# ---- block 1 ----
Fig. 1: block 1, power grid
Pins as bars on the die edge.
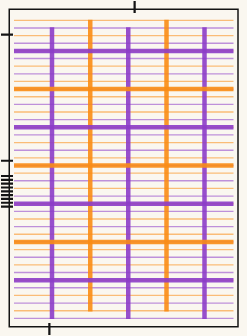
Fig. 2: block 1, cells colored by class
Bar = 20 µm.
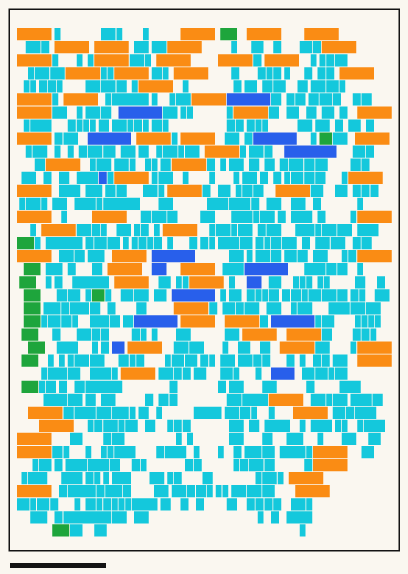
Fig. 3: block 1, clock distribution
Bar = 20 µm.
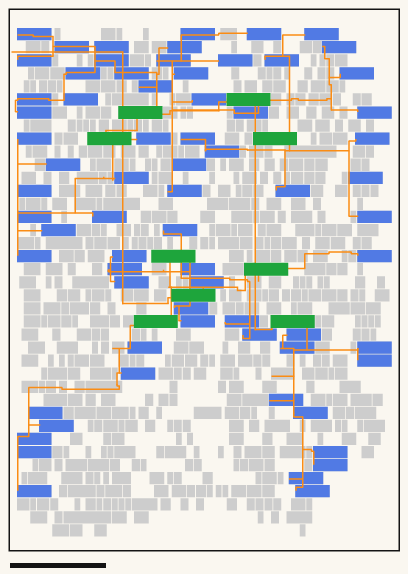
===== src/rtl/melody_pkg.sv =====
// ============================================================================
// Module      : melody_pkg
// Description : Note codes, base tone periods, ROM entry layout and FSM
//               state encoding shared by the melody player.
// Revision    : 1.0 - initial release
// ============================================================================
`default_nettype none

package melody_pkg;

    localparam logic [3:0] NOTE_REST     = 4'd0;
    localparam logic [3:0] NOTE_DO       = 4'd1;
    localparam logic [3:0] NOTE_RE       = 4'd2;
    localparam logic [3:0] NOTE_MI       = 4'd3;
    localparam logic [3:0] NOTE_FA       = 4'd4;
    localparam logic [3:0] NOTE_SOL      = 4'd5;
    localparam logic [3:0] NOTE_LA       = 4'd6;
    localparam logic [3:0] NOTE_XI       = 4'd7;
    localparam logic [3:0] NOTE_HI_OFS   = 4'd8;
    localparam logic [3:0] NOTE_REST_ALT = 4'd15;

    localparam logic [11:0] PER_DO  = 12'd3817;
    localparam logic [11:0] PER_RE  = 12'd3401;
    localparam logic [11:0] PER_MI  = 12'd3030;
    localparam logic [11:0] PER_FA  = 12'd2865;
    localparam logic [11:0] PER_SOL = 12'd2551;
    localparam logic [11:0] PER_LA  = 12'd2272;
    localparam logic [11:0] PER_XI  = 12'd2024;

    typedef struct packed {
        logic [3:0] note;
        logic [1:0] len;
    } rom_entry_t;

    localparam logic [1:0] ST_IDLE = 2'd0;
    localparam logic [1:0] ST_TONE = 2'd1;
    localparam logic [1:0] ST_GAP  = 2'd2;

    // Table period for a note code; zero marks a rest (codes 0 and 15).
    function automatic logic [11:0] base_period(input logic [3:0] note);
        logic [3:0]  degree;
        logic [11:0] per;
        degree = (note >= NOTE_HI_OFS) ? note - (NOTE_HI_OFS - 4'd1) : note;
        case (degree)
            NOTE_DO:  per = PER_DO;
            NOTE_RE:  per = PER_RE;
            NOTE_MI:  per = PER_MI;
            NOTE_FA:  per = PER_FA;
            NOTE_SOL: per = PER_SOL;
            NOTE_LA:  per = PER_LA;
            NOTE_XI:  per = PER_XI;
            default:  per = 12'd0;
        endcase
        if (note >= NOTE_HI_OFS) begin
            per = per >> 1;
        end
        return per;
    endfunction

endpackage

`default_nettype wire


===== src/rtl/melody_rom.sv =====
// ============================================================================
// Module      : melody_rom
// Description : Combinational store of the two 16-step songs.
// Revision    : 1.0 - initial release
// ============================================================================
`default_nettype none

module melody_rom
    import melody_pkg::*;
(
    input  logic       i_song,
    input  logic [3:0] i_step,
    output rom_entry_t o_entry
);

    always_comb begin
        o_entry = '{NOTE_REST, 2'd0};
        case ({i_song, i_step})
            5'd0:  o_entry = '{NOTE_DO,                2'd0};
            5'd1:  o_entry = '{NOTE_RE,                2'd0};
            5'd2:  o_entry = '{NOTE_MI,                2'd1};
            5'd3:  o_entry = '{NOTE_FA,                2'd0};
            5'd4:  o_entry = '{NOTE_SOL,               2'd1};
            5'd5:  o_entry = '{NOTE_REST,              2'd3};
            5'd6:  o_entry = '{NOTE_HI_OFS + 4'd1,     2'd0};
            5'd7:  o_entry = '{NOTE_REST_ALT,          2'd1};
            5'd8:  o_entry = '{NOTE_LA,                2'd0};
            5'd9:  o_entry = '{NOTE_XI,                2'd0};
            5'd10: o_entry = '{NOTE_HI_OFS,            2'd1};
            5'd11: o_entry = '{NOTE_XI,                2'd0};
            5'd12: o_entry = '{NOTE_LA,                2'd0};
            5'd13: o_entry = '{NOTE_SOL,               2'd1};
            5'd14: o_entry = '{NOTE_REST,              2'd0};
            5'd15: o_entry = '{NOTE_DO,                2'd3};
            5'd16: o_entry = '{NOTE_SOL,               2'd0};
            5'd17: o_entry = '{NOTE_SOL,               2'd0};
            5'd18: o_entry = '{NOTE_LA,                2'd1};
            5'd19: o_entry = '{NOTE_SOL,               2'd0};
            5'd20: o_entry = '{NOTE_HI_OFS,            2'd1};
            5'd21: o_entry = '{NOTE_HI_OFS + 4'd6,     2'd2};
            5'd22: o_entry = '{NOTE_HI_OFS + 4'd2,     2'd0};
            5'd23: o_entry = '{NOTE_HI_OFS + 4'd3,     2'd3};
            5'd24: o_entry = '{NOTE_MI,                2'd0};
            5'd25: o_entry = '{NOTE_RE,                2'd0};
            5'd26: o_entry = '{NOTE_DO,                2'd1};
            5'd27: o_entry = '{NOTE_REST,              2'd0};
            5'd28: o_entry = '{NOTE_HI_OFS + 4'd4,     2'd0};
            5'd29: o_entry = '{NOTE_HI_OFS + 4'd5,     2'd0};
            5'd30: o_entry = '{NOTE_HI_OFS + 4'd6,     2'd1};
            5'd31: o_entry = '{NOTE_HI_OFS,            2'd3};
            default: o_entry = '{NOTE_REST, 2'd0};
        endcase
    end

endmodule

`default_nettype wire


===== src/rtl/melody_player.sv =====
// ============================================================================
// Module      : melody_player
// Description : Plays one of two stored melodies on a passive buzzer with
//               articulation gaps, loop mode and stop control.
//               Optional macro BEEP_TRANSPOSE_EN adds the octave_up input.
// Revision    : 1.0 - initial release
// ============================================================================
`default_nettype none

module melody_player
    import melody_pkg::*;
#(
    parameter logic [24:0] UNIT_CYC     = 25'd5000000,
    parameter logic [24:0] GAP_CYC      = 25'd500000,
    parameter int          NUM_STEPS    = 8,
    parameter int          PERIOD_W     = 18,
    parameter int          PERIOD_SHIFT = 0
) (
    input  logic       sys_clk,
    input  logic       sys_rst,
    input  logic       start,
    input  logic       stop,
    input  logic       song_sel,
    input  logic       loop_en,
`ifdef BEEP_TRANSPOSE_EN
    input  logic       octave_up,
`endif
    output logic       beep,
    output logic       busy,
    output logic       done,
    output logic [3:0] step_idx
);

    logic [1:0]          r_state;
    logic                r_song;
    logic [3:0]          r_step;
    logic [1:0]          r_len;
    logic [1:0]          r_dur_cnt;
    logic [24:0]         r_unit_cnt;
    logic [PERIOD_W-1:0] r_period;
    logic [PERIOD_W-1:0] r_freq_cnt;
    logic                r_rest;
    logic                r_beep;
    logic                r_done;

    logic [1:0]          w_state_next;
    logic                w_load;
    logic [3:0]          w_load_step;
    logic                w_done_next;
    logic                w_rom_song;
    rom_entry_t          w_entry;
    logic [11:0]         w_base;
    logic [PERIOD_W-1:0] w_period;
    logic [PERIOD_W-1:0] w_freq_next;
    logic                w_beep_next;
    logic                w_unit_end;
    logic                w_tone_end;
    logic                w_gap_end;
    logic                w_last_step;

    // The song is taken live from song_sel only on the accepting IDLE cycle.
    assign w_rom_song = (r_state == ST_IDLE) ? song_sel : r_song;

    melody_rom u_rom (
        .i_song  (w_rom_song),
        .i_step  (w_load_step),
        .o_entry (w_entry)
    );

    assign w_base = base_period(w_entry.note);

    always_comb begin
        w_period = PERIOD_W'(32'(w_base) >> PERIOD_SHIFT);
`ifdef BEEP_TRANSPOSE_EN
        if (octave_up) begin
            w_period = w_period >> 1;
        end
`endif
        if (w_period < PERIOD_W'(2)) begin
            w_period = PERIOD_W'(2);
        end
    end

    assign w_unit_end  = (r_unit_cnt == UNIT_CYC - 25'd1);
    assign w_tone_end  = w_unit_end && (r_dur_cnt == r_len);
    assign w_gap_end   = (r_unit_cnt == GAP_CYC - 25'd1);
    assign w_last_step = (r_step == 4'(NUM_STEPS - 1));
    assign w_freq_next = (r_freq_cnt == r_period - PERIOD_W'(1)) ? '0
                                                                 : r_freq_cnt + PERIOD_W'(1);

    always_comb begin
        w_state_next = r_state;
        w_load       = 1'b0;
        w_load_step  = r_step;
        w_done_next  = 1'b0;
        case (r_state)
            ST_IDLE: begin
                if (start) begin
                    w_state_next = ST_TONE;
                    w_load       = 1'b1;
                    w_load_step  = 4'd0;
                end
            end
            ST_TONE: begin
                if (w_tone_end) begin
                    w_state_next = ST_GAP;
                end
            end
            ST_GAP: begin
                if (w_gap_end) begin
                    if (!w_last_step) begin
                        w_state_next = ST_TONE;
                        w_load       = 1'b1;
                        w_load_step  = r_step + 4'd1;
                    end else if (loop_en) begin
                        w_state_next = ST_TONE;
                        w_load       = 1'b1;
                        w_load_step  = 4'd0;
                    end else begin
                        w_state_next = ST_IDLE;
                        w_done_next  = 1'b1;
                    end
                end
            end
            default: w_state_next = ST_IDLE;
        endcase
        if (stop) begin
            w_state_next = ST_IDLE;
            w_load       = 1'b0;
            w_done_next  = 1'b0;
        end
    end

    // Registered beep follows the counter value of the cycle it is shown in.
    assign w_beep_next = (r_state == ST_TONE) && (w_state_next == ST_TONE) && !r_rest
                         && (w_freq_next >= (r_period >> 1));

    always_ff @(posedge sys_clk) begin
        if (sys_rst) begin
            r_state    <= ST_IDLE;
            r_song     <= 1'b0;
            r_step     <= 4'd0;
            r_len      <= 2'd0;
            r_dur_cnt  <= 2'd0;
            r_unit_cnt <= 25'd0;
            r_period   <= '0;
            r_freq_cnt <= '0;
            r_rest     <= 1'b0;
            r_beep     <= 1'b0;
            r_done     <= 1'b0;
        end else begin
            r_state <= w_state_next;
            r_done  <= w_done_next;
            r_beep  <= w_beep_next;
            if (w_load) begin
                r_song     <= w_rom_song;
                r_step     <= w_load_step;
                r_len      <= w_entry.len;
                r_rest     <= (w_base == 12'd0);
                r_period   <= w_period;
                r_freq_cnt <= '0;
                r_unit_cnt <= 25'd0;
                r_dur_cnt  <= 2'd0;
            end else if (w_state_next == ST_IDLE) begin
                r_step     <= 4'd0;
                r_freq_cnt <= '0;
                r_unit_cnt <= 25'd0;
                r_dur_cnt  <= 2'd0;
            end else if (r_state == ST_TONE) begin
                r_freq_cnt <= w_freq_next;
                if (w_tone_end) begin
                    r_unit_cnt <= 25'd0;
                    r_dur_cnt  <= 2'd0;
                end else if (w_unit_end) begin
                    r_unit_cnt <= 25'd0;
                    r_dur_cnt  <= r_dur_cnt + 2'd1;
                end else begin
                    r_unit_cnt <= r_unit_cnt + 25'd1;
                end
            end else begin
                r_unit_cnt <= r_unit_cnt + 25'd1;
            end
        end
    end

    assign beep     = r_beep;
    assign busy     = (r_state != ST_IDLE);
    assign done     = r_done;
    assign step_idx = r_step;

endmodule

`default_nettype wire


===== config.mk =====
export PLATFORM = sky130hd
export DESIGN_NAME = melody_player
export DESIGN_NICKNAME = d
export VERILOG_FILES = /design/src/rtl/melody_pkg.sv /design/src/rtl/melody_rom.sv /design/src/rtl/melody_player.sv
export SDC_FILE = /design/constraint.sdc
export NUM_CORES = 1
export LEC_CHECK = 0
export ABC_AREA = 0
export CORE_ASPECT_RATIO = 1.4
export CORE_UTILIZATION = 60
export DETAILED_ROUTE_END_ITERATION = 7
export PLACE_DENSITY_LB_ADDON = 0.15
export REMOVE_ABC_BUFFERS = 1
export SYNTH_ARGS = -nofsm -noshare
export SYNTH_HDL_FRONTEND = slang
export SYNTH_SLANG_ARGS = --single-unit

===== constraint.sdc =====
create_clock -name sys_clk -period 8.2 [get_ports sys_clk]
set_input_delay 1.64 -clock sys_clk [delete_from_list [all_inputs] [get_ports sys_clk]]
set_output_delay 1.64 -clock sys_clk [all_outputs]
set_load 0.005 [all_outputs]

==> run_results.csv <==
group,metric,value,unit
final_layout,inverters,22,
final_timing,setup_tns,0,ns
final_timing,final.setup.worst_slack,2.567,ns
final_timing,clock_skew,0.01238,ns
placement,dpl.cell_count,750,
worst_setup_path,cp-start-kind,"input pin",
global_route,grt.overflow.total,0,
floorplanning,io_pins,13,
final_timing,fin_crit,5.633,ns
run_status,status,"finished, final reports clean",
power,leakage,2.000,nW
worst_setup_path,crit_path_frequent_cell,"o221ai_1",
detailed_routing,wl_met3,535,µm
detailed_routing,dr.max_layer_used,"met4",
final_layout,lay_top_count,"nor2_1",
final_layout,combGateArea,0.003582,mm²
global_route,grt_pass1_wl,21780,µm
final_layout,design.seq.count,69,
final_timing,fmaxAchievable,0.1775,GHz
synth,synthCells,678,
floorplanning,die_area,0.009099,mm²
cts,htree_levels,3,
power,seq-power,0.348,mW
power,p_sw,0.2066,mW
final_timing,slew_viol_final,0,
detailed_routing,wl_met1,5200,µm
final_layout,lay_top_cells,"nor2_1, nand2_1, dfxtp_1",
final_layout,seq_share,24.62,%
final_timing,setup_viol,0,
synth,ys_sh_adder,5.263,%
worst_setup_path,cp.required,8.40,ns
final_layout,num_antenna_cells,0,
synth,ys_warn_count,0,
power,internal_power,0.6197,mW
power,p_clk_share,47.1,%
worst_setup_path,cp_cell_sequence,"clkdlybuf4s50_1 -> nor3b_1 -> nor2b_1 -> mux2i_2 -> o221ai_1 -> o221ai_1 -> and2_1 -> ha_1 -> inv_1 -> nor3_1 -> nor4_1 -> a2111oi_1",
synth,synthMuxAreaShare,1.483,%
global_route,gr-usage-met2,52.38,%
final_layout,utilization,67.63,%
## Picture notes: Fig. 1
- purple: VSS
- orange: VDD
- signal pins: 13
- rows: 39
- met4 straps: 5
- met5 straps: 7

## Picture notes: Fig. 2
- green: remaining buffers and delay cells (cells 14; share of their area 2.5%)
- blue: clock drivers and dummy loads (cells 15; share of their area 5.5%)
- cyan: remaining logic cells (cells 565; share of their area 67%)
- orange: sequential cells (cells 69; share of their area 25%)

## Picture notes: Fig. 3
- green: clock-net drivers (count 9)
- blue: flip-flops (count 69)
- orange: clock wires (length 903 µm)
- routed clock nets: 10

[path summary, 6_finish.rpt]
kind / to / depth (start not counted) / slack, ns / startpoint
hold / removal: r_unit_cnt[0] / 1 / 0.46 / r_unit_cnt[0]
hold reg to reg: r_unit_cnt[0] / 1 / 0.46 / r_unit_cnt[0]
setup reg to reg: beep / 21 / 2.58 / r_period[0]
setup / recovery: r_period[3] / 12 / 2.57 / start
[state kept, by name, indices dropped and copies added (netlist names)]
name,count
r_rest,1
r_unit_cnt,25
r_freq_cnt,18
r_period,12
done,1
beep,1
step_idx,4
r_len,2
r_song,1
r_dur_cnt,2
r_state,2

# ---- block 2 ----
File: src/rtl/directory_pfq_pkg.sv
// Shared types and constants for the directory prefetch queue (scmem request type, line geometry).
package directory_pfq_pkg;

    localparam int unsigned SC_LINE_OFFSET_BITS = 6;
    localparam int unsigned PADDR_W             = 40;
    localparam int unsigned LINE_W              = PADDR_W - SC_LINE_OFFSET_BITS;

    typedef enum logic [2:0] {
        CMD_PREF_RD = 3'd0,
        CMD_PREF_WR = 3'd1
    } pf_cmd_e;

    typedef struct packed {
        logic [4:0]         nid;
        logic [5:0]         l2id;
        pf_cmd_e            cmd;
        logic [PADDR_W-1:0] paddr;
    } I_l2todr_req_type;

endpackage

File: src/rtl/directory_pfq_match.sv
// Line-address comparator across all queue entries, masked by entry occupancy.
import directory_pfq_pkg::*;

module directory_pfq_match #(
    parameter int unsigned ENTRIES = 8
) (
    input  logic [LINE_W-1:0]  line_i,
    input  logic [LINE_W-1:0]  lines_i [ENTRIES],
    input  logic [ENTRIES-1:0] valid_i,
    output logic               hit_o
);

    always_comb begin
        hit_o = 1'b0;
        for (int unsigned i = 0; i < ENTRIES; i++) begin
            if (valid_i[i] && (lines_i[i] == line_i)) begin
                hit_o = 1'b1;
            end
        end
    end

endmodule

File: src/rtl/directory_pfq.sv
// Drop-oldest prefetch request queue feeding the directory bank pfreq port.
// Optional duplicate-line filtering is enabled by defining DIRECTORY_PFQ_DEDUP_EN.
import directory_pfq_pkg::*;

module directory_pfq #(
    parameter int unsigned ENTRIES = 8
) (
    input  logic                           clk,
    input  logic                           reset,
    input  logic                           l2todr_pfreq_valid,
    output logic                           l2todr_pfreq_retry,
    input  I_l2todr_req_type               l2todr_pfreq,
    output logic                           pfq_pfreq_valid,
    input  logic                           pfq_pfreq_retry,
    output I_l2todr_req_type               pfq_pfreq,
    output logic                           pfq_drop,
    output logic [$clog2(ENTRIES+1)-1:0]   pfq_count
);

    localparam int unsigned PW = $clog2(ENTRIES);
    localparam int unsigned CW = $clog2(ENTRIES + 1);

    I_l2todr_req_type mem_q [ENTRIES];
    logic [PW-1:0]    head_q, head_d;
    logic [PW-1:0]    tail_q, tail_d;
    logic [CW-1:0]    count_q, count_d;
    logic             drop_q, drop_d;

    logic full, deq, enq, dup;

    assign full = (count_q == CW'(ENTRIES));
    assign deq  = (count_q != '0) && !pfq_pfreq_retry;
    assign enq  = l2todr_pfreq_valid && !dup;

`ifdef DIRECTORY_PFQ_DEDUP_EN
    logic [LINE_W-1:0]  lines [ENTRIES];
    logic [ENTRIES-1:0] live;
    logic [PW-1:0]      off;

    // An entry is live when its distance from head is below the occupancy.
    always_comb begin
        lines = '{default: '0};
        live  = '0;
        off   = '0;
        for (int unsigned i = 0; i < ENTRIES; i++) begin
            lines[i] = mem_q[i].paddr[PADDR_W-1:SC_LINE_OFFSET_BITS];
            off      = PW'(i) - head_q;
            live[i]  = (CW'(off) < count_q);
        end
    end

    directory_pfq_match #(.ENTRIES(ENTRIES)) u_match (
        .line_i  (l2todr_pfreq.paddr[PADDR_W-1:SC_LINE_OFFSET_BITS]),
        .lines_i (lines),
        .valid_i (live),
        .hit_o   (dup)
    );
`else
    assign dup = 1'b0;
`endif

    // Overflow advances head alongside tail so the oldest entry is overwritten.
    always_comb begin
        head_d  = head_q;
        tail_d  = tail_q;
        count_d = count_q;
        drop_d  = 1'b0;
        if (enq) begin
            tail_d = tail_q + PW'(1);
            if (!deq) begin
                if (full) begin
                    head_d = head_q + PW'(1);
                    drop_d = 1'b1;
                end else begin
                    count_d = count_q + CW'(1);
                end
            end
        end
        if (deq) begin
            head_d = head_q + PW'(1);
            if (!enq) begin
                count_d = count_q - CW'(1);
            end
        end
    end

    always_ff @(posedge clk) begin
        if (reset) begin
            head_q  <= '0;
            tail_q  <= '0;
            count_q <= '0;
            drop_q  <= 1'b0;
        end else begin
            head_q  <= head_d;
            tail_q  <= tail_d;
            count_q <= count_d;
            drop_q  <= drop_d;
        end
    end

    always_ff @(posedge clk) begin
        if (enq && !reset) begin
            mem_q[tail_q] <= l2todr_pfreq;
        end
    end

    assign l2todr_pfreq_retry = reset;
    assign pfq_pfreq_valid    = (count_q != '0);
    assign pfq_pfreq          = mem_q[head_q];
    assign pfq_drop           = drop_q;
    assign pfq_count          = count_q;

endmodule
File: config.mk
export PLATFORM = sky130hd
export DESIGN_NAME = directory_pfq
export DESIGN_NICKNAME = d
export VERILOG_FILES = /design/src/rtl/directory_pfq_pkg.sv /design/src/rtl/directory_pfq_match.sv /design/src/rtl/directory_pfq.sv
export SDC_FILE = /design/constraint.sdc
export NUM_CORES = 1
export LEC_CHECK = 0
export CAP_MARGIN = 10
export CORE_MARGIN = 2
export CORE_UTILIZATION = 35
export CTS_CLUSTER_SIZE = 28
export DETAILED_ROUTE_END_ITERATION = 7
export REMOVE_ABC_BUFFERS = 1
export SETUP_SLACK_MARGIN = 0.02
export SLEW_MARGIN = 25
export SYNTH_ARGS = -nofsm -noshare
export SYNTH_HDL_FRONTEND = slang
export SYNTH_SLANG_ARGS = --single-unit
File: constraint.sdc
create_clock -name clk -period 20.9 [get_ports clk]
set_input_delay 4.18 -clock clk [delete_from_list [all_inputs] [get_ports clk]]
set_output_delay 4.18 -clock clk [all_outputs]
set_load 0.01 [all_outputs]
==> run_results.csv <==
group,metric,value,unit
power,p_comb,0.409,mW
worst_setup_path,max_stage_delay,0.98,ns
floorplanning,die_h,224.4,µm
synth,ys_sh_adder,0.2942,%
cts,cts_setup_buffers,0,
floorplanning,die_w,224.4,µm
run_status,status,"finished, final reports clean",
worst_setup_path,critPathTopFamily,"buffers and inverters",
worst_setup_path,startpoint,"reset",
placement,io_buffers,118,
final_timing,rsz0062_at_grt,"no",
power,pwr-share-seq,46.7,%
power,leakage,6.204,nW
detailed_routing,vias_per_cell,5.034,
power,seq-power,1.03,mW
detailed_routing,drcViolationCount,0,
worst_setup_path,crit_type,"input pin to output pin",
synth,yosys_cells,719,
final cells by class:
class / instances / share of cell area, %
sequential: 446 / 65.12
multi-input combinational: 232 / 17.65
timing repair buffer: 132 / 6.476
clock buffer: 54 / 5.695
tap: 615 / 3.779
clock inverter: 24 / 1.192
inverter: 5 / 0.09216
stage by stage:
step	area, µm²	utilization [%]	cells	hold WS (ns)
2_1_floorplan	16810	-	683	0.4671
3_3_place_gp	18910	39.53	1428	0.4798
3_5_place_dp	18940	39.59	1429	0.4978
4_1_cts	20340	42.52	1507	0.5063
5_1_grt	20360	42.56	1508	0.5345
6_report	20360	42.56	1508	0.5014
Fig. 4: block 2, power grid
Pins as bars on the die edge.
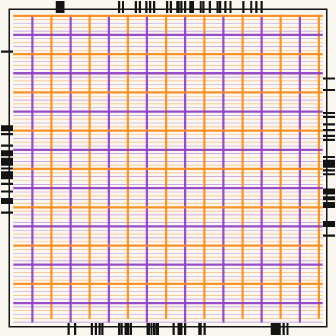
- purple: VSS
- orange: VDD
- met1 rails: 81
- rows: 80


# ---- block 3 ----
Fig. 5: block 3, clock distribution
Bar = 100 µm.
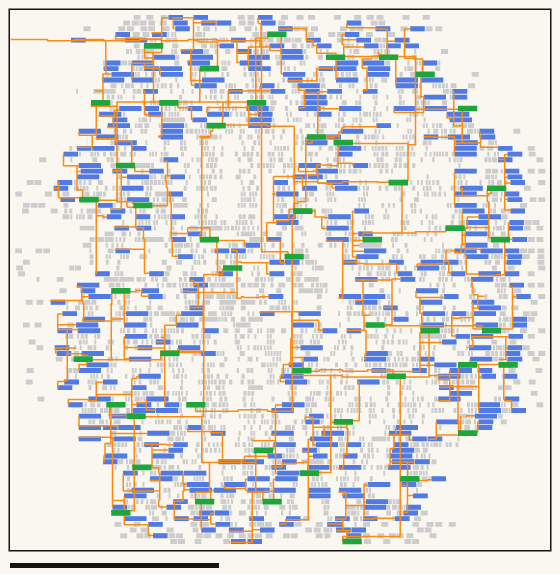
Fig. 6: block 3, power grid
Pins as bars on the die edge.
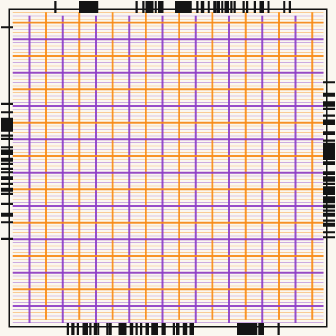
File: src/rtl/reversi_move_sequencer.sv
// reversi_move_sequencer: owns the 64-cell Reversi board and sequences a
// move one cell per cycle: target check, 8-direction scan, flip, commit.
//
// Ports: clk, resetn (synchronous, active high), x/y/go/pass (move
// request, sampled in IDLE), busy, done (1-cycle pulse), move_ok,
// black_turn, board_result (cell p = y*8+x at bits [3p+2:3p]).
// Optional: define REVERSI_FLIP_COUNT_EN to add flip_count[5:0].
module reversi_move_sequencer #(
    parameter bit BLACK_FIRST = 1'b1,
    parameter bit CLEAR_HINTS = 1'b1
) (
    input  logic         clk,
    input  logic         resetn,
    input  logic [2:0]   x,
    input  logic [2:0]   y,
    input  logic         go,
    input  logic         pass,
    output logic         busy,
    output logic         done,
    output logic         move_ok,
    output logic         black_turn,
`ifdef REVERSI_FLIP_COUNT_EN
    output logic [5:0]   flip_count,
`endif
    output logic [191:0] board_result
);

    localparam logic [2:0] EMPTY = 3'b000;
    localparam logic [2:0] HINT  = 3'b100;

    localparam logic [191:0] INIT_BOARD =
        (192'(3'b110) << 81) | (192'(3'b111) << 84) |
        (192'(3'b111) << 105) | (192'(3'b110) << 108);

    typedef enum logic [2:0] {
        S_IDLE, S_CHECK, S_SCAN, S_FLIP, S_NEXTDIR, S_COMMIT
    } state_t;

    state_t state_q, state_d;

    // committed board and the working copy that collects flips
    logic [2:0] board_c  [64];
    logic [2:0] work_c   [64];
    logic [2:0] commit_c [64];

    logic [2:0] tx_q, ty_q;
    logic [2:0] cx_q, cy_q;
    logic [2:0] dir_q;
    logic [2:0] run_q;
    logic       ply_q;
    logic       any_flip_q;
    logic       done_q;
    logic       ok_q;
    logic       turn_q;
`ifdef REVERSI_FLIP_COUNT_EN
    logic [5:0] flips_q;
    logic [5:0] fcnt_q;
`endif

    logic [3:0] dx, dy;
    logic [3:0] nx, ny;
    logic       off_board;
    logic [5:0] nidx, tidx, cidx;
    logic [2:0] ncell, tcell;
    logic [2:0] own, opp;

    assign own  = {2'b11, ply_q};
    assign opp  = {2'b11, ~ply_q};
    assign tidx = {ty_q, tx_q};
    assign cidx = {cy_q, cx_q};

    // 4-bit two's complement deltas: 0001 = +1, 1111 = -1
    always_comb begin
        dx = 4'b0000;
        dy = 4'b0000;
        unique case (dir_q)
            3'd0: begin dx = 4'b0001; dy = 4'b0000; end
            3'd1: begin dx = 4'b1111; dy = 4'b0000; end
            3'd2: begin dx = 4'b0000; dy = 4'b0001; end
            3'd3: begin dx = 4'b0000; dy = 4'b1111; end
            3'd4: begin dx = 4'b0001; dy = 4'b0001; end
            3'd5: begin dx = 4'b1111; dy = 4'b0001; end
            3'd6: begin dx = 4'b0001; dy = 4'b1111; end
            3'd7: begin dx = 4'b1111; dy = 4'b1111; end
        endcase
    end

    // stepping off either edge lands on -1 or 8, both with bit 3 set
    assign nx        = {1'b0, cx_q} + dx;
    assign ny        = {1'b0, cy_q} + dy;
    assign off_board = nx[3] | ny[3];
    assign nidx      = {ny[2:0], nx[2:0]};
    assign ncell     = board_c[nidx];
    assign tcell     = board_c[tidx];

    always_comb begin
        for (int i = 0; i < 64; i++) begin
            commit_c[i] = work_c[i];
            if (CLEAR_HINTS && work_c[i] == HINT)
                commit_c[i] = EMPTY;
            if (6'(i) == tidx)
                commit_c[i] = own;
        end
    end

    always_ff @(posedge clk) begin
        if (resetn)
            state_q <= S_IDLE;
        else
            state_q <= state_d;
    end

    always_comb begin
        state_d = state_q;
        unique case (state_q)
            S_IDLE:
                if (go)
                    state_d = S_CHECK;
            S_CHECK:
                if (tcell[2:1] == 2'b11)
                    state_d = S_COMMIT;
                else
                    state_d = S_SCAN;
            S_SCAN:
                if (off_board)
                    state_d = S_NEXTDIR;
                else if (ncell == opp)
                    state_d = S_SCAN;
                else if (ncell == own && run_q != 3'd0)
                    state_d = S_FLIP;
                else
                    state_d = S_NEXTDIR;
            S_FLIP:
                if (run_q == 3'd1)
                    state_d = S_NEXTDIR;
            S_NEXTDIR:
                if (dir_q == 3'd7)
                    state_d = S_COMMIT;
                else
                    state_d = S_SCAN;
            S_COMMIT:
                state_d = S_IDLE;
            default:
                state_d = S_IDLE;
        endcase
    end

    always_comb begin
        busy = (state_q != S_IDLE);
    end

    always_ff @(posedge clk) begin
        if (resetn) begin
            for (int i = 0; i < 64; i++)
                board_c[i] <= INIT_BOARD[3*i +: 3];
            tx_q       <= 3'd0;
            ty_q       <= 3'd0;
            cx_q       <= 3'd0;
            cy_q       <= 3'd0;
            dir_q      <= 3'd0;
            run_q      <= 3'd0;
            ply_q      <= 1'b0;
            any_flip_q <= 1'b0;
            done_q     <= 1'b0;
            ok_q       <= 1'b0;
            turn_q     <= BLACK_FIRST;
`ifdef REVERSI_FLIP_COUNT_EN
            flips_q    <= 6'd0;
            fcnt_q     <= 6'd0;
`endif
        end else begin
            done_q <= 1'b0;
            unique case (state_q)
                S_IDLE: begin
                    if (go) begin
                        tx_q   <= x;
                        ty_q   <= y;
                        cx_q   <= x;
                        cy_q   <= y;
                        ply_q  <= turn_q;
                        work_c <= board_c;
                    end else if (pass) begin
                        turn_q <= ~turn_q;
                    end
                end
                S_CHECK: begin
                    dir_q      <= 3'd0;
                    run_q      <= 3'd0;
                    any_flip_q <= 1'b0;
`ifdef REVERSI_FLIP_COUNT_EN
                    flips_q    <= 6'd0;
`endif
                end
                S_SCAN: begin
                    if (!off_board && ncell == opp) begin
                        cx_q  <= nx[2:0];
                        cy_q  <= ny[2:0];
                        run_q <= run_q + 3'd1;
                    end
                end
                S_FLIP: begin
                    work_c[cidx] <= own;
                    cx_q         <= 3'({1'b0, cx_q} - dx);
                    cy_q         <= 3'({1'b0, cy_q} - dy);
                    run_q        <= run_q - 3'd1;
                    any_flip_q   <= 1'b1;
`ifdef REVERSI_FLIP_COUNT_EN
                    flips_q      <= flips_q + 6'd1;
`endif
                end
                S_NEXTDIR: begin
                    dir_q <= dir_q + 3'd1;
                    cx_q  <= tx_q;
                    cy_q  <= ty_q;
                    run_q <= 3'd0;
                end
                S_COMMIT: begin
                    done_q <= 1'b1;
                    ok_q   <= any_flip_q;
`ifdef REVERSI_FLIP_COUNT_EN
                    fcnt_q <= any_flip_q ? flips_q : 6'd0;
`endif
                    if (any_flip_q) begin
                        board_c <= commit_c;
                        turn_q  <= ~turn_q;
                    end
                end
                default: ;
            endcase
        end
    end

    assign done       = done_q;
    assign move_ok    = ok_q;
    assign black_turn = turn_q;
`ifdef REVERSI_FLIP_COUNT_EN
    assign flip_count = fcnt_q;
`endif

    for (genvar g = 0; g < 64; g++) begin : g_pack
        assign board_result[3*g +: 3] = board_c[g];
    end

endmodule

File: config.mk
export PLATFORM = sky130hd
export DESIGN_NAME = reversi_move_sequencer
export DESIGN_NICKNAME = d
export VERILOG_FILES = /design/src/rtl/reversi_move_sequencer.sv
export SDC_FILE = /design/constraint.sdc
export NUM_CORES = 1
export LEC_CHECK = 0
export ABC_AREA = 1
export CELL_PAD_IN_SITES_DETAIL_PLACEMENT = 0
export CELL_PAD_IN_SITES_GLOBAL_PLACEMENT = 1
export CORE_MARGIN = 2
export CORE_UTILIZATION = 34
export CTS_CLUSTER_DIAMETER = 200
export DETAILED_ROUTE_END_ITERATION = 6
export PLACE_DENSITY = 0.76
export SLEW_MARGIN = 0
export SYNTH_ARGS = -nofsm -noshare
export SYNTH_HDL_FRONTEND = slang
export SYNTH_SLANG_ARGS = --single-unit
File: constraint.sdc
create_clock -name clk -period 3.49 [get_ports clk]
set_input_delay 0.698 -clock clk [delete_from_list [all_inputs] [get_ports clk]]
set_output_delay 0.698 -clock clk [all_outputs]
set_load 0.02 [all_outputs]
==> run_results.csv <==
group,metric,value,unit
run_status,status,"finished, final reports clean",
final_layout,design.seq.count,414,
synth,ys_area,0.02191,mm²
final_timing,relSlewSlack,35.02,%
floorplanning,die_w,257.8,µm
cts,cts_tree,"yes",
floorplanning,coreArea,0.06412,mm²
synth,fp_nets,2942,
power,pwr-share-seq,35.4,%
power,p_sw_share,38.75,%
power,pg_clk,5.54,mW
final_layout,num_antenna_cells,0,
final_layout,sh_comb_area,35.05,%
global_route,grt_max_degree,181,
final_timing,setup_tns,0,ns
placement,hpwl,61750,µm
final_layout,nNetsFinal,3099,
final_layout,areaGrowthSynthToFinish,22.35,%
final_layout,signal_buffer_area_fraction,10.54,%
power,internal_power,11.19,mW
detailed_routing,num_vias,21577,
About Fig. 5:
- blue: flip-flops (count 414)
- green: clock-net drivers (count 48)
- orange: clock wires (length 6040 µm)
- flops lie: widely spread
- routed clock nets: 49

About Fig. 6:
- purple: VSS
- orange: VDD
- rows: 93
- met1 rails: 94

-- metrics by stage --
stage	worst slack (ns)	hold WS [ns]	cells
CTS	0.1718	0.4847	3961
detailed placement	0.2083	0.4701	3873
floorplan	0.8349	0.4445	2912
finish	0.3050	0.4760	3962
global route	0.09070	0.5229	3962
global placement	0.2481	0.4548	3873
-- cell families after synthesis --
kind of cell | after synthesis | synth area share, %
simple gates | 1149 | 21.19
fa+ha+maj | 20 | 1.279
buf+inv | 597 | 10.69
compound gates | 727 | 20.04
flops | 414 | 46.60
xor+xnor | 5 | 0.1999

# ---- block 4 ----
Fig. 7: block 4, power grid
Pins as bars on the die edge.
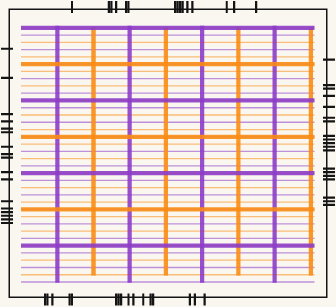
Fig. 8: block 4, cells colored by class
Bar = 20 µm.
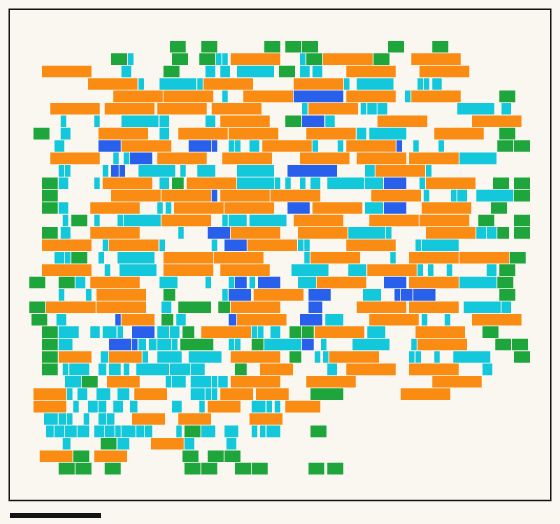
Fig. 9: block 4, clock distribution
Bar = 20 µm.
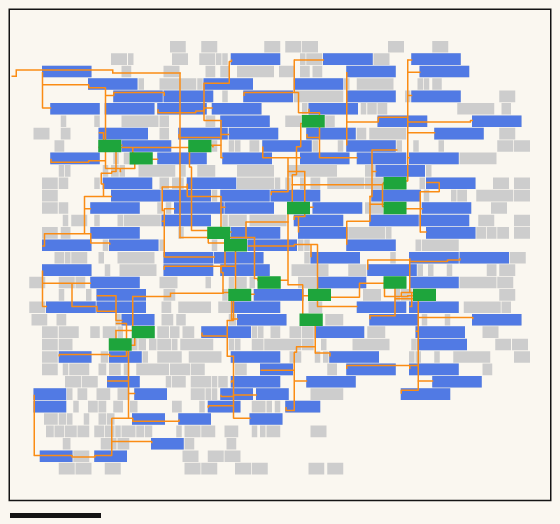
### src/rtl/port_b_write_queue_if.sv
// Port-B beat bus: upstream beats from the switch into the queue and the
// drained head towards the port-B slave.
interface port_b_write_queue_if;
  logic        in_valid;
  logic [7:0]  in_addr;
  logic [15:0] in_data;
  logic        in_ready;
  logic        out_valid;
  logic [7:0]  out_addr;
  logic [15:0] out_data;
  logic        out_ready;

  modport slave (
    input  in_valid, in_addr, in_data, out_ready,
    output in_ready, out_valid, out_addr, out_data
  );

  modport master (
    output in_valid, in_addr, in_data, out_ready,
    input  in_ready, out_valid, out_addr, out_data
  );
endinterface

### src/rtl/port_b_write_queue.sv
// Port-B write queue: address-window filter in front of a circular FIFO with
// overflow/drop status. Define PORT_B_WQ_BYPASS_EN for the empty-queue bypass path.
module port_b_write_queue #(
  parameter int         DEPTH     = 4,
  parameter logic [7:0] ADDR_BASE = 8'h40
) (
  input  logic                   clk,
  input  logic                   reset,
  port_b_write_queue_if.slave    bus,
  output logic [$clog2(DEPTH):0] count,
  output logic                   overflow,
  input  logic                   clr_overflow,
  output logic [7:0]             drop_cnt
);
  localparam int PW = $clog2(DEPTH);
  localparam int CW = PW + 1;
  localparam logic [CW-1:0] FULL_CNT = CW'(DEPTH);

  logic [7:0]    addr_mem_r [DEPTH];
  logic [15:0]   data_mem_r [DEPTH];
  logic [PW-1:0] wr_ptr_r;
  logic [PW-1:0] rd_ptr_r;
  logic [CW-1:0] count_r;
  logic          overflow_r;
  logic [7:0]    drop_cnt_r;

  logic addr_ok_s, full_s, empty_s, accept_s, filter_s, discard_s;
  logic bypass_s, push_s, pop_s;

  // Beat classification and push/pop decisions.
  always_comb begin
    addr_ok_s = (bus.in_addr >= ADDR_BASE);
    full_s    = (count_r == FULL_CNT);
    empty_s   = (count_r == {CW{1'b0}});
    accept_s  = bus.in_valid & addr_ok_s & ~full_s;
    filter_s  = bus.in_valid & ~addr_ok_s;
    discard_s = bus.in_valid & addr_ok_s & full_s;
    pop_s     = ~empty_s & bus.out_ready;
`ifdef PORT_B_WQ_BYPASS_EN
    // A beat consumed straight through an empty queue never touches storage.
    bypass_s  = empty_s & accept_s & bus.out_ready;
`else
    bypass_s  = 1'b0;
`endif
    push_s    = accept_s & ~bypass_s;
  end

  // Storage, pointers and status counters.
  always_ff @(posedge clk) begin
    if (reset) begin
      wr_ptr_r   <= {PW{1'b0}};
      rd_ptr_r   <= {PW{1'b0}};
      count_r    <= {CW{1'b0}};
      overflow_r <= 1'b0;
      drop_cnt_r <= 8'h00;
      for (int i = 0; i < DEPTH; i++) begin
        addr_mem_r[i] <= 8'h00;
        data_mem_r[i] <= 16'h0000;
      end
    end else begin
      if (push_s) begin
        addr_mem_r[wr_ptr_r] <= bus.in_addr;
        data_mem_r[wr_ptr_r] <= bus.in_data;
        wr_ptr_r             <= wr_ptr_r + {{(PW-1){1'b0}}, 1'b1};
      end
      if (pop_s) begin
        rd_ptr_r <= rd_ptr_r + {{(PW-1){1'b0}}, 1'b1};
      end
      count_r <= count_r + {{(CW-1){1'b0}}, push_s} - {{(CW-1){1'b0}}, pop_s};
      // A new discard outranks a clear arriving in the same cycle.
      if (discard_s) begin
        overflow_r <= 1'b1;
      end else if (clr_overflow) begin
        overflow_r <= 1'b0;
      end
      if (filter_s && (drop_cnt_r != 8'hFF)) begin
        drop_cnt_r <= drop_cnt_r + 8'h01;
      end
    end
  end

  // Output drive: head entry, or the incoming beat when bypassing.
  always_comb begin
    bus.in_ready  = ~full_s;
    count         = count_r;
    overflow      = overflow_r;
    drop_cnt      = drop_cnt_r;
    bus.out_valid = ~empty_s;
    bus.out_addr  = addr_mem_r[rd_ptr_r];
    bus.out_data  = data_mem_r[rd_ptr_r];
`ifdef PORT_B_WQ_BYPASS_EN
    if (empty_s && accept_s) begin
      bus.out_valid = 1'b1;
      bus.out_addr  = bus.in_addr;
      bus.out_data  = bus.in_data;
    end else begin
      bus.out_valid = ~empty_s;
    end
`endif
  end
endmodule

### src/flat_wrapper.sv
// flat-port wrapper written by rule: the top's interface ports become plain ports
module port_b_write_queue_flat 
#(
  parameter int         DEPTH     = 4,
  parameter logic [7:0] ADDR_BASE = 8'h40
)
  (clk, reset, count, overflow, clr_overflow, drop_cnt, bus_in_valid, bus_in_addr, bus_in_data, bus_out_ready, bus_in_ready, bus_out_valid, bus_out_addr, bus_out_data);
  port_b_write_queue_if bus_i ();
  input  logic clk;
  input  logic reset;
  output logic [$clog2(DEPTH):0] count;
  output logic overflow;
  input  logic clr_overflow;
  output logic [7:0] drop_cnt;
  input wire logic [$bits(bus_i.in_valid)-1:0] bus_in_valid;
  input wire logic [$bits(bus_i.in_addr)-1:0] bus_in_addr;
  input wire logic [$bits(bus_i.in_data)-1:0] bus_in_data;
  input wire logic [$bits(bus_i.out_ready)-1:0] bus_out_ready;
  output wire logic [$bits(bus_i.in_ready)-1:0] bus_in_ready;
  output wire logic [$bits(bus_i.out_valid)-1:0] bus_out_valid;
  output wire logic [$bits(bus_i.out_addr)-1:0] bus_out_addr;
  output wire logic [$bits(bus_i.out_data)-1:0] bus_out_data;
  assign bus_i.in_valid = bus_in_valid;
  assign bus_i.in_addr = bus_in_addr;
  assign bus_i.in_data = bus_in_data;
  assign bus_i.out_ready = bus_out_ready;
  assign bus_in_ready = bus_i.in_ready;
  assign bus_out_valid = bus_i.out_valid;
  assign bus_out_addr = bus_i.out_addr;
  assign bus_out_data = bus_i.out_data;
  port_b_write_queue #(.DEPTH(DEPTH), .ADDR_BASE(ADDR_BASE)) u_core (.clk(clk), .reset(reset), .bus(bus_i), .count(count), .overflow(overflow), .clr_overflow(clr_overflow), .drop_cnt(drop_cnt));
endmodule
### config.mk
export PLATFORM = sky130hd
export DESIGN_NAME = port_b_write_queue_flat
export DESIGN_NICKNAME = d
export VERILOG_FILES = /design/src/rtl/port_b_write_queue_if.sv /design/src/rtl/port_b_write_queue.sv /design/src/flat_wrapper.sv
export SDC_FILE = /design/constraint.sdc
export NUM_CORES = 1
export LEC_CHECK = 0
export CAP_MARGIN = 20
export CORE_ASPECT_RATIO = 0.9
export CORE_MARGIN = 4
export CORE_UTILIZATION = 46
export CTS_BUF_LIST = sky130_fd_sc_hd__clkbuf_8
export DETAILED_ROUTE_END_ITERATION = 7
export PLACE_DENSITY = 0.69
export SLEW_MARGIN = 20
export SYNTH_ARGS = -nofsm -noshare
export SYNTH_HDL_FRONTEND = slang
export SYNTH_SLANG_ARGS = --single-unit
### constraint.sdc
create_clock -name clk -period 3 [get_ports clk]
set_clock_uncertainty 0.15 [all_clocks]
set_input_delay 0.6 -clock clk [delete_from_list [all_inputs] [get_ports clk]]
set_output_delay 0.6 -clock clk [all_outputs]
set_load 0.02 [all_outputs]
==> run_results.csv <==
group,metric,value,unit
placement,io_buffers,66,
run_status,status,"finished, final reports clean",
worst_setup_path,rr_endpoint,"u_core.count[2]",
synth,top_cell_area_share,57.16,%
synth,ys.flops,114,
final_timing,setup_viol,0,
worst_setup_path,cp-endpoint,"bus_out_addr[6]",
synth,top_cell,"edfxtp_1",
synth,syn_area,0.005044,mm²
synth,ys_seq_share,64.30,%
final_layout,n_multi_input_combinational_cell,212,
detailed_routing,dr_wl_met2,4983,µm
global_route,grt.overflow.total,0,
global_route,grtUsageMet1,21.75,%
power,seq-power,1.98,mW
placement,placed_area,0.005862,mm²
detailed_routing,vias_per_cell,5.251,
final_layout,lay_top_cells,"edfxtp_1, nor2_1, clkdlybuf4s50_1",
worst_setup_path,cp_slowest_cell,"clkdlybuf4s50_1",
final_layout,areaGrowthSynthToFinish,23.39,%
final_layout,signal_buffer_area_fraction,12.91,%
synth,yosys_cells,354,
global_route,grt_pass1_wl,16270,µm
worst_setup_path,cp.depth,3,
worst_setup_path,rrSetupSlack,0.78,ns
detailed_routing,wl,10100,µm
final_timing,tightest_slew,0.5182,ns
final_layout,final.fill_count,827,
global_route,use_met3,5.097,%
floorplanning,num_rows,35,
synth,top_cells_by_count,"edfxtp_1, nor2_1, nand2b_1, mux4_2, dfxtp_1",
min_path,hold_depth,2,
min_path,hp-start,"u_core.drop_cnt[5]",
min_path,hold_class,"register to register",
cts,cts.path.max_buffers,2,
worst_setup_path,critPathTopFamily,"buffers and inverters",
placement,gp_congestion,0.7614,
floorplanning,die_h,107.3,µm
synth,top_cells_by_area,"edfxtp_1, mux4_2, dfxtp_1",
final_timing,hold_viol,0,
global_route,grt_antenna_before_repair,0,
final_layout,flop_area,0.003244,mm²
cts,htree_levels,4,
detailed_routing,first_pass_iters,4,
worst_setup_path,crit_type,"register to output pin",
worst_setup_path,timing.critical_path.buf_inv,2,
floorplanning,io_pins,67,
power,top_power_group,"sequential cells",
About Fig. 7:
- orange: VDD
- purple: VSS
- met1 rails: 36
- met4 straps: 8
- met5 straps: 7
- rows: 35
- signal pins: 67

About Fig. 8:
- blue: clock drivers and dummy loads (cells 32; share of their area 6.0%)
- orange: sequential cells (cells 114; share of their area 54%)
- cyan: remaining logic cells (cells 218; share of their area 27%)
- green: remaining buffers and delay cells (cells 80; share of their area 13%)
Core ar.: 0.01047 mm²
final instance area: 0.006223 mm²
final core occ: 59.46%

About Fig. 9:
- green: clock-net drivers (count 17)
- orange: clock wires (length 1310 µm)
- blue: flip-flops (count 114)
- routed clock nets: 18
- flops lie: widely spread
power share of the clock group: 27.7%
clk latency of the worst-skew pair: 0.41 ns

logic make-up (layout without fill, tap and decap cells):
| kind of cell | count (synthesis) | count (layout) | synth area share, % |
|---|---|---|---|
| compound gates | 16 | 16 | 2.084 |
| xor+xnor | 6 | 6 | 1.042 |
| fa+ha+maj | 4 | 4 | 1.141 |
| buf+inv | 28 | 118 | 3.399 |
| flops | 114 | 114 | 64.30 |
| mux | 25 | 25 | 10.92 |
| simple gates | 161 | 161 | 17.12 |

# ---- block 5 ----
Fig. 10: block 5, power grid
Pins as bars on the die edge.
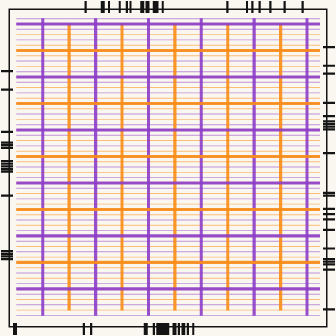
Fig. 11: block 5, cells colored by class
Bar = 50 µm.
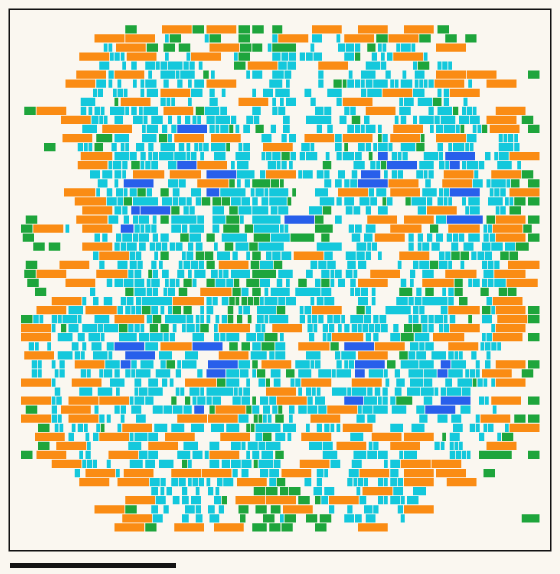
`src/rtl/rv32i_pkg.sv`:
```
// Shared timer-peripheral definitions: register offsets, handshake states,
// control register layout and a byte-strobe merge helper.
package rv32i_pkg;

  // Byte offsets of the word registers inside the 32-byte timer window
  localparam logic [4:0] TIMER_CTRL     = 5'h00;
  localparam logic [4:0] TIMER_PRESC    = 5'h04;
  localparam logic [4:0] TIMER_MTIME_LO = 5'h08;
  localparam logic [4:0] TIMER_MTIME_HI = 5'h0C;
  localparam logic [4:0] TIMER_CMP_LO   = 5'h10;
  localparam logic [4:0] TIMER_CMP_HI   = 5'h14;
  localparam logic [4:0] TIMER_STATUS   = 5'h18;

  typedef enum logic {
    TMR_IDLE = 1'b0,
    TMR_RESP = 1'b1
  } timer_state_e;

  // Packed MSB first, so en lands on bit 0 and irq_en on bit 1
  typedef struct packed {
    logic irq_en;
    logic en;
  } timer_ctrl_t;

  // Replace the bytes of old_val selected by strb with the bytes of new_val
  function automatic logic [31:0] merge_bytes(input logic [31:0] old_val,
                                              input logic [31:0] new_val,
                                              input logic [3:0]  strb);
    logic [31:0] res;
    res = old_val;
    for (int b = 0; b < 4; b++) begin
      if (strb[b]) res[b*8 +: 8] = new_val[b*8 +: 8];
    end
    return res;
  endfunction

endpackage

```
`src/rtl/timer_prescaler.sv`:
```
// Prescaler for the timer: counts enabled clocks and emits a one-cycle tick
// each time the count reaches the programmed divide value, then restarts.
module timer_prescaler #(
  parameter int PRESC_W = 16
) (
  input  logic               i_clk,
  input  logic               i_rst_n,
  input  logic               i_en,
  input  logic               i_clear,
  input  logic [PRESC_W-1:0] i_presc,
  output logic               o_tick
);

  logic [PRESC_W-1:0] cnt_q;
  logic               hit;

  assign hit = (cnt_q == i_presc);

  // A clear (PRESC rewritten) takes priority and suppresses the tick that cycle
  assign o_tick = i_en & hit & ~i_clear;

  // Count while enabled; hold (not clear) while disabled
  always_ff @(posedge i_clk or negedge i_rst_n) begin
    if (!i_rst_n) begin
      cnt_q <= '0;
    end else if (i_clear) begin
      cnt_q <= '0;
    end else if (i_en) begin
      cnt_q <= hit ? '0 : cnt_q + 1'b1;
    end
  end

endmodule

```
`src/rtl/lsu_timer_responder.sv`:
```
// Memory-mapped 64-bit timer responder on the LSU peripheral handshake.
// Handshake: a request is accepted on any clock edge where i_VALID and o_READY
// are both high; o_READY is high only in IDLE, so the initiator must hold its
// request until then. Exactly one cycle after acceptance o_rvalid pulses for
// one cycle with o_rdata (read value, or 0 for writes).
// Build option TIMER_SNAPSHOT_EN: reading MTIME_LO latches mtime[63:32] into a
// shadow that MTIME_HI reads return, giving tear-free 64-bit reads.
module lsu_timer_responder
  import rv32i_pkg::*;
#(
  parameter int                 ADDR_W    = 5,
  parameter int                 PRESC_W   = 16,
  parameter logic [PRESC_W-1:0] RST_PRESC = '0
) (
  input  logic              i_clk,
  input  logic              i_rst_n,
  input  logic              i_VALID,
  output logic              o_READY,
  input  logic              i_wr_en,
  input  logic [ADDR_W-1:0] i_addr,
  input  logic [31:0]       i_wdata,
  input  logic [3:0]        i_wstrb,
  output logic [31:0]       o_rdata,
  output logic              o_rvalid,
  output logic              o_irq,
  output timer_state_e      o_dbg_state
);

  timer_state_e       state_q, state_d;
  timer_ctrl_t        ctrl_q;
  logic [PRESC_W-1:0] presc_q;
  logic [63:0]        mtime_q, mtime_d;
  logic [63:0]        cmp_q;
  logic               pending_q;
  logic [31:0]        rdata_q, rd_val, mtime_hi_rd;
  logic [ADDR_W-1:0]  word_off;
  logic               accept, wr_hit, rd_acc, tick, presc_clear, w1c;
  logic               sel_ctrl, sel_presc, sel_mlo, sel_mhi, sel_clo, sel_chi, sel_stat;
  logic               unused_addr;

  assign unused_addr = ^i_addr[1:0];
  assign word_off    = {i_addr[ADDR_W-1:2], 2'b00};
  assign accept      = i_VALID & (state_q == TMR_IDLE);
  // Writes with no strobes are acknowledged but change nothing
  assign wr_hit      = accept & i_wr_en & (|i_wstrb);
  assign rd_acc      = accept & ~i_wr_en;
  assign presc_clear = wr_hit & sel_presc;
  assign w1c         = wr_hit & sel_stat & i_wstrb[0] & i_wdata[0];

  // Address decode of the word register being accessed
  always_comb begin
    sel_ctrl  = 1'b0;
    sel_presc = 1'b0;
    sel_mlo   = 1'b0;
    sel_mhi   = 1'b0;
    sel_clo   = 1'b0;
    sel_chi   = 1'b0;
    sel_stat  = 1'b0;
    case (word_off)
      ADDR_W'(TIMER_CTRL):     sel_ctrl  = 1'b1;
      ADDR_W'(TIMER_PRESC):    sel_presc = 1'b1;
      ADDR_W'(TIMER_MTIME_LO): sel_mlo   = 1'b1;
      ADDR_W'(TIMER_MTIME_HI): sel_mhi   = 1'b1;
      ADDR_W'(TIMER_CMP_LO):   sel_clo   = 1'b1;
      ADDR_W'(TIMER_CMP_HI):   sel_chi   = 1'b1;
      ADDR_W'(TIMER_STATUS):   sel_stat  = 1'b1;
      default: ;
    endcase
  end

  // Handshake state register
  always_ff @(posedge i_clk or negedge i_rst_n) begin
    if (!i_rst_n) state_q <= TMR_IDLE;
    else          state_q <= state_d;
  end

  // Handshake next state and outputs: IDLE accepts, RESP answers for one cycle
  always_comb begin
    state_d  = state_q;
    o_READY  = 1'b0;
    o_rvalid = 1'b0;
    case (state_q)
      TMR_IDLE: begin
        o_READY = 1'b1;
        if (i_VALID) state_d = TMR_RESP;
      end
      TMR_RESP: begin
        o_rvalid = 1'b1;
        state_d  = TMR_IDLE;
      end
      default: state_d = TMR_IDLE;
    endcase
  end

  timer_prescaler #(.PRESC_W(PRESC_W)) u_presc (
    .i_clk   (i_clk),
    .i_rst_n (i_rst_n),
    .i_en    (ctrl_q.en),
    .i_clear (presc_clear),
    .i_presc (presc_q),
    .o_tick  (tick)
  );

  // Control, prescaler and compare registers: byte-strobed software writes
  always_ff @(posedge i_clk or negedge i_rst_n) begin
    if (!i_rst_n) begin
      ctrl_q  <= '0;
      presc_q <= RST_PRESC;
      cmp_q   <= '0;
    end else if (wr_hit) begin
      if (sel_ctrl && i_wstrb[0]) ctrl_q <= timer_ctrl_t'(i_wdata[1:0]);
      if (sel_presc) presc_q <= PRESC_W'(merge_bytes(32'(presc_q), i_wdata, i_wstrb));
      if (sel_clo) cmp_q[31:0]  <= merge_bytes(cmp_q[31:0], i_wdata, i_wstrb);
      if (sel_chi) cmp_q[63:32] <= merge_bytes(cmp_q[63:32], i_wdata, i_wstrb);
    end
  end

  // mtime next value: a software write to one half overrides the tick and
  // leaves the other half untouched (no carry into it that cycle)
  always_comb begin
    mtime_d = tick ? mtime_q + 64'd1 : mtime_q;
    if (wr_hit && sel_mlo) mtime_d = {mtime_q[63:32], merge_bytes(mtime_q[31:0], i_wdata, i_wstrb)};
    if (wr_hit && sel_mhi) mtime_d = {merge_bytes(mtime_q[63:32], i_wdata, i_wstrb), mtime_q[31:0]};
  end

  // mtime counter and compare-match pending flag (set beats W1C)
  always_ff @(posedge i_clk or negedge i_rst_n) begin
    if (!i_rst_n) begin
      mtime_q   <= '0;
      pending_q <= 1'b0;
    end else begin
      mtime_q   <= mtime_d;
      pending_q <= (mtime_q >= cmp_q) | (pending_q & ~w1c);
    end
  end

`ifdef TIMER_SNAPSHOT_EN
  logic [31:0] shadow_q;

  // Shadow of the upper half, taken whenever the lower half is read
  always_ff @(posedge i_clk or negedge i_rst_n) begin
    if (!i_rst_n)               shadow_q <= '0;
    else if (rd_acc && sel_mlo) shadow_q <= mtime_q[63:32];
  end

  assign mtime_hi_rd = shadow_q;
`else
  assign mtime_hi_rd = mtime_q[63:32];
`endif

  // Read data selection; reserved words and bits read as zero
  always_comb begin
    rd_val = '0;
    if (sel_ctrl)  rd_val = {30'd0, ctrl_q};
    if (sel_presc) rd_val = 32'(presc_q);
    if (sel_mlo)   rd_val = mtime_q[31:0];
    if (sel_mhi)   rd_val = mtime_hi_rd;
    if (sel_clo)   rd_val = cmp_q[31:0];
    if (sel_chi)   rd_val = cmp_q[63:32];
    if (sel_stat)  rd_val = {31'd0, pending_q};
  end

  // Response data register: read value in the RESP cycle, zero otherwise
  always_ff @(posedge i_clk or negedge i_rst_n) begin
    if (!i_rst_n) rdata_q <= '0;
    else          rdata_q <= rd_acc ? rd_val : 32'd0;
  end

  assign o_rdata     = rdata_q;
  assign o_irq       = pending_q & ctrl_q.irq_en;
  assign o_dbg_state = state_q;

endmodule

```
`config.mk`:
```
export PLATFORM = sky130hd
export DESIGN_NAME = lsu_timer_responder
export DESIGN_NICKNAME = d
export VERILOG_FILES = /design/src/rtl/rv32i_pkg.sv /design/src/rtl/timer_prescaler.sv /design/src/rtl/lsu_timer_responder.sv
export SDC_FILE = /design/constraint.sdc
export NUM_CORES = 1
export LEC_CHECK = 0
export ABC_CLOCK_PERIOD_IN_PS = 2400
export CORE_MARGIN = 3
export CORE_UTILIZATION = 50
export CTS_CLUSTER_SIZE = 10
export DETAILED_ROUTE_END_ITERATION = 12
export GPL_TIMING_DRIVEN = 0
export PLACE_DENSITY = 0.72
export SYNTH_ARGS = -nofsm -noshare
export SYNTH_HDL_FRONTEND = slang
export SYNTH_SLANG_ARGS = --single-unit
```
`constraint.sdc`:
```
create_clock -name i_clk -period 2.4 [get_ports i_clk]
set_clock_uncertainty 0.05 [all_clocks]
set_input_delay 0.48 -clock i_clk [delete_from_list [all_inputs] [get_ports i_clk]]
set_output_delay 0.48 -clock i_clk [all_outputs]
set_load 0.005 [all_outputs]
```
==> run_results.csv <==
group,metric,value,unit
worst_setup_path,cp_slowest_cell,"or4_4",
synth,synthCells,1402,
run_status,status,"finished with violations",
synth,ys_area,0.01220,mm²
final_timing,hold_viol,6,
final_timing,rsz0062_at_grt,"yes",
final_timing,relSlewSlack,48.45,%
final_timing,setup_viol,3,
power,finalPower,9.027,mW
final_layout,design.seq.count,196,
floorplanning,initCoreUtil,51.38,%
synth,top_cell,"dfrtp_1",
synth,aoi_share,22.72,%
final_layout,sh_comb_area,46.44,%
final_layout,stdcell_count,1902,
global_route,first_global_vias,11555,
placement,placed_area,0.01343,mm²
final_layout,lay_top_count,"dfrtp_1",
synth,simple_gate_share,18.84,%
worst_setup_path,cp.depth,8,
worst_setup_path,cp_cell_sequence,"nand4_1 -> buf_6 -> nor4_4 -> nand4_1 -> buf_4 -> or4_4 -> a21oi_2 -> a211o_1",
cts,cts_tree,"yes",
synth,synthMuxAreaShare,4.880,%
detailed_routing,wl,43610,µm
placement,hpwl,31080,µm
final_layout,utilization,64.07,%
final_timing,final.setup.worst_slack,-0.04765,ns
final_timing,fin_crit,2.448,ns
synth,top_cell_area_share,40.19,%
placement,dpl.cell_count,1799,
final_layout,clockBufferCount,17,
final_timing,holdWs,-0.01504,ns
final_layout,signal_buffer_area_fraction,12.52,%
run_status,violations,"hold timing, setup timing",
cts,clk_latency,0.45,ns
final_layout,inverters,79,
final_layout,final.fill_count,1931,
placement,io_buffers,77,
run,drv_cap,0,
final_timing,tightest_slew,0.7732,ns
worst_setup_path,cp.required,2.74,ns
Notes on Fig. 10 above:
- orange: VDD
- purple: VSS
- met5 straps: 11
- met4 straps: 11
- rows: 56
- met1 rails: 57
- signal pins: 81
Core ar.: 0.02375 mm²
VDD IR max: 0.3657 mV
Die Height: 162.2 µm

Notes on Fig. 11 above:
- orange: sequential cells (cells 196; share of their area 33%)
- cyan: remaining logic cells (cells 1121; share of their area 50%)
- blue: clock drivers and dummy loads (cells 32; share of their area 4.1%)
- green: remaining buffers and delay cells (cells 234; share of their area 13%)

## sequential cells by signal (all words and copies together), names as in the netlist
name / flops
mtime_q: 64
o_rdata: 32
cmp_q: 64
presc_q: 16
pending_q: 1
u_presc.cnt_q: 16
o_dbg_state: 1
ctrl_q: 2
## where the power goes
| group | internal (mW) | switching (mW) | leakage [nW] |
|---|---|---|---|
| clock network | 1.50 | 1.52 | 0.294 |
| logic | 0.810 | 1.17 | 4.03 |
| registers | 3.70 | 0.316 | 2.41 |
## routing by layer
layer	track usage, %	routed length, µm
met3	7.983	5051
met5	0	0
met4	11.01	1674
met2	47.15	18710
met1	47.96	18170

# ---- block 6 ----
$ cat src/rtl/decoder_seq_pkg.sv
// Shared types and helpers for the decoder select sequencer.
// next_code steps a select code by one, wrapping modulo 2**width.
package decoder_seq_pkg;

    localparam int DEFAULT_SEL_W = 3;

    typedef enum logic {
        IDLE,
        SCAN
    } state_t;

    function automatic int next_code(input int code, input logic dir_down, input int width);
        int mask;
        mask = (1 << width) - 1;
        return dir_down ? ((code - 1) & mask) : ((code + 1) & mask);
    endfunction

endpackage

$ cat src/rtl/dwell_timer.sv
// Free-running dwell counter that wraps after DWELL_CYCLES enabled cycles.
// expire marks the last cycle of each dwell period.
module dwell_timer #(
    parameter int DWELL_CYCLES = 100
) (
    input  logic clk,
    input  logic rst,
    input  logic clear,
    input  logic enable,
    output logic expire
);

    localparam int               CNT_W = $clog2(DWELL_CYCLES) + 1;
    localparam logic [CNT_W-1:0] LAST  = CNT_W'(DWELL_CYCLES - 1);

    logic [CNT_W-1:0] count_reg;

    assign expire = (count_reg == LAST);

    always_ff @(posedge clk) begin
        if (rst || clear) begin
            count_reg <= '0;
        end else if (enable) begin
            count_reg <= expire ? '0 : count_reg + 1'b1;
        end
    end

endmodule

$ cat src/rtl/decoder_select_sequencer.sv
// Drives the 3-to-8 decoder select, stepping through every code with a fixed dwell.
// Supports one-shot/continuous scans, up/down direction, preload and abort.
module decoder_select_sequencer
    import decoder_seq_pkg::*;
#(
    parameter int SEL_W        = DEFAULT_SEL_W,
    parameter int DWELL_CYCLES = 100
) (
    input  logic             clk,
    input  logic             rst,
    input  logic             start,
    input  logic             stop,
    input  logic             mode_cont,
    input  logic             dir_down,
    input  logic             load,
    input  logic [SEL_W-1:0] load_val,
    output logic [SEL_W-1:0] s,
    output logic             busy,
    output logic             step_pulse,
    output logic             done
);

    localparam logic [SEL_W:0] SCAN_LEN = {1'b1, {SEL_W{1'b0}}};

    state_t           state_reg, state_next;
    logic [SEL_W-1:0] s_reg, s_next;
    logic [SEL_W:0]   visited_reg, visited_next;
    logic             busy_reg, busy_next;
    logic             step_reg, step_next;
    logic             done_reg, done_next;
    logic             mode_reg, mode_next;
    logic             dir_reg, dir_next;
    logic             expire;

    // Timer is held at zero while idle so each scan starts a fresh dwell.
    dwell_timer #(
        .DWELL_CYCLES(DWELL_CYCLES)
    ) u_dwell_timer (
        .clk   (clk),
        .rst   (rst),
        .clear (state_reg == IDLE),
        .enable(state_reg == SCAN),
        .expire(expire)
    );

    always_comb begin
        state_next   = state_reg;
        s_next       = s_reg;
        visited_next = visited_reg;
        busy_next    = busy_reg;
        step_next    = 1'b0;
        done_next    = 1'b0;
        mode_next    = mode_reg;
        dir_next     = dir_reg;
        case (state_reg)
            IDLE: begin
                if (load) begin
                    s_next = load_val;
                end
                if (start) begin
                    state_next   = SCAN;
                    busy_next    = 1'b1;
                    visited_next = {{SEL_W{1'b0}}, 1'b1};
                    mode_next    = mode_cont;
                    dir_next     = dir_down;
                end
            end
            SCAN: begin
                if (stop) begin
                    state_next = IDLE;
                    busy_next  = 1'b0;
                end else if (expire) begin
                    if (!mode_reg && (visited_reg == SCAN_LEN)) begin
                        state_next = IDLE;
                        busy_next  = 1'b0;
                        done_next  = 1'b1;
                    end else begin
                        s_next       = SEL_W'(next_code(int'(s_reg), dir_reg, SEL_W));
                        step_next    = 1'b1;
                        // Saturating keeps continuous scans from wrapping the visit count.
                        visited_next = (visited_reg == SCAN_LEN) ? SCAN_LEN : visited_reg + 1'b1;
                    end
                end
            end
            default: state_next = IDLE;
        endcase
    end

    always_ff @(posedge clk) begin
        if (rst) begin
            state_reg   <= IDLE;
            s_reg       <= '0;
            visited_reg <= '0;
            busy_reg    <= 1'b0;
            step_reg    <= 1'b0;
            done_reg    <= 1'b0;
            mode_reg    <= 1'b0;
            dir_reg     <= 1'b0;
        end else begin
            state_reg   <= state_next;
            s_reg       <= s_next;
            visited_reg <= visited_next;
            busy_reg    <= busy_next;
            step_reg    <= step_next;
            done_reg    <= done_next;
            mode_reg    <= mode_next;
            dir_reg     <= dir_next;
        end
    end

    assign s          = s_reg;
    assign busy       = busy_reg;
    assign step_pulse = step_reg;
    assign done       = done_reg;

endmodule

$ cat config.mk
export PLATFORM = sky130hd
export DESIGN_NAME = decoder_select_sequencer
export DESIGN_NICKNAME = d
export VERILOG_FILES = /design/src/rtl/decoder_seq_pkg.sv /design/src/rtl/dwell_timer.sv /design/src/rtl/decoder_select_sequencer.sv
export SDC_FILE = /design/constraint.sdc
export NUM_CORES = 1
export LEC_CHECK = 0
export ABC_AREA = 1
export ABC_CLOCK_PERIOD_IN_PS = 2700
export CAP_MARGIN = 5
export CORE_MARGIN = 2
export CORE_UTILIZATION = 59
export CTS_BUF_LIST = sky130_fd_sc_hd__clkbuf_8
export CTS_CLUSTER_SIZE = 20
export DETAILED_ROUTE_END_ITERATION = 10
export GPL_TIMING_DRIVEN = 0
export PLACE_DENSITY = 0.86
export SYNTH_ARGS = -nofsm -noshare
export SYNTH_HDL_FRONTEND = slang
export SYNTH_SLANG_ARGS = --single-unit
$ cat constraint.sdc
create_clock -name clk -period 2.7 [get_ports clk]
set_clock_uncertainty 0.05 [all_clocks]
set_input_delay 0.675 -clock clk [delete_from_list [all_inputs] [get_ports clk]]
set_output_delay 0.675 -clock clk [all_outputs]
set_load 0.01 [all_outputs]
Fig. 12: block 6, power grid
Pins as bars on the die edge.
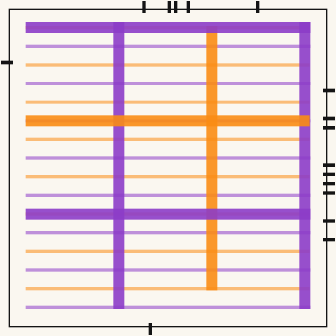
- orange: VDD
- purple: VSS
- signal pins: 16
- met5 straps: 3
Core ar.: 0.001689 mm²
VDD IR max: 0.4145 mV
die width: 46.08 µm
Die Height: 46.08 µm

==> run_results.csv <==
group,metric,value,unit
detailed_routing,drcViolationCount,0,
final_layout,lay_top_cells,"nand2_1, nor2_1, dfxtp_1",
final_timing,fin_crit,1.889,ns
synth,xor_share,5.868,%
final_layout,lay_top_count,"nand2_1",
synth,yosysUniqueCellTypes,22,
worst_setup_path,cp.depth,1,
final_timing,setup_tns,0,ns
worst_setup_path,cp_cell_sequence,"clkdlybuf4s50_1",
final_layout,stdcell_area,0.001261,mm²
floorplanning,initCoreUtil,61.85,%
synth,syn_avg_cell_area,7.463,µm²
synth,fp_nets,154,
synth,top_cell,"nand2_1",
final_timing,period_used_share,69.96,%
final_layout,drive_gt1_share,10.69,%
min_path,hp-start,"u_dwell_timer.count_reg[0]",
synth,synthArstFlopShare,0,%
final_layout,signal_buffer_area_fraction,12.80,%
power,leakage,0.5242,nW
final_layout,combGateArea,541.8,µm²
worst_setup_path,critPathTopFamily,"buffers and inverters",
cts,cts_buffers,3,
worst_setup_path,rr_startpoint,"s[0]",
final_layout,utilization,74.67,%
synth,ys_sh_adder,5.509,%
final_timing,rsz0062_at_grt,"no",
final_layout,stdcell_count,176,
synth,simple_gate_share,34.37,%
floorplanning,io_pins,16,
final_timing,tightest_slew,0.2941,ns
placement,place_ws,0.7749,ns
detailed_routing,ant_nets,0,
final_layout,final.fill_count,136,
worst_setup_path,max_stage_delay,0.55,ns
final_timing,relSlewSlack,80.34,%
final_layout,flop_area,420.4,µm²
cts,cts_tree,"yes",
synth,yosys_cells,140,
final_layout,clockBufferCount,3,
worst_setup_path,startpoint,"s[0]",
final_layout,largest_cell_class,"combinational gates",
synth,flop_cell,"dfxtp_1",
synth,ys_area,0.001045,mm²
final_timing,setup_viol,0,
final_layout,largest_reg_flops,8,
final_layout,nNetsFinal,174,
global_route,grt.overflow.total,0,
final_timing,holdWs,0.3950,ns
global_route,grt_antenna_before_repair,0,
worst_setup_path,rrSetupSlack,1.21,ns
placement,dpl.cell_count,172,
synth,top_cells_by_area,"dfxtp_1, nand2_1, nor2_1",
worst_setup_path,timing.critical_path.buf_inv,1,
detailed_routing,num_vias,898,
placement,gp_congestion,0.7966,
final_layout,n_multi_input_combinational_cell,99,
cts,clk_latency,0.26,ns
synth,synthCells,140,
cts,clk_pin_slew,0.07,ns
final_layout,num_antenna_cells,0,
synth,yosysTopAreaCell,"dfxtp_1",
cts,ctsHoldBuffers,0,
worst_setup_path,cp.required,1.98,ns
final_layout,clkCellAreaFrac,3.571,%
worst_setup_path,critPathCaptureType,"output pin",
run_status,status,"finished, final reports clean",
worst_setup_path,worstPathArrival,1.16,ns
detailed_routing,drt_iter0_drc,14,
synth,top_cells_by_count,"nand2_1, nor2_1, dfxtp_1, inv_1, nand3_1",
-- power breakdown --
part	internal [mW]	switching (mW)	total (mW)
Sequential	0.321	0.00713	0.328
Combinational	0.0405	0.0441	0.0846
Clock	0.101	0.0939	0.195
-- metal layers --
metal	part of all wire, %	track usage (%)	routed length (µm)	vias to the layer above
li1	-	-	-	475
met1	44	23.73	826	390
met2	50	35.00	933	27
met3	5.0	4.314	94	6
met4	1.3	7.429	25	0
met5	0	0	0	-

# ---- block 7 ----
## src/rtl/alu_arbiter.sv

```systemverilog
// alu_arbiter: round-robin share of one ALU among NUM_REQ valid/ready requesters,
// with a registered single-entry response slot (result, zero, id, tag).
package riscv_pkg;
    localparam int XLEN = 32;
    typedef enum logic [3:0] {
        ALU_ADD, ALU_SUB, ALU_SLL, ALU_SLT, ALU_SLTU,
        ALU_XOR, ALU_SRL, ALU_SRA, ALU_OR, ALU_AND
    } alu_op_e;
endpackage

module alu
    import riscv_pkg::*;
(
    input  logic [XLEN-1:0] a,
    input  logic [XLEN-1:0] b,
    input  alu_op_e         op,
    output logic [XLEN-1:0] result,
    output logic            zero
);
    localparam int SH_W = $clog2(XLEN);
    logic [SH_W-1:0] shamt;
    assign shamt = b[SH_W-1:0];
    always_comb begin
        case (op)
            ALU_ADD:  result = a + b;
            ALU_SUB:  result = a - b;
            ALU_SLL:  result = a << shamt;
            ALU_SLT:  result = XLEN'($signed(a) < $signed(b));
            ALU_SLTU: result = XLEN'(a < b);
            ALU_XOR:  result = a ^ b;
            ALU_SRL:  result = a >> shamt;
            ALU_SRA:  result = XLEN'($signed(a) >>> shamt);
            ALU_OR:   result = a | b;
            ALU_AND:  result = a & b;
            default:  result = '0;
        endcase
    end
    assign zero = result == '0;
endmodule

module alu_arbiter
    import riscv_pkg::*;
#(
    parameter int NUM_REQ = 2,
    parameter int TAG_W   = 4
) (
    input  logic                               clk,
    input  logic                               rst_n,
    input  logic [NUM_REQ-1:0]                 req_valid,
    output logic [NUM_REQ-1:0]                 req_ready,
    input  logic [NUM_REQ-1:0][XLEN-1:0]       req_a,
    input  logic [NUM_REQ-1:0][XLEN-1:0]       req_b,
    input  alu_op_e [NUM_REQ-1:0]              req_op,
    input  logic [NUM_REQ-1:0][TAG_W-1:0]      req_tag,
    output logic                               resp_valid,
    input  logic                               resp_ready,
    output logic [$clog2(NUM_REQ)-1:0]         resp_id,
    output logic [XLEN-1:0]                    resp_result,
    output logic                               resp_zero,
    output logic [TAG_W-1:0]                   resp_tag
);
    localparam int ID_W = $clog2(NUM_REQ);

    logic            gnt_valid, accept;
    logic [ID_W-1:0] gnt_id, idx;
    logic [XLEN-1:0] alu_a, alu_b, alu_result;
    alu_op_e         alu_op;
    logic            alu_zero;

    logic             resp_valid_q, resp_valid_d;
    logic [XLEN-1:0]  resp_result_q, resp_result_d;
    logic             resp_zero_q, resp_zero_d;
    logic [ID_W-1:0]  resp_id_q, resp_id_d;
    logic [TAG_W-1:0] resp_tag_q, resp_tag_d;
    logic [ID_W-1:0]  rr_ptr_q, rr_ptr_d;

    // Scan from the farthest offset down so the one nearest rr_ptr wins.
    always_comb begin
        gnt_valid = 1'b0;
        gnt_id    = '0;
        idx       = '0;
        for (int k = NUM_REQ - 1; k >= 0; k--) begin
            idx = ID_W'((int'(rr_ptr_q) + k) % NUM_REQ);
            if (req_valid[idx]) begin
                gnt_valid = 1'b1;
                gnt_id    = idx;
            end
        end
    end

    always_comb begin
        accept        = gnt_valid && (!resp_valid_q || resp_ready);
        req_ready     = accept ? NUM_REQ'(1) << gnt_id : '0;
        alu_a         = accept ? req_a[gnt_id] : '0;
        alu_b         = accept ? req_b[gnt_id] : '0;
        alu_op        = accept ? req_op[gnt_id] : ALU_ADD;
        resp_valid_d  = accept || (resp_valid_q && !resp_ready);
        resp_result_d = accept ? alu_result : resp_result_q;
        resp_zero_d   = accept ? alu_zero : resp_zero_q;
        resp_id_d     = accept ? gnt_id : resp_id_q;
        resp_tag_d    = accept ? req_tag[gnt_id] : resp_tag_q;
        rr_ptr_d      = !accept ? rr_ptr_q : (gnt_id == ID_W'(NUM_REQ - 1)) ? '0 : gnt_id + 1'b1;
    end

    alu u_alu (
        .a      (alu_a),
        .b      (alu_b),
        .op     (alu_op),
        .result (alu_result),
        .zero   (alu_zero)
    );

    always_ff @(posedge clk or negedge rst_n) begin
        if (!rst_n) begin
            resp_valid_q  <= 1'b0;
            resp_result_q <= '0;
            resp_zero_q   <= 1'b0;
            resp_id_q     <= '0;
            resp_tag_q    <= '0;
            rr_ptr_q      <= '0;
        end else begin
            resp_valid_q  <= resp_valid_d;
            resp_result_q <= resp_result_d;
            resp_zero_q   <= resp_zero_d;
            resp_id_q     <= resp_id_d;
            resp_tag_q    <= resp_tag_d;
            rr_ptr_q      <= rr_ptr_d;
        end
    end

    assign resp_valid  = resp_valid_q;
    assign resp_result = resp_result_q;
    assign resp_zero   = resp_zero_q;
    assign resp_id     = resp_id_q;
    assign resp_tag    = resp_tag_q;
endmodule

```

## config.mk

```make
export PLATFORM = sky130hd
export DESIGN_NAME = alu_arbiter
export DESIGN_NICKNAME = d
export VERILOG_FILES = /design/src/rtl/alu_arbiter.sv
export SDC_FILE = /design/constraint.sdc
export NUM_CORES = 1
export LEC_CHECK = 0
export CAP_MARGIN = 20
export CELL_PAD_IN_SITES_DETAIL_PLACEMENT = 1
export CELL_PAD_IN_SITES_GLOBAL_PLACEMENT = 2
export CORE_ASPECT_RATIO = 0.7
export CORE_MARGIN = 2
export CORE_UTILIZATION = 33
export CTS_CLUSTER_SIZE = 8
export DETAILED_ROUTE_END_ITERATION = 12
export GPL_TIMING_DRIVEN = 0
export HOLD_SLACK_MARGIN = 0.15
export PLACE_DENSITY = 0.95
export SYNTH_ARGS = -nofsm -noshare
export SYNTH_HDL_FRONTEND = slang
export SYNTH_SLANG_ARGS = --single-unit
```

## constraint.sdc

```tcl
create_clock -name clk -period 9.1 [get_ports clk]
set_clock_uncertainty 0.05 [all_clocks]
set_input_delay 1.82 -clock clk [delete_from_list [all_inputs] [get_ports clk]]
set_output_delay 1.82 -clock clk [all_outputs]
set_load 0.05 [all_outputs]
```

Fig. 13: block 7, clock nets
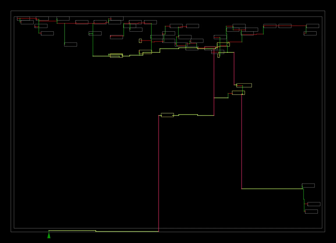
flip-flops: 40
clk latency of the worst-skew pair: 0.32 ns
clock buffers: 6
Num CTS Buffers: 5

Fig. 14: block 7, cells colored by class
Bar = 50 µm.
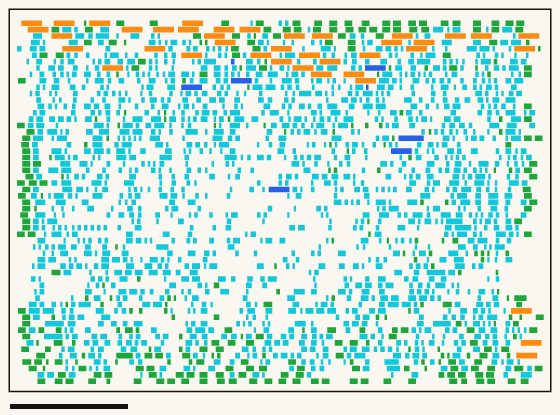
- cyan: remaining logic cells (cells 1551; share of their area 73%)
- orange: sequential cells (cells 40; share of their area 7.2%)
- blue: clock drivers and dummy loads (cells 8; share of their area 1.2%)
- green: remaining buffers and delay cells (cells 341; share of their area 19%)
row count: 57
Core ar.: 0.03495 mm²
final core occ: 41.61%
final instance area: 0.01454 mm²

==> run_results.csv <==
group,metric,value,unit
run_status,status,"finished with violations",
run_status,violations,"slew limit",
synth,syn_area,0.01177,mm²
detailed_routing,first_pass_iters,5,
final_layout,seq_share,6.884,%
final_layout,stdcell_count,2412,
power,power.density,146.5,mW/mm²
min_path,hold_depth,2,
worst_setup_path,cp-start-kind,"input pin",
placement,dpl.cell_count,2402,
worst_setup_path,max_stage_delay,0.72,ns
final_timing,rsz0062_at_grt,"no",
power,top_power_group,"combinational cells",
detailed_routing,ant_nets,0,
synth,fp_nets,1983,
worst_setup_path,timing.critical_path.buf_inv,6,
global_route,grt_usage,43.85,%
synth,aoi_share,41.76,%
final_layout,combGateArea,0.009672,mm²
final_timing,slew_viol_final,9,
synth,top_logic_kind,"AND-OR/OR-AND gates",
min_path,hold_class,"register to register",
synth,flop_cell,"dfrtp_1",
power,combPwrFrac,77.7,%
final_layout,sh_comb_area,66.51,%
global_route,grt.overflow.total,0,
power,seq-power,0.251,mW
global_route,use_met3,16.75,%
worst_setup_path,cp_cell_sequence,"clkdlybuf4s50_1 -> nand2_2 -> nand3_4 -> inv_4 -> buf_6 -> a22oi_4 -> inv_2 -> clkbuf_1 -> clkbuf_1 -> ha_1 -> nor2b_1 -> nor4_1 -> a211oi_1 -> a211oi_1 -> o21ai_1 -> a311o_1 -> a221oi_1 -> nor2_1 -> a211oi_1 -> nand4b_1 -> or4_1 -> o41ai_2",
final_layout,n_all_buffers,341,
detailed_routing,wl,83860,µm
cts,htree_levels,2,
power,leakage,5.797,nW
placement,placed_area,0.01432,mm²
placement,gp_congestion,1.073,
power,internal_power,0.8480,mW
worst_setup_path,crit_type,"input pin to register",
cts,clock-sinks,40,
global_route,grt_pass1_wl,119100,µm
worst_setup_path,crit_fanout,10,
final_layout,lay_top_count,"clkdlybuf4s50_1",
final_layout,areaGrowthSynthToFinish,23.51,%
power,p_comb,1.66,mW
final_layout,signal_buffer_area_fraction,18.34,%
Fig. 15: block 7, clock distribution
Bar = 50 µm.
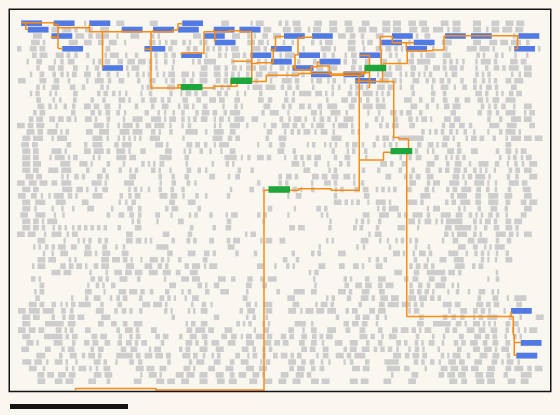
- blue: flip-flops (count 40)
- green: clock-net drivers (count 5)
- orange: clock wires (length 1020 µm)
- routed clock nets: 6
- flops lie: a horizontal strip, top
power share of the clock group: 10.5%
Power Clock: 0.224 mW

worst max-delay path by stage:
| stage | from | to | depth (start not counted) |
|---|---|---|---|
| 2_1_floorplan | req_valid[0] | resp_zero | 23 |
| 3_3_place_gp | resp_ready | resp_zero | 23 |
| 3_5_place_dp | resp_ready | resp_zero | 22 |
| 4_1_cts | resp_ready | resp_zero | 24 |
| 5_1_grt | req_valid[1] | resp_zero | 22 |
| 6_report | req_valid[1] | resp_zero | 22 |
registers in the layout (all words and copies together) (netlist names):
register / flops
resp_valid: 1
resp_result: 32
resp_id: 1
resp_zero: 1
rr_ptr_q: 1
resp_tag: 4

# ---- block 8 ----
[src/rtl/instr_encoder_loader.sv]
// Builds RV32I instruction words from field-level commands and streams them into
// instruction memory, closing every program with the 0x0000007F halt word.
module instr_encoder_loader #(
  parameter int ADDR_W = 8
) (
  input  logic              clk,
  input  logic              rst,
  input  logic              start,
  input  logic              cmd_valid,
  output logic              cmd_ready,
  input  logic [2:0]        cmd_type,
  input  logic [2:0]        cmd_funct3,
  input  logic              cmd_f7b5,
  input  logic [4:0]        cmd_rd,
  input  logic [4:0]        cmd_rs1,
  input  logic [4:0]        cmd_rs2,
  input  logic [31:0]       cmd_imm,
  input  logic              finish,
  output logic              imem_we,
  output logic [ADDR_W-1:0] imem_addr,
  output logic [31:0]       imem_wdata,
  output logic [ADDR_W:0]   count,
  output logic              busy,
  output logic              done
);

  localparam logic [31:0] HALT_WORD = 32'h0000_007F;
  localparam logic [6:0]  OP_R      = 7'b0110011;
  localparam logic [6:0]  OP_IALU   = 7'b0010011;
  localparam logic [6:0]  OP_LOAD   = 7'b0000011;
  localparam logic [6:0]  OP_STORE  = 7'b0100011;
  localparam logic [6:0]  OP_BRANCH = 7'b1100011;
  localparam logic [6:0]  OP_JAL    = 7'b1101111;
  localparam logic [6:0]  OP_JALR   = 7'b1100111;

  // Highest word address; it is kept free so the halt word always fits.
  localparam logic [ADDR_W:0] LAST = {1'b0, {ADDR_W{1'b1}}};

  typedef enum logic [1:0] {IDLE, LOAD, HALT, DONE} state_t;

  state_t          state;
  logic [31:0]     enc_word;
  logic            accept;
  logic [ADDR_W:0] count_inc;
  logic            unused_imm;

  assign accept     = (state == LOAD) && cmd_valid && cmd_ready;
  assign count_inc  = count + 1'b1;
  assign unused_imm = ^cmd_imm[31:21];

  always_comb begin
    enc_word = HALT_WORD;
    case (cmd_type)
      3'd0: enc_word = {1'b0, cmd_f7b5, 5'b0, cmd_rs2, cmd_rs1, cmd_funct3, cmd_rd, OP_R};
      3'd1: begin
        // Shift-immediates carry a 5-bit shamt with funct7 in the upper bits.
        if (cmd_funct3 == 3'b001 || cmd_funct3 == 3'b101)
          enc_word = {1'b0, cmd_f7b5, 5'b0, cmd_imm[4:0], cmd_rs1, cmd_funct3, cmd_rd, OP_IALU};
        else
          enc_word = {cmd_imm[11:0], cmd_rs1, cmd_funct3, cmd_rd, OP_IALU};
      end
      3'd2: enc_word = {cmd_imm[11:0], cmd_rs1, cmd_funct3, cmd_rd, OP_LOAD};
      3'd3: enc_word = {cmd_imm[11:5], cmd_rs2, cmd_rs1, cmd_funct3, cmd_imm[4:0], OP_STORE};
      3'd4: enc_word = {cmd_imm[12], cmd_imm[10:5], cmd_rs2, cmd_rs1, cmd_funct3,
                        cmd_imm[4:1], cmd_imm[11], OP_BRANCH};
      3'd5: enc_word = {cmd_imm[20], cmd_imm[10:1], cmd_imm[11], cmd_imm[19:12], cmd_rd, OP_JAL};
      3'd6: enc_word = {cmd_imm[11:0], cmd_rs1, 3'b000, cmd_rd, OP_JALR};
      default: enc_word = HALT_WORD;
    endcase
  end

  always_ff @(posedge clk) begin
    if (rst) begin
      state      <= IDLE;
      cmd_ready  <= 1'b0;
      imem_we    <= 1'b0;
      imem_addr  <= '0;
      imem_wdata <= '0;
      count      <= '0;
      busy       <= 1'b0;
      done       <= 1'b0;
    end else begin
      imem_we <= 1'b0;
      case (state)
        IDLE, DONE: begin
          if (start) begin
            state     <= LOAD;
            count     <= '0;
            done      <= 1'b0;
            busy      <= 1'b1;
            cmd_ready <= 1'b1;
          end
        end
        LOAD: begin
          if (accept) begin
            imem_we    <= 1'b1;
            imem_addr  <= count[ADDR_W-1:0];
            imem_wdata <= enc_word;
            count      <= count_inc;
          end
          // A command accepted alongside finish is written before the halt word.
          if (finish) begin
            state     <= HALT;
            cmd_ready <= 1'b0;
          end else begin
            cmd_ready <= accept ? (count_inc < LAST) : (count < LAST);
          end
        end
        HALT: begin
          imem_we    <= 1'b1;
          imem_addr  <= count[ADDR_W-1:0];
          imem_wdata <= HALT_WORD;
          count      <= count_inc;
          state      <= DONE;
          busy       <= 1'b0;
          done       <= 1'b1;
        end
        default: state <= IDLE;
      endcase
    end
  end

endmodule

[config.mk]
export PLATFORM = sky130hd
export DESIGN_NAME = instr_encoder_loader
export DESIGN_NICKNAME = d
export VERILOG_FILES = /design/src/rtl/instr_encoder_loader.sv
export SDC_FILE = /design/constraint.sdc
export NUM_CORES = 1
export LEC_CHECK = 0
export ABC_CLOCK_PERIOD_IN_PS = 4900
export CAP_MARGIN = 15
export CORE_MARGIN = 2
export CORE_UTILIZATION = 48
export DETAILED_ROUTE_END_ITERATION = 8
export GPL_ROUTABILITY_DRIVEN = 1
export PLACE_DENSITY = 0.86
export REMOVE_ABC_BUFFERS = 1
export SKIP_LAST_GASP = 1
export SYNTH_ARGS = -nofsm -noshare
export SYNTH_HDL_FRONTEND = slang
export SYNTH_SLANG_ARGS = --single-unit
[constraint.sdc]
create_clock -name clk -period 4.9 [get_ports clk]
set_input_delay 0.735 -clock clk [delete_from_list [all_inputs] [get_ports clk]]
set_output_delay 0.735 -clock clk [all_outputs]
set_load 0.005 [all_outputs]
Fig. 16: block 8, power grid
Pins as bars on the die edge.
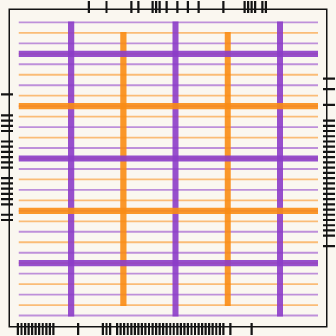
- purple: VSS
- orange: VDD
- rows: 28
- signal pins: 112
- met1 rails: 29
VDD IR max: 0.2400 mV
die width: 82.10 µm
Die Height: 82.10 µm
Core ar.: 0.005921 mm²

==> run_results.csv <==
group,metric,value,unit
power,leakage,1.375,nW
synth,ys_area,0.002928,mm²
worst_setup_path,critPathTopFamily,"simple AND/OR/NAND/NOR gates",
final_timing,fmaxAchievable,0.3669,GHz
global_route,first_global_vias,2681,
global_route,grt_usage,22.97,%
final_timing,setup_viol,0,
final_layout,clockBufferCount,5,
min_path,hold_path_end,"imem_addr[1]",
worst_setup_path,cp-start-kind,"input pin",
final_layout,utilization,66.57,%
detailed_routing,num_vias,2936,
worst_setup_path,cp_cell_sequence,"clkdlybuf4s50_1 -> and2_1 -> a21oi_4 -> and2b_4 -> a22oi_2 -> nor2_2",
synth,synthMuxAreaShare,1.496,%
final_timing,clock_skew,0.004934,ns
synth,synthArstFlopShare,0,%
final_layout,clkCellAreaFrac,2.286,%
worst_setup_path,cp-endpoint,"imem_wdata[25]",
worst_setup_path,startpoint,"cmd_type[2]",
run_status,status,"finished, final reports clean",
final_timing,slew_viol_final,0,
detailed_routing,drt-wirelength-per-cell,14.87,µm
final_timing,setup_tns,0,ns
final_layout,n_multi_input_combinational_cell,273,
worst_setup_path,timing.critical_path.buf_inv,1,
worst_setup_path,cp.depth,6,
power,power.density,351.3,mW/mm²
final_timing,final.setup.worst_slack,2.174,ns
floorplanning,taps,75,
final_timing,holdWs,0.4552,ns
synth,ys_sh_adder,1.709,%
worst_setup_path,rrSetupSlack,2.68,ns
detailed_routing,drcViolationCount,0,
final_timing,hold_viol,0,
detailed_routing,vias_per_cell,5.646,
min_path,hold_depth,2,
synth,top_logic_kind,"AND-OR/OR-AND gates",
placement,gp_congestion,0.8703,
final_layout,n_all_buffers,102,
placement,dpl.cell_count,512,
cts,htree_levels,2,
run,warnings,38,
worst_setup_path,rr_endpoint,"imem_wdata[25]",
## registers in the layout, indices dropped and copies added (netlist names)
name and cells:
busy 1, cmd_ready 1, count 9, done 1, imem_addr 8, imem_wdata 31
imem_we 1, state 2
## power breakdown
group / internal, mW / switching [mW] / leakage [nW]
sequential: 0.496 / 0.0479 / 0.438
clock: 0.101 / 0.148 / 0.0441
combinational: 0.255 / 0.337 / 0.893
total: 0.851 / 0.533 / 1.38
## metal layers
layer	vias to the layer above	track usage (%)	share of wire, %
met2	106	38.37	48
met4	0	9.333	2.9
met3	20	4.891	6.4
met5	-	0	0
li1	1451	-	-
met1	1359	28.81	43

# ---- block 9 ----
### config.mk
export PLATFORM = sky130hd
export DESIGN_NAME = muldiv_sequencer
export DESIGN_NICKNAME = d
export VERILOG_FILES = /design/src/rtl/muldiv_sequencer.sv
export SDC_FILE = /design/constraint.sdc
export NUM_CORES = 1
export LEC_CHECK = 0
export CORE_MARGIN = 5
export CORE_UTILIZATION = 50
export DETAILED_ROUTE_END_ITERATION = 10
export PLACE_DENSITY = 0.84
export SLEW_MARGIN = 20
export SYNTH_ARGS = -nofsm -noshare
export SYNTH_HDL_FRONTEND = slang
export SYNTH_SLANG_ARGS = --single-unit
### constraint.sdc
create_clock -name clock -period 2.5 [get_ports clock]
set_input_delay 0.75 -clock clock [delete_from_list [all_inputs] [get_ports clock]]
set_output_delay 0.75 -clock clock [all_outputs]
set_load 0.01 [all_outputs]
### src/rtl/muldiv_sequencer.sv
// rtl/muldiv_sequencer.sv - iterative 16-bit shift-add multiply / restoring divide sequencer
module muldiv_sequencer #(
    parameter int WIDTH = 16
) (
    input  logic             clock,
    input  logic             reset,
    input  logic             start,
    input  logic             op,
    input  logic [WIDTH-1:0] operand_a,
    input  logic [WIDTH-1:0] operand_b,
    input  logic             hi_lo_sl,
    output logic [WIDTH-1:0] result,
    output logic             instr_stall_sl,
    output logic             ready,
    output logic             div_zero
);
    localparam int CW = (WIDTH > 1) ? $clog2(WIDTH) : 1;

    typedef enum logic [1:0] {IDLE, RUN, DONE} state_t;

    state_t           state;
    logic [CW-1:0]    count;
    logic             op_q;
    logic [WIDTH-1:0] operand_q;
    logic [2*WIDTH:0] acc;
    logic [2*WIDTH:0] acc_step;
    logic [2*WIDTH:0] shifted;
    logic [WIDTH:0]   upper_sum;
    logic [WIDTH-1:0] hi;
    logic [WIDTH-1:0] lo;
    logic             running;
    logic             last_step;

    assign last_step = (count == CW'(WIDTH - 1));

    // One algorithm step on the current accumulator; the final step feeds HI/LO directly.
    always_comb begin
        acc_step  = acc;
        shifted   = '0;
        upper_sum = '0;
        if (!op_q) begin
            upper_sum = acc[2*WIDTH:WIDTH] + (acc[0] ? {1'b0, operand_q} : '0);
            acc_step  = {upper_sum, acc[WIDTH-1:0]} >> 1;
        end else begin
            shifted = acc << 1;
            if (shifted[2*WIDTH:WIDTH] >= {1'b0, operand_q}) begin
                acc_step = {shifted[2*WIDTH:WIDTH] - {1'b0, operand_q},
                            shifted[WIDTH-1:1], 1'b1};
            end else begin
                acc_step = shifted;
            end
        end
    end

    always_ff @(posedge clock) begin
        if (reset) begin
            state     <= IDLE;
            count     <= '0;
            op_q      <= 1'b0;
            operand_q <= '0;
            acc       <= '0;
            hi        <= '0;
            lo        <= '0;
            div_zero  <= 1'b0;
            ready     <= 1'b0;
            running   <= 1'b0;
        end else begin
            case (state)
                IDLE: begin
                    ready <= 1'b0;
                    if (start) begin
                        state     <= RUN;
                        running   <= 1'b1;
                        count     <= '0;
                        op_q      <= op;
                        operand_q <= operand_b;
                        acc       <= {{(WIDTH + 1){1'b0}}, operand_a};
                        div_zero  <= 1'b0;
                    end
                end
                RUN: begin
                    acc   <= acc_step;
                    count <= count + CW'(1);
                    if (last_step) begin
                        state    <= DONE;
                        running  <= 1'b0;
                        ready    <= 1'b1;
                        hi       <= acc_step[2*WIDTH-1:WIDTH];
                        lo       <= acc_step[WIDTH-1:0];
                        div_zero <= op_q && (operand_q == '0);
                    end
                end
                DONE: begin
                    state <= IDLE;
                    ready <= 1'b0;
                end
                default: begin
                    state   <= IDLE;
                    ready   <= 1'b0;
                    running <= 1'b0;
                end
            endcase
        end
    end

    // Accept-cycle term is combinational so the PC never advances past the request.
    assign instr_stall_sl = running | ((state == IDLE) & start);
    assign result         = hi_lo_sl ? hi : lo;
endmodule
Fig. 17: block 9, power grid
Pins as bars on the die edge.
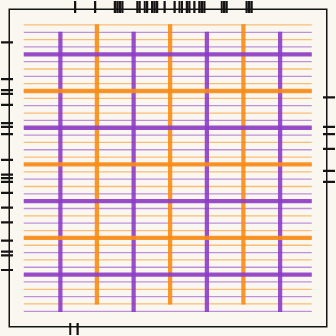
- purple: VSS
- orange: VDD
- rows: 39
- met5 straps: 7

Fig. 18: block 9, cells colored by class
Bar = 20 µm.
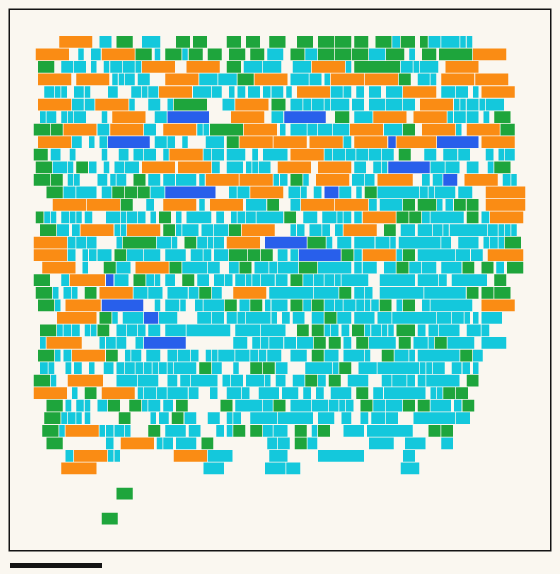
- cyan: remaining logic cells (cells 579; share of their area 55%)
- blue: clock drivers and dummy loads (cells 15; share of their area 3.7%)
- orange: sequential cells (cells 91; share of their area 24%)
- green: remaining buffers and delay cells (cells 164; share of their area 18%)
final instance area: 0.008030 mm²
Core ar.: 0.01132 mm²
Seq area share: 22.98%
row count: 39

==> run_results.csv <==
group,metric,value,unit
run_status,status,"finished with violations",
run_status,violations,"setup timing",
detailed_routing,ant_nets,0,
placement,gp_congestion,1.027,
final_timing,setup_viol,25,
final_layout,n_multi_input_combinational_cell,554,
run,drv_cap,0,
worst_setup_path,cp.depth,9,
synth,yosys_cells,710,
worst_setup_path,cp-endpoint,"acc[32]",
global_route,grt_pass1_wl,30920,µm
final_layout,nNetsFinal,917,
final_timing,fin_crit,2.686,ns
final_layout,stdcell_count,992,
worst_setup_path,startpoint,"operand_q[3]",
min_path,hold_class,"register to register",
power,leakage,3.304,nW
global_route,first_global_vias,6193,
final_timing,relSlewSlack,47.51,%
detailed_routing,wl,20350,µm
cts,htree_levels,3,
worst_setup_path,critPathTopFamily,"AND-OR/OR-AND gates",
final_layout,signal_buffer_area_fraction,17.79,%
worst_setup_path,cp-start-kind,"register",
floorplanning,die_area,0.01370,mm²
final_timing,hold_viol,0,
worst_setup_path,critPathCaptureType,"register",
cts,clk_latency,0.34,ns
placement,placed_area,0.007064,mm²
cts,cts.path.max_buffers,2,
final_timing,setup_tns,-1.985,ns
synth,aoi_share,26.38,%
synth,fp_nets,782,
final_layout,clkCellAreaFrac,3.630,%
final_layout,clockBufferCount,9,
detailed_routing,drt-wirelength-per-cell,20.52,µm
worst_setup_path,worstPathArrival,2.92,ns
global_route,grt_usage,28.62,%
synth,ys.flops,91,
floorplanning,io_pins,56,
global_route,grt_max_degree,31,
cts,ctsHoldBuffers,0,
final_layout,areaGrowthSynthToFinish,40.13,%
synth,yosysTopAreaCell,"dfxtp_1",
synth,ys_sh_adder,7.904,%
detailed_routing,first_pass_iters,8,
power,finalPower,4.181,mW
worst_setup_path,cp.required,2.73,ns
cts,cts_buffers,9,
synth,top_cell_area_share,31.79,%
cts,clk_pin_slew,0.07,ns
final_timing,slew_viol_final,0,
detailed_routing,wl_met1,7700,µm
final_timing,final.setup.worst_slack,-0.1855,ns
floorplanning,taps,143,
synth,top_cells_by_area,"dfxtp_1, ha_1, nor2_1",
final_layout,combGateArea,0.004192,mm²
-- state kept, by name, summed over array words and instances (netlist names) --
register	flops
op_q	1
div_zero	1
acc	33
count	4
lo	16
hi	16
state	2
running	1
operand_q	16
ready	1
-- power breakdown --
| part | switching [mW] | total [mW] | internal [mW] |
|---|---|---|---|
| combinational | 0.676 | 1.27 | 0.592 |
| clock | 0.586 | 1.36 | 0.773 |
| sequential | 0.0550 | 1.55 | 1.50 |
| total | 1.32 | 4.18 | 2.86 |
-- metal layers --
layer,global-route usage [%],up-vias
met3,5.296,99
met1,35.29,3003
met2,48.54,336
met5,0,-
met4,12.92,0
li1,-,2877

# ---- block 10 ----
==> src/rtl/reg_pchs_if.sv <==
// rtl/reg_pchs_if.sv - Load/data/increment bundle between the PC-high select register and its sequencer.
interface reg_pchs_if #(
    parameter int WIDTH = 8
);
    logic             PCH_LOAD;
    logic             ADH_LOAD;
    logic [WIDTH-1:0] PCH_DATA;
    logic [WIDTH-1:0] ADH_DATA;
    logic             INC;
    logic             CARRY_IN;
    logic             CARRY_OUT;
    logic [WIDTH-1:0] OUT;

    modport master (
        output PCH_LOAD, ADH_LOAD, PCH_DATA, ADH_DATA, INC, CARRY_IN,
        input  CARRY_OUT, OUT
    );

    modport slave (
        input  PCH_LOAD, ADH_LOAD, PCH_DATA, ADH_DATA, INC, CARRY_IN,
        output CARRY_OUT, OUT
    );
endinterface

==> src/rtl/reg_pchs.sv <==
// rtl/reg_pchs.sv - 6502 PC-high select register; PCHS_INC_EN enables the internal page incrementer.
module reg_pchs #(
    parameter int               WIDTH       = 8,
    parameter logic [WIDTH-1:0] RESET_VALUE = '0
) (
    input  logic        CLK,
    input  logic        RST_N,
    reg_pchs_if.slave   bus
);

    logic [WIDTH-1:0] out_q;
    logic [WIDTH-1:0] out_d;

    // ADH bus beats the PCH feedback path when both strobes fire together.
    always_comb begin
        out_d = out_q;
        if (bus.ADH_LOAD) begin
            out_d = bus.ADH_DATA;
        end else if (bus.PCH_LOAD) begin
            out_d = bus.PCH_DATA;
        end
`ifdef PCHS_INC_EN
        else if (bus.INC && bus.CARRY_IN) begin
            out_d = out_q + WIDTH'(1);
        end
`endif
    end

    always_ff @(posedge CLK or negedge RST_N) begin
        if (!RST_N) begin
            out_q <= RESET_VALUE;
        end else begin
            out_q <= out_d;
        end
    end

    assign bus.OUT = out_q;

`ifdef PCHS_INC_EN
    // Page-wrap carry for the 16-bit PC; forced low while reset is held.
    assign bus.CARRY_OUT = RST_N & bus.INC & bus.CARRY_IN & (&out_q);
`else
    logic unused_inc;
    assign unused_inc    = bus.INC ^ bus.CARRY_IN;
    assign bus.CARRY_OUT = 1'b0;
`endif

endmodule

==> src/flat_wrapper.sv <==
// flat-port wrapper written by rule: the top's interface ports become plain ports
module reg_pchs_flat 
#(
    parameter int               WIDTH       = 8,
    parameter logic [WIDTH-1:0] RESET_VALUE = '0
)
  (CLK, RST_N, bus_PCH_LOAD, bus_ADH_LOAD, bus_PCH_DATA, bus_ADH_DATA, bus_INC, bus_CARRY_IN, bus_CARRY_OUT, bus_OUT);
  reg_pchs_if #(.WIDTH(WIDTH)) bus_i ();
  input  logic CLK;
  input  logic RST_N;
  input wire logic [$bits(bus_i.PCH_LOAD)-1:0] bus_PCH_LOAD;
  input wire logic [$bits(bus_i.ADH_LOAD)-1:0] bus_ADH_LOAD;
  input wire logic [$bits(bus_i.PCH_DATA)-1:0] bus_PCH_DATA;
  input wire logic [$bits(bus_i.ADH_DATA)-1:0] bus_ADH_DATA;
  input wire logic [$bits(bus_i.INC)-1:0] bus_INC;
  input wire logic [$bits(bus_i.CARRY_IN)-1:0] bus_CARRY_IN;
  output wire logic [$bits(bus_i.CARRY_OUT)-1:0] bus_CARRY_OUT;
  output wire logic [$bits(bus_i.OUT)-1:0] bus_OUT;
  assign bus_i.PCH_LOAD = bus_PCH_LOAD;
  assign bus_i.ADH_LOAD = bus_ADH_LOAD;
  assign bus_i.PCH_DATA = bus_PCH_DATA;
  assign bus_i.ADH_DATA = bus_ADH_DATA;
  assign bus_i.INC = bus_INC;
  assign bus_i.CARRY_IN = bus_CARRY_IN;
  assign bus_CARRY_OUT = bus_i.CARRY_OUT;
  assign bus_OUT = bus_i.OUT;
  reg_pchs #(.WIDTH(WIDTH), .RESET_VALUE(RESET_VALUE)) u_core (.CLK(CLK), .RST_N(RST_N), .bus(bus_i));
endmodule
==> config.mk <==
export PLATFORM = sky130hd
export DESIGN_NAME = reg_pchs_flat
export DESIGN_NICKNAME = d
export VERILOG_FILES = /design/src/rtl/reg_pchs_if.sv /design/src/rtl/reg_pchs.sv /design/src/flat_wrapper.sv
export SDC_FILE = /design/constraint.sdc
export NUM_CORES = 1
export LEC_CHECK = 0
export ABC_AREA = 0
export CORE_AREA = 2 2 39 41
export DETAILED_ROUTE_END_ITERATION = 10
export DIE_AREA = 0 0 41 43
export GPL_ROUTABILITY_DRIVEN = 0
export GPL_TIMING_DRIVEN = 0
export PLACE_DENSITY = 0.78
export REMOVE_ABC_BUFFERS = 1
export SYNTH_ARGS = -nofsm -noshare
export SYNTH_HDL_FRONTEND = slang
export SYNTH_SLANG_ARGS = --single-unit
==> constraint.sdc <==
create_clock -name CLK -period 0.8 [get_ports CLK]
set_input_delay 0.16 -clock CLK [delete_from_list [all_inputs] [get_ports CLK]]
set_output_delay 0.16 -clock CLK [all_outputs]
set_load 0.03 [all_outputs]
Fig. 19: block 10, power grid
Pins as bars on the die edge.
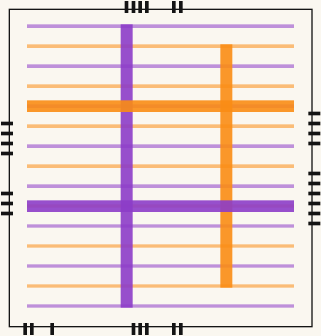
- purple: VSS
- orange: VDD
- met1 rails: 15
- met4 straps: 2

Fig. 20: block 10, cells colored by class
Bar = 10 µm.
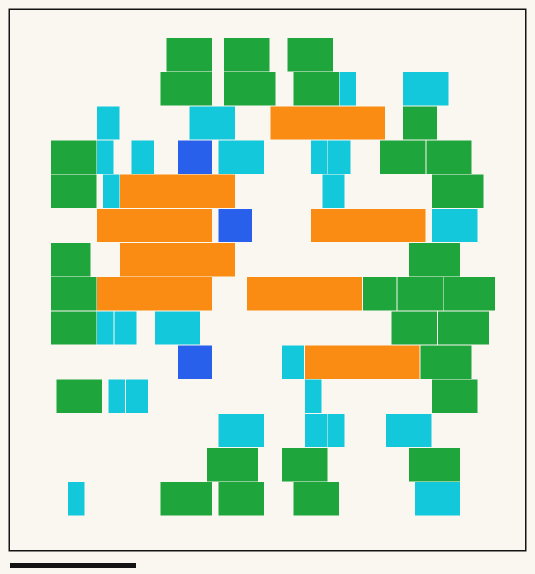
- cyan: remaining logic cells (cells 25; share of their area 23%)
- green: remaining buffers and delay cells (cells 30; share of their area 45%)
- orange: sequential cells (cells 8; share of their area 29%)
- blue: clock-net drivers (cells 3; share of their area 3.3%)

==> run_results.csv <==
group,metric,value,unit
run_status,violations,"setup timing",
final_timing,setup_viol,11,
final_layout,largest_cell_class,"buffers",
final_timing,fin_crit,0.9413,ns
final_timing,final.setup.worst_slack,-0.1413,ns
synth,ys.flops,8,
floorplanning,die_w,41,µm
run_status,status,"finished with violations",
power,pg_clk,0.295,mW
floorplanning,io_pins,31,
floorplanning,die_area,0.001763,mm²
global_route,use_met3,3.141,%
synth,syn_area,384.1,µm²
synth,top_cell_area_share,52.12,%
final_layout,sh_comb_area,21.89,%
detailed_routing,wl_met1,313,µm
Fig. 21: block 10, clock distribution
Bar = 10 µm.
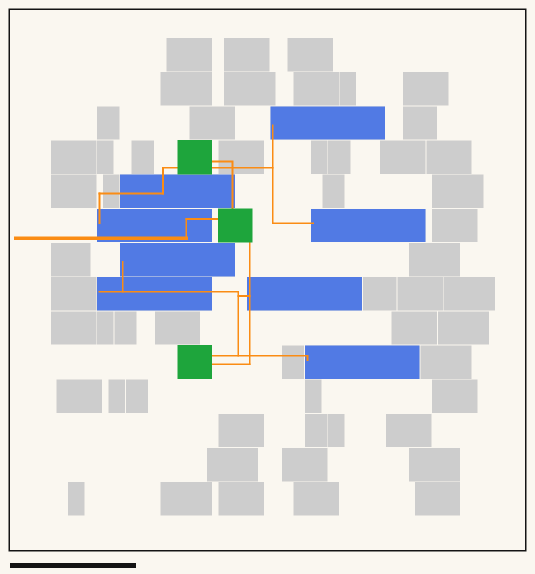
- blue: flip-flops (count 8)
- orange: clock wires (length 100 µm)
- green: clock-net drivers (count 3)
- routed clock nets: 4

through the flow:
step | instance area, µm² | hold WS (ns) | utilization, %
5_1_grt | 703.2 | 0.2208 | 50.81
3_3_place_gp | 644.4 | 0.4592 | 46.56
2_1_floorplan | 354.1 | -0.1356 | -
6_report | 703.2 | 0.1833 | 50.81
3_5_place_dp | 644.4 | 0.4541 | 46.56
4_1_cts | 691.9 | 0.1899 | 50.00
worst register-to-register path, stage by stage, from the launching register on:
cell,delay (ns)
dfrtp_1,0.39
buf_4,0.14
mux2i_1,0.14
o21ai_1,0.08

# ---- block 11 ----
Fig. 22: block 11, power grid
Pins as bars on the die edge.
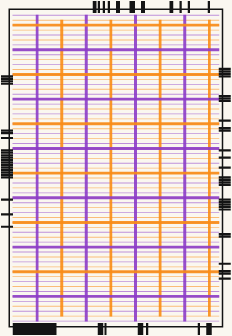
Fig. 23: block 11, cells colored by class
Bar = 20 µm.
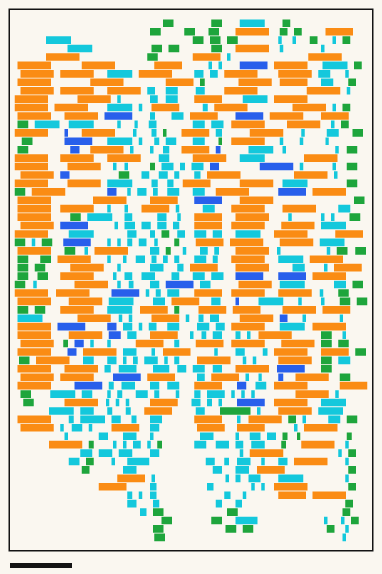
$ cat config.mk
export PLATFORM = sky130hd
export DESIGN_NAME = apb_uart_fifo_bridge
export DESIGN_NICKNAME = d
export VERILOG_FILES = /design/src/rtl/uart_apb_pkg.sv /design/src/rtl/sync_fifo.sv /design/src/rtl/apb_uart_fifo_bridge.sv
export SDC_FILE = /design/constraint.sdc
export NUM_CORES = 1
export LEC_CHECK = 0
export CELL_PAD_IN_SITES_DETAIL_PLACEMENT = 2
export CELL_PAD_IN_SITES_GLOBAL_PLACEMENT = 2
export CORE_ASPECT_RATIO = 1.5
export CORE_UTILIZATION = 39
export DETAILED_ROUTE_END_ITERATION = 7
export GPL_TIMING_DRIVEN = 0
export PLACE_DENSITY = 0.9
export SLEW_MARGIN = 20
export SYNTH_ARGS = -nofsm -noshare
export SYNTH_HDL_FRONTEND = slang
export SYNTH_HIERARCHICAL = 1
export SYNTH_SLANG_ARGS = --single-unit
$ cat constraint.sdc
create_clock -name PCLK -period 5.2 [get_ports PCLK]
set_input_delay 1.04 -clock PCLK [delete_from_list [all_inputs] [get_ports PCLK]]
set_output_delay 1.04 -clock PCLK [all_outputs]
set_load 0.02 [all_outputs]
$ cat src/rtl/uart_apb_pkg.sv
// Shared register map, bit positions and TX launch state encoding for the
// APB-to-UART FIFO bridge.
package uart_apb_pkg;

    localparam logic [4:0] ADDR_ENABLE   = 5'h00;
    localparam logic [4:0] ADDR_CTRL     = 5'h04;
    localparam logic [4:0] ADDR_STATUS   = 5'h08;
    localparam logic [4:0] ADDR_DATA     = 5'h0C;
    localparam logic [4:0] ADDR_IRQ_EN   = 5'h10;
    localparam logic [4:0] ADDR_IRQ_STAT = 5'h14;

    localparam int ST_TX_EMPTY = 0;
    localparam int ST_TX_FULL  = 1;
    localparam int ST_RX_EMPTY = 2;
    localparam int ST_RX_FULL  = 3;
    localparam int ST_TX_BUSY  = 4;
    localparam int ST_TX_COUNT = 8;
    localparam int ST_RX_COUNT = 16;

    localparam int IRQ_RX_AVAIL = 0;
    localparam int IRQ_TX_EMPTY = 1;
    localparam int IRQ_RX_OVF   = 2;
    localparam int IRQ_TX_OVF   = 3;
    localparam int IRQ_RX_FRAME = 4;
    localparam int IRQ_RX_PAR   = 5;
    localparam int IRQ_RX_STOP  = 6;
    localparam int IRQ_W        = 7;

    // Only these IRQ_STAT bits are held in flops; the two low bits are live FIFO levels.
    localparam logic [IRQ_W-1:0] IRQ_STICKY_MASK = 7'b111_1100;

    typedef enum logic [1:0] {
        IDLE = 2'd0,
        LOAD = 2'd1,
        WAIT = 2'd2
    } tx_state_e;

endpackage

$ cat src/rtl/sync_fifo.sv
// Single-clock show-ahead FIFO; pointers carry an extra wrap bit so full and
// empty are told apart without a separate counter.
module sync_fifo #(
    parameter int WIDTH = 8,
    parameter int DEPTH = 8
) (
    input  logic                       clk,
    input  logic                       rst_n,
    input  logic                       push,
    input  logic                       pop,
    input  logic [WIDTH-1:0]           wdata,
    output logic [WIDTH-1:0]           rdata,
    output logic                       full,
    output logic                       empty,
    output logic [$clog2(DEPTH):0]     count
);
    localparam int AW = $clog2(DEPTH);

    logic [AW:0]      r_wptr;
    logic [AW:0]      r_rptr;
    logic [WIDTH-1:0] r_mem [DEPTH];
    logic             w_do_push;
    logic             w_do_pop;

    assign empty = (r_wptr == r_rptr);
    assign full  = (r_wptr[AW] != r_rptr[AW]) && (r_wptr[AW-1:0] == r_rptr[AW-1:0]);
    assign count = r_wptr - r_rptr;
    assign rdata = r_mem[r_rptr[AW-1:0]];

    // A push into a full FIFO is accepted only when a pop frees the slot in the same cycle.
    assign w_do_pop  = pop & ~empty;
    assign w_do_push = push & (~full | w_do_pop);

    always_ff @(posedge clk or negedge rst_n) begin
        if (!rst_n) begin
            r_wptr <= '0;
            r_rptr <= '0;
        end else begin
            if (w_do_push) r_wptr <= r_wptr + 1'b1;
            if (w_do_pop)  r_rptr <= r_rptr + 1'b1;
        end
    end

    always_ff @(posedge clk) begin
        if (w_do_push) r_mem[r_wptr[AW-1:0]] <= wdata;
    end

endmodule

$ cat src/rtl/apb_uart_fifo_bridge.sv
// APB3 register front end for a UART core: TX/RX FIFOs, control registers,
// sticky error flags with a registered level interrupt, and the TX launch FSM.
module apb_uart_fifo_bridge
    import uart_apb_pkg::*;
#(
    parameter int DATA_W   = 8,
    parameter int TX_DEPTH = 8,
    parameter int RX_DEPTH = 8
) (
    input  logic              PCLK,
    input  logic              PRESETn,
    input  logic              PSEL,
    input  logic              PENABLE,
    input  logic              PWRITE,
    input  logic [4:0]        PADDR,
    input  logic [31:0]       PWDATA,
    output logic [31:0]       PRDATA,
    output logic              PREADY,
    output logic              PSLVERR,
    output logic [DATA_W-1:0] tx_data,
    output logic              tx_start,
    input  logic              tx_done,
    input  logic [DATA_W-1:0] rx_data,
    input  logic              rx_done,
    input  logic [2:0]        rx_err,
    output logic [1:0]        parity_type,
    output logic [1:0]        baud_rate,
    output logic              irq,
    output logic [1:0]        dbg_tx_state
);
    localparam int TX_AW = $clog2(TX_DEPTH);
    localparam int RX_AW = $clog2(RX_DEPTH);

    logic [1:0]        r_enable;
    logic [3:0]        r_ctrl;
    logic [IRQ_W-1:0]  r_irq_en;
    logic [IRQ_W-1:0]  r_irq_sticky;
    logic              r_irq;
    tx_state_e         r_state;
    logic [DATA_W-1:0] r_tx_data;
    logic              r_tx_start;

    logic              w_access, w_wr, w_rd;
    logic [4:0]        w_addr;
    logic              w_addr_ok;
    logic [31:0]       w_rdata;
    logic [31:0]       w_status;
    logic [IRQ_W-1:0]  w_irq_stat, w_irq_set, w_irq_clr;
    logic              w_tx_push, w_tx_pop, w_tx_full, w_tx_empty, w_tx_ovf;
    logic              w_rx_cap, w_rx_pop, w_rx_full, w_rx_empty, w_rx_ovf, w_rx_udf;
    logic [DATA_W-1:0] w_tx_rdata, w_rx_rdata;
    logic [TX_AW:0]    w_tx_count;
    logic [RX_AW:0]    w_rx_count;
    logic              w_unused_bits;

    assign w_access      = PSEL & PENABLE;
    assign w_wr          = w_access & PWRITE;
    assign w_rd          = w_access & ~PWRITE;
    assign w_addr        = {PADDR[4:2], 2'b00};
    assign w_unused_bits = ^{PADDR[1:0], PWDATA};

    assign w_tx_ovf  = w_wr & (w_addr == ADDR_DATA) & w_tx_full;
    assign w_tx_push = w_wr & (w_addr == ADDR_DATA) & ~w_tx_full;
    assign w_tx_pop  = (r_state == IDLE) & r_enable[1] & ~w_tx_empty;

    // A capture into a full RX FIFO is only lost when no APB pop drains it that cycle.
    assign w_rx_udf  = w_rd & (w_addr == ADDR_DATA) & w_rx_empty;
    assign w_rx_pop  = w_rd & (w_addr == ADDR_DATA) & ~w_rx_empty;
    assign w_rx_cap  = rx_done & r_enable[0];
    assign w_rx_ovf  = w_rx_cap & w_rx_full & ~w_rx_pop;

    sync_fifo #(.WIDTH(DATA_W), .DEPTH(TX_DEPTH)) u_tx_fifo (
        .clk   (PCLK),
        .rst_n (PRESETn),
        .push  (w_tx_push),
        .pop   (w_tx_pop),
        .wdata (PWDATA[DATA_W-1:0]),
        .rdata (w_tx_rdata),
        .full  (w_tx_full),
        .empty (w_tx_empty),
        .count (w_tx_count)
    );

    sync_fifo #(.WIDTH(DATA_W), .DEPTH(RX_DEPTH)) u_rx_fifo (
        .clk   (PCLK),
        .rst_n (PRESETn),
        .push  (w_rx_cap),
        .pop   (w_rx_pop),
        .wdata (rx_data),
        .rdata (w_rx_rdata),
        .full  (w_rx_full),
        .empty (w_rx_empty),
        .count (w_rx_count)
    );

    always_comb begin
        w_status                          = '0;
        w_status[ST_TX_EMPTY]             = w_tx_empty;
        w_status[ST_TX_FULL]              = w_tx_full;
        w_status[ST_RX_EMPTY]             = w_rx_empty;
        w_status[ST_RX_FULL]              = w_rx_full;
        w_status[ST_TX_BUSY]              = (r_state != IDLE);
        w_status[ST_TX_COUNT +: 8]        = 8'(w_tx_count);
        w_status[ST_RX_COUNT +: 8]        = 8'(w_rx_count);

        w_irq_stat                        = r_irq_sticky;
        w_irq_stat[IRQ_RX_AVAIL]          = ~w_rx_empty;
        w_irq_stat[IRQ_TX_EMPTY]          = w_tx_empty;

        // rx_err is ordered {frame, parity, stop}.
        w_irq_set                         = '0;
        w_irq_set[IRQ_RX_OVF]             = w_rx_ovf;
        w_irq_set[IRQ_TX_OVF]             = w_tx_ovf;
        w_irq_set[IRQ_RX_FRAME]           = w_rx_cap & rx_err[2];
        w_irq_set[IRQ_RX_PAR]             = w_rx_cap & rx_err[1];
        w_irq_set[IRQ_RX_STOP]            = w_rx_cap & rx_err[0];

        w_irq_clr = (w_wr && (w_addr == ADDR_IRQ_STAT)) ? PWDATA[IRQ_W-1:0] : '0;
    end

    always_comb begin
        w_rdata   = '0;
        w_addr_ok = 1'b1;
        case (w_addr)
            ADDR_ENABLE:   w_rdata = 32'(r_enable);
            ADDR_CTRL:     w_rdata = 32'(r_ctrl);
            ADDR_STATUS:   w_rdata = w_status;
            ADDR_DATA:     w_rdata = w_rx_empty ? 32'h0 : 32'(w_rx_rdata);
            ADDR_IRQ_EN:   w_rdata = 32'(r_irq_en);
            ADDR_IRQ_STAT: w_rdata = 32'(w_irq_stat);
            default:       w_addr_ok = 1'b0;
        endcase
    end

    assign PREADY  = w_access;
    assign PRDATA  = w_rd ? w_rdata : 32'h0;
    assign PSLVERR = w_access & (~w_addr_ok | w_tx_ovf | w_rx_udf);

    always_ff @(posedge PCLK or negedge PRESETn) begin
        if (!PRESETn) begin
            r_enable     <= '0;
            r_ctrl       <= '0;
            r_irq_en     <= '0;
            r_irq_sticky <= '0;
            r_irq        <= 1'b0;
        end else begin
            if (w_wr && (w_addr == ADDR_ENABLE)) r_enable <= PWDATA[1:0];
            if (w_wr && (w_addr == ADDR_CTRL))   r_ctrl   <= PWDATA[3:0];
            if (w_wr && (w_addr == ADDR_IRQ_EN)) r_irq_en <= PWDATA[IRQ_W-1:0];
            r_irq_sticky <= ((r_irq_sticky & ~w_irq_clr) | w_irq_set) & IRQ_STICKY_MASK;
            r_irq        <= |(w_irq_stat & r_irq_en);
        end
    end

    // Clearing tx_en only blocks the next launch from IDLE; a frame in WAIT runs to tx_done.
    always_ff @(posedge PCLK or negedge PRESETn) begin
        if (!PRESETn) begin
            r_state    <= IDLE;
            r_tx_data  <= '0;
            r_tx_start <= 1'b0;
        end else begin
            case (r_state)
                IDLE: begin
                    if (w_tx_pop) begin
                        r_state    <= LOAD;
                        r_tx_data  <= w_tx_rdata;
                        r_tx_start <= 1'b1;
                    end
                end
                LOAD: begin
                    r_state    <= WAIT;
                    r_tx_start <= 1'b0;
                end
                WAIT: begin
                    if (tx_done) r_state <= IDLE;
                end
                default: begin
                    r_state    <= IDLE;
                    r_tx_start <= 1'b0;
                end
            endcase
        end
    end

    assign tx_data      = r_tx_data;
    assign tx_start     = r_tx_start;
    assign parity_type  = r_ctrl[1:0];
    assign baud_rate    = r_ctrl[3:2];
    assign irq          = r_irq;
    assign dbg_tx_state = r_state;

endmodule

==> run_results.csv <==
group,metric,value,unit
run_status,status,"finished, final reports clean",
cts,htree_levels,4,
cts,clock-sinks,174,
worst_setup_path,crit_path_frequent_cell,"clkbuf_2",
final_layout,clkCellAreaFrac,6.017,%
detailed_routing,drt_iter0_drc,185,
placement,gp_congestion,0.7993,
power,p_comb,1.30,mW
synth,ys.flops,174,
worst_setup_path,cp_slowest_cell,"clkdlybuf4s50_1",
worst_setup_path,rr_endpoint,"u_rx_fifo/r_mem[7][6]",
floorplanning,io_pins,105,
detailed_routing,drcViolationCount,0,
synth,syn_area,0.007717,mm²
cts,clk_latency,0.43,ns
synth,ys_area,0.007717,mm²
min_path,hold_depth,1,
synth,aoi_share,3.729,%
worst_setup_path,rrSetupSlack,1.12,ns
synth,top_cell_area_share,49.81,%
detailed_routing,dr_wl_met2,12690,µm
final_layout,combGateArea,0.002522,mm²
final_timing,slew_viol_final,0,
final_timing,hold_viol,0,
power,pwr-share-seq,41.3,%
final_layout,stdcell_count,871,
global_route,grt_pass1_wl,32640,µm
detailed_routing,wl_met1,7221,µm
Notes on Fig. 22 above:
- purple: VSS
- orange: VDD
- met5 straps: 12
- met1 rails: 63
- met4 straps: 8
- rows: 62
- signal pins: 105

Notes on Fig. 23 above:
- blue: clock drivers and dummy loads (cells 32; share of their area 6.2%)
- green: remaining buffers and delay cells (cells 96; share of their area 9.5%)
- orange: sequential cells (cells 174; share of their area 55%)
- cyan: remaining logic cells (cells 313; share of their area 29%)

[state kept, by name, indices dropped and copies added, names as in the netlist]
register and cells:
u_rx_fifo/r_mem 64, u_tx_fifo/r_mem 64, tx_data 8, r_irq_en 7, r_irq_sticky 5, r_ctrl 4
u_rx_fifo/r_rptr 4, u_rx_fifo/r_wptr 4, u_tx_fifo/r_rptr 4, u_tx_fifo/r_wptr 4, dbg_tx_state 2, r_enable 2
irq 1, tx_start 1


==> gallery <==
Cells colored by class.
panel A
Bar = 20 µm.
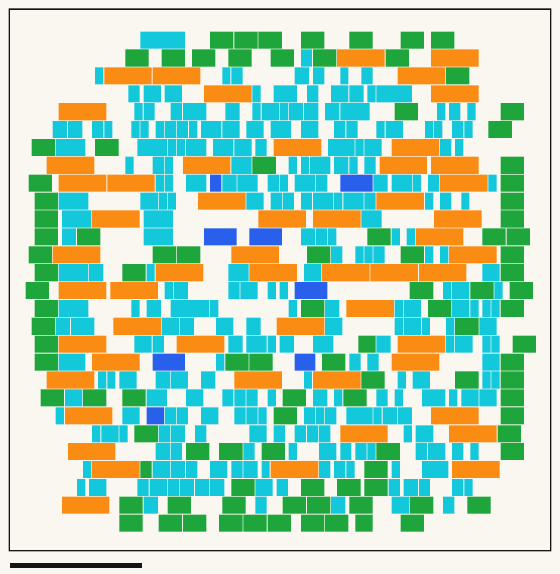
panel B
Bar = 100 µm.
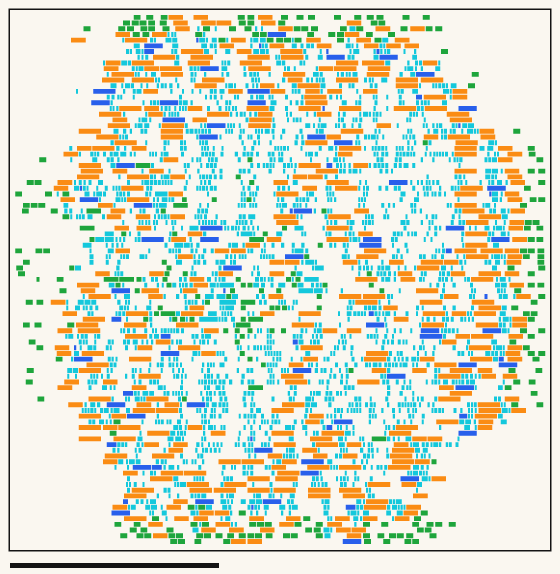
panel C
Bar = 50 µm.
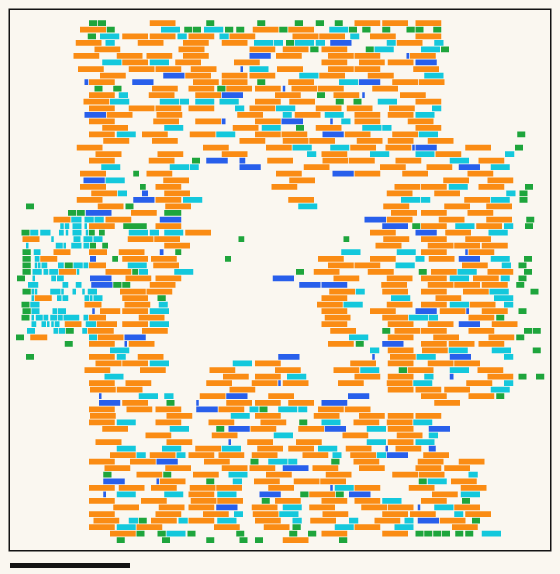
panel D
Bar = 10 µm.
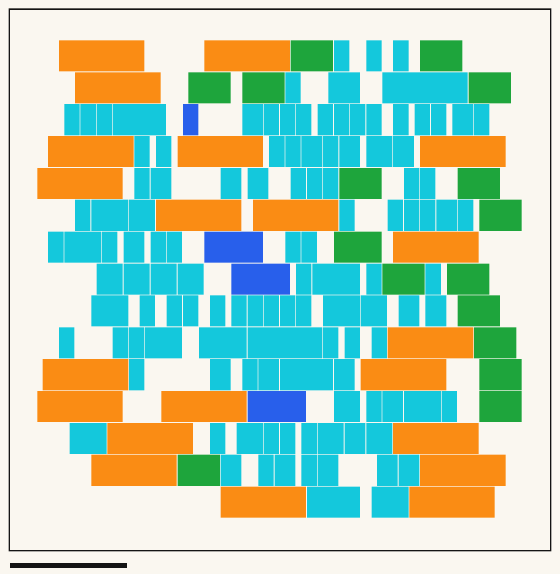
Block 3 is panel B.
Block 2 is panel C.
Block 8 is panel A.
Block 6 is panel D.

Key to panel A:
- orange: sequential cells (cells 54; share of their area 28%)
- green: remaining buffers and delay cells (cells 102; share of their area 26%)
- cyan: remaining logic cells (cells 281; share of their area 43%)
- blue: clock drivers and dummy loads (cells 8; share of their area 2.3%)


==> screenshots <==
Metal layers overlaid.
Two of the layers only.
(a)
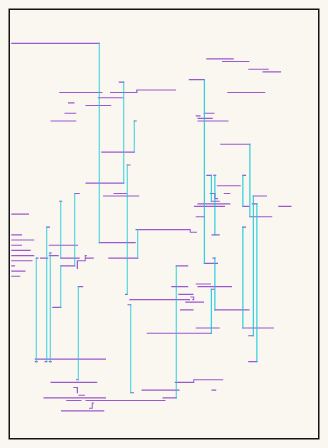
(b)
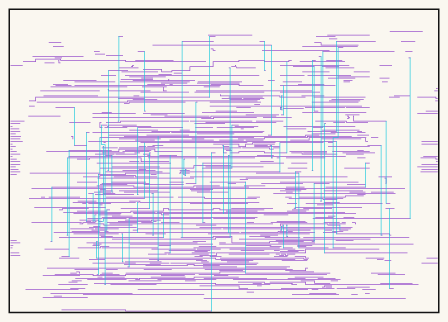
(c)
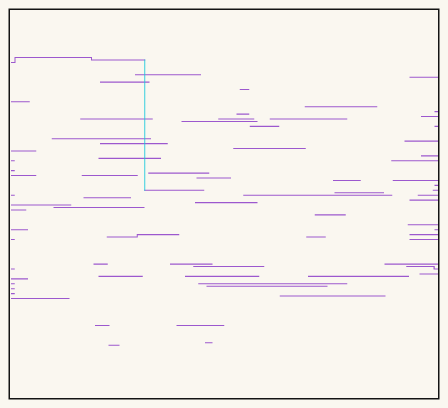
(d)
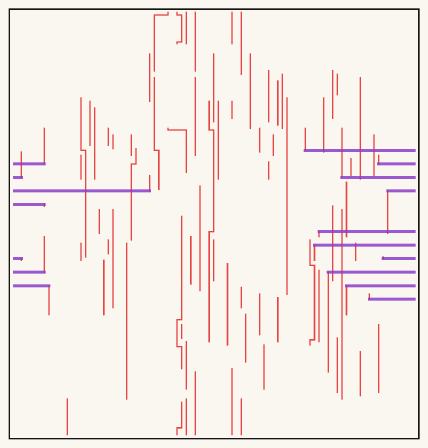
(e)
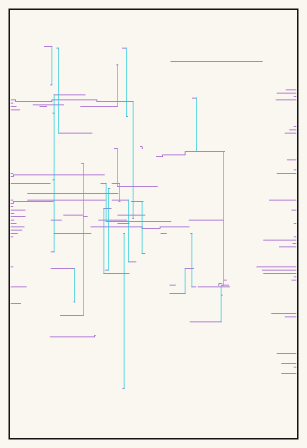
(f)
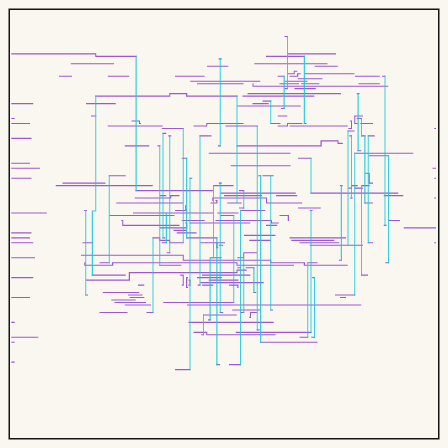
The one with the least wire is (d).
The one with the most wire is (b).
(f) -> block 9
(a) -> block 1
(d) -> block 10
(b) -> block 7
(e) -> block 11
(c) -> block 4

Key to (d):
- purple: M3 (wire length 94.3 µm)
- red: M2 (wire length 468 µm)

No activity file was given, so power comes from the tool's default toggle rates.
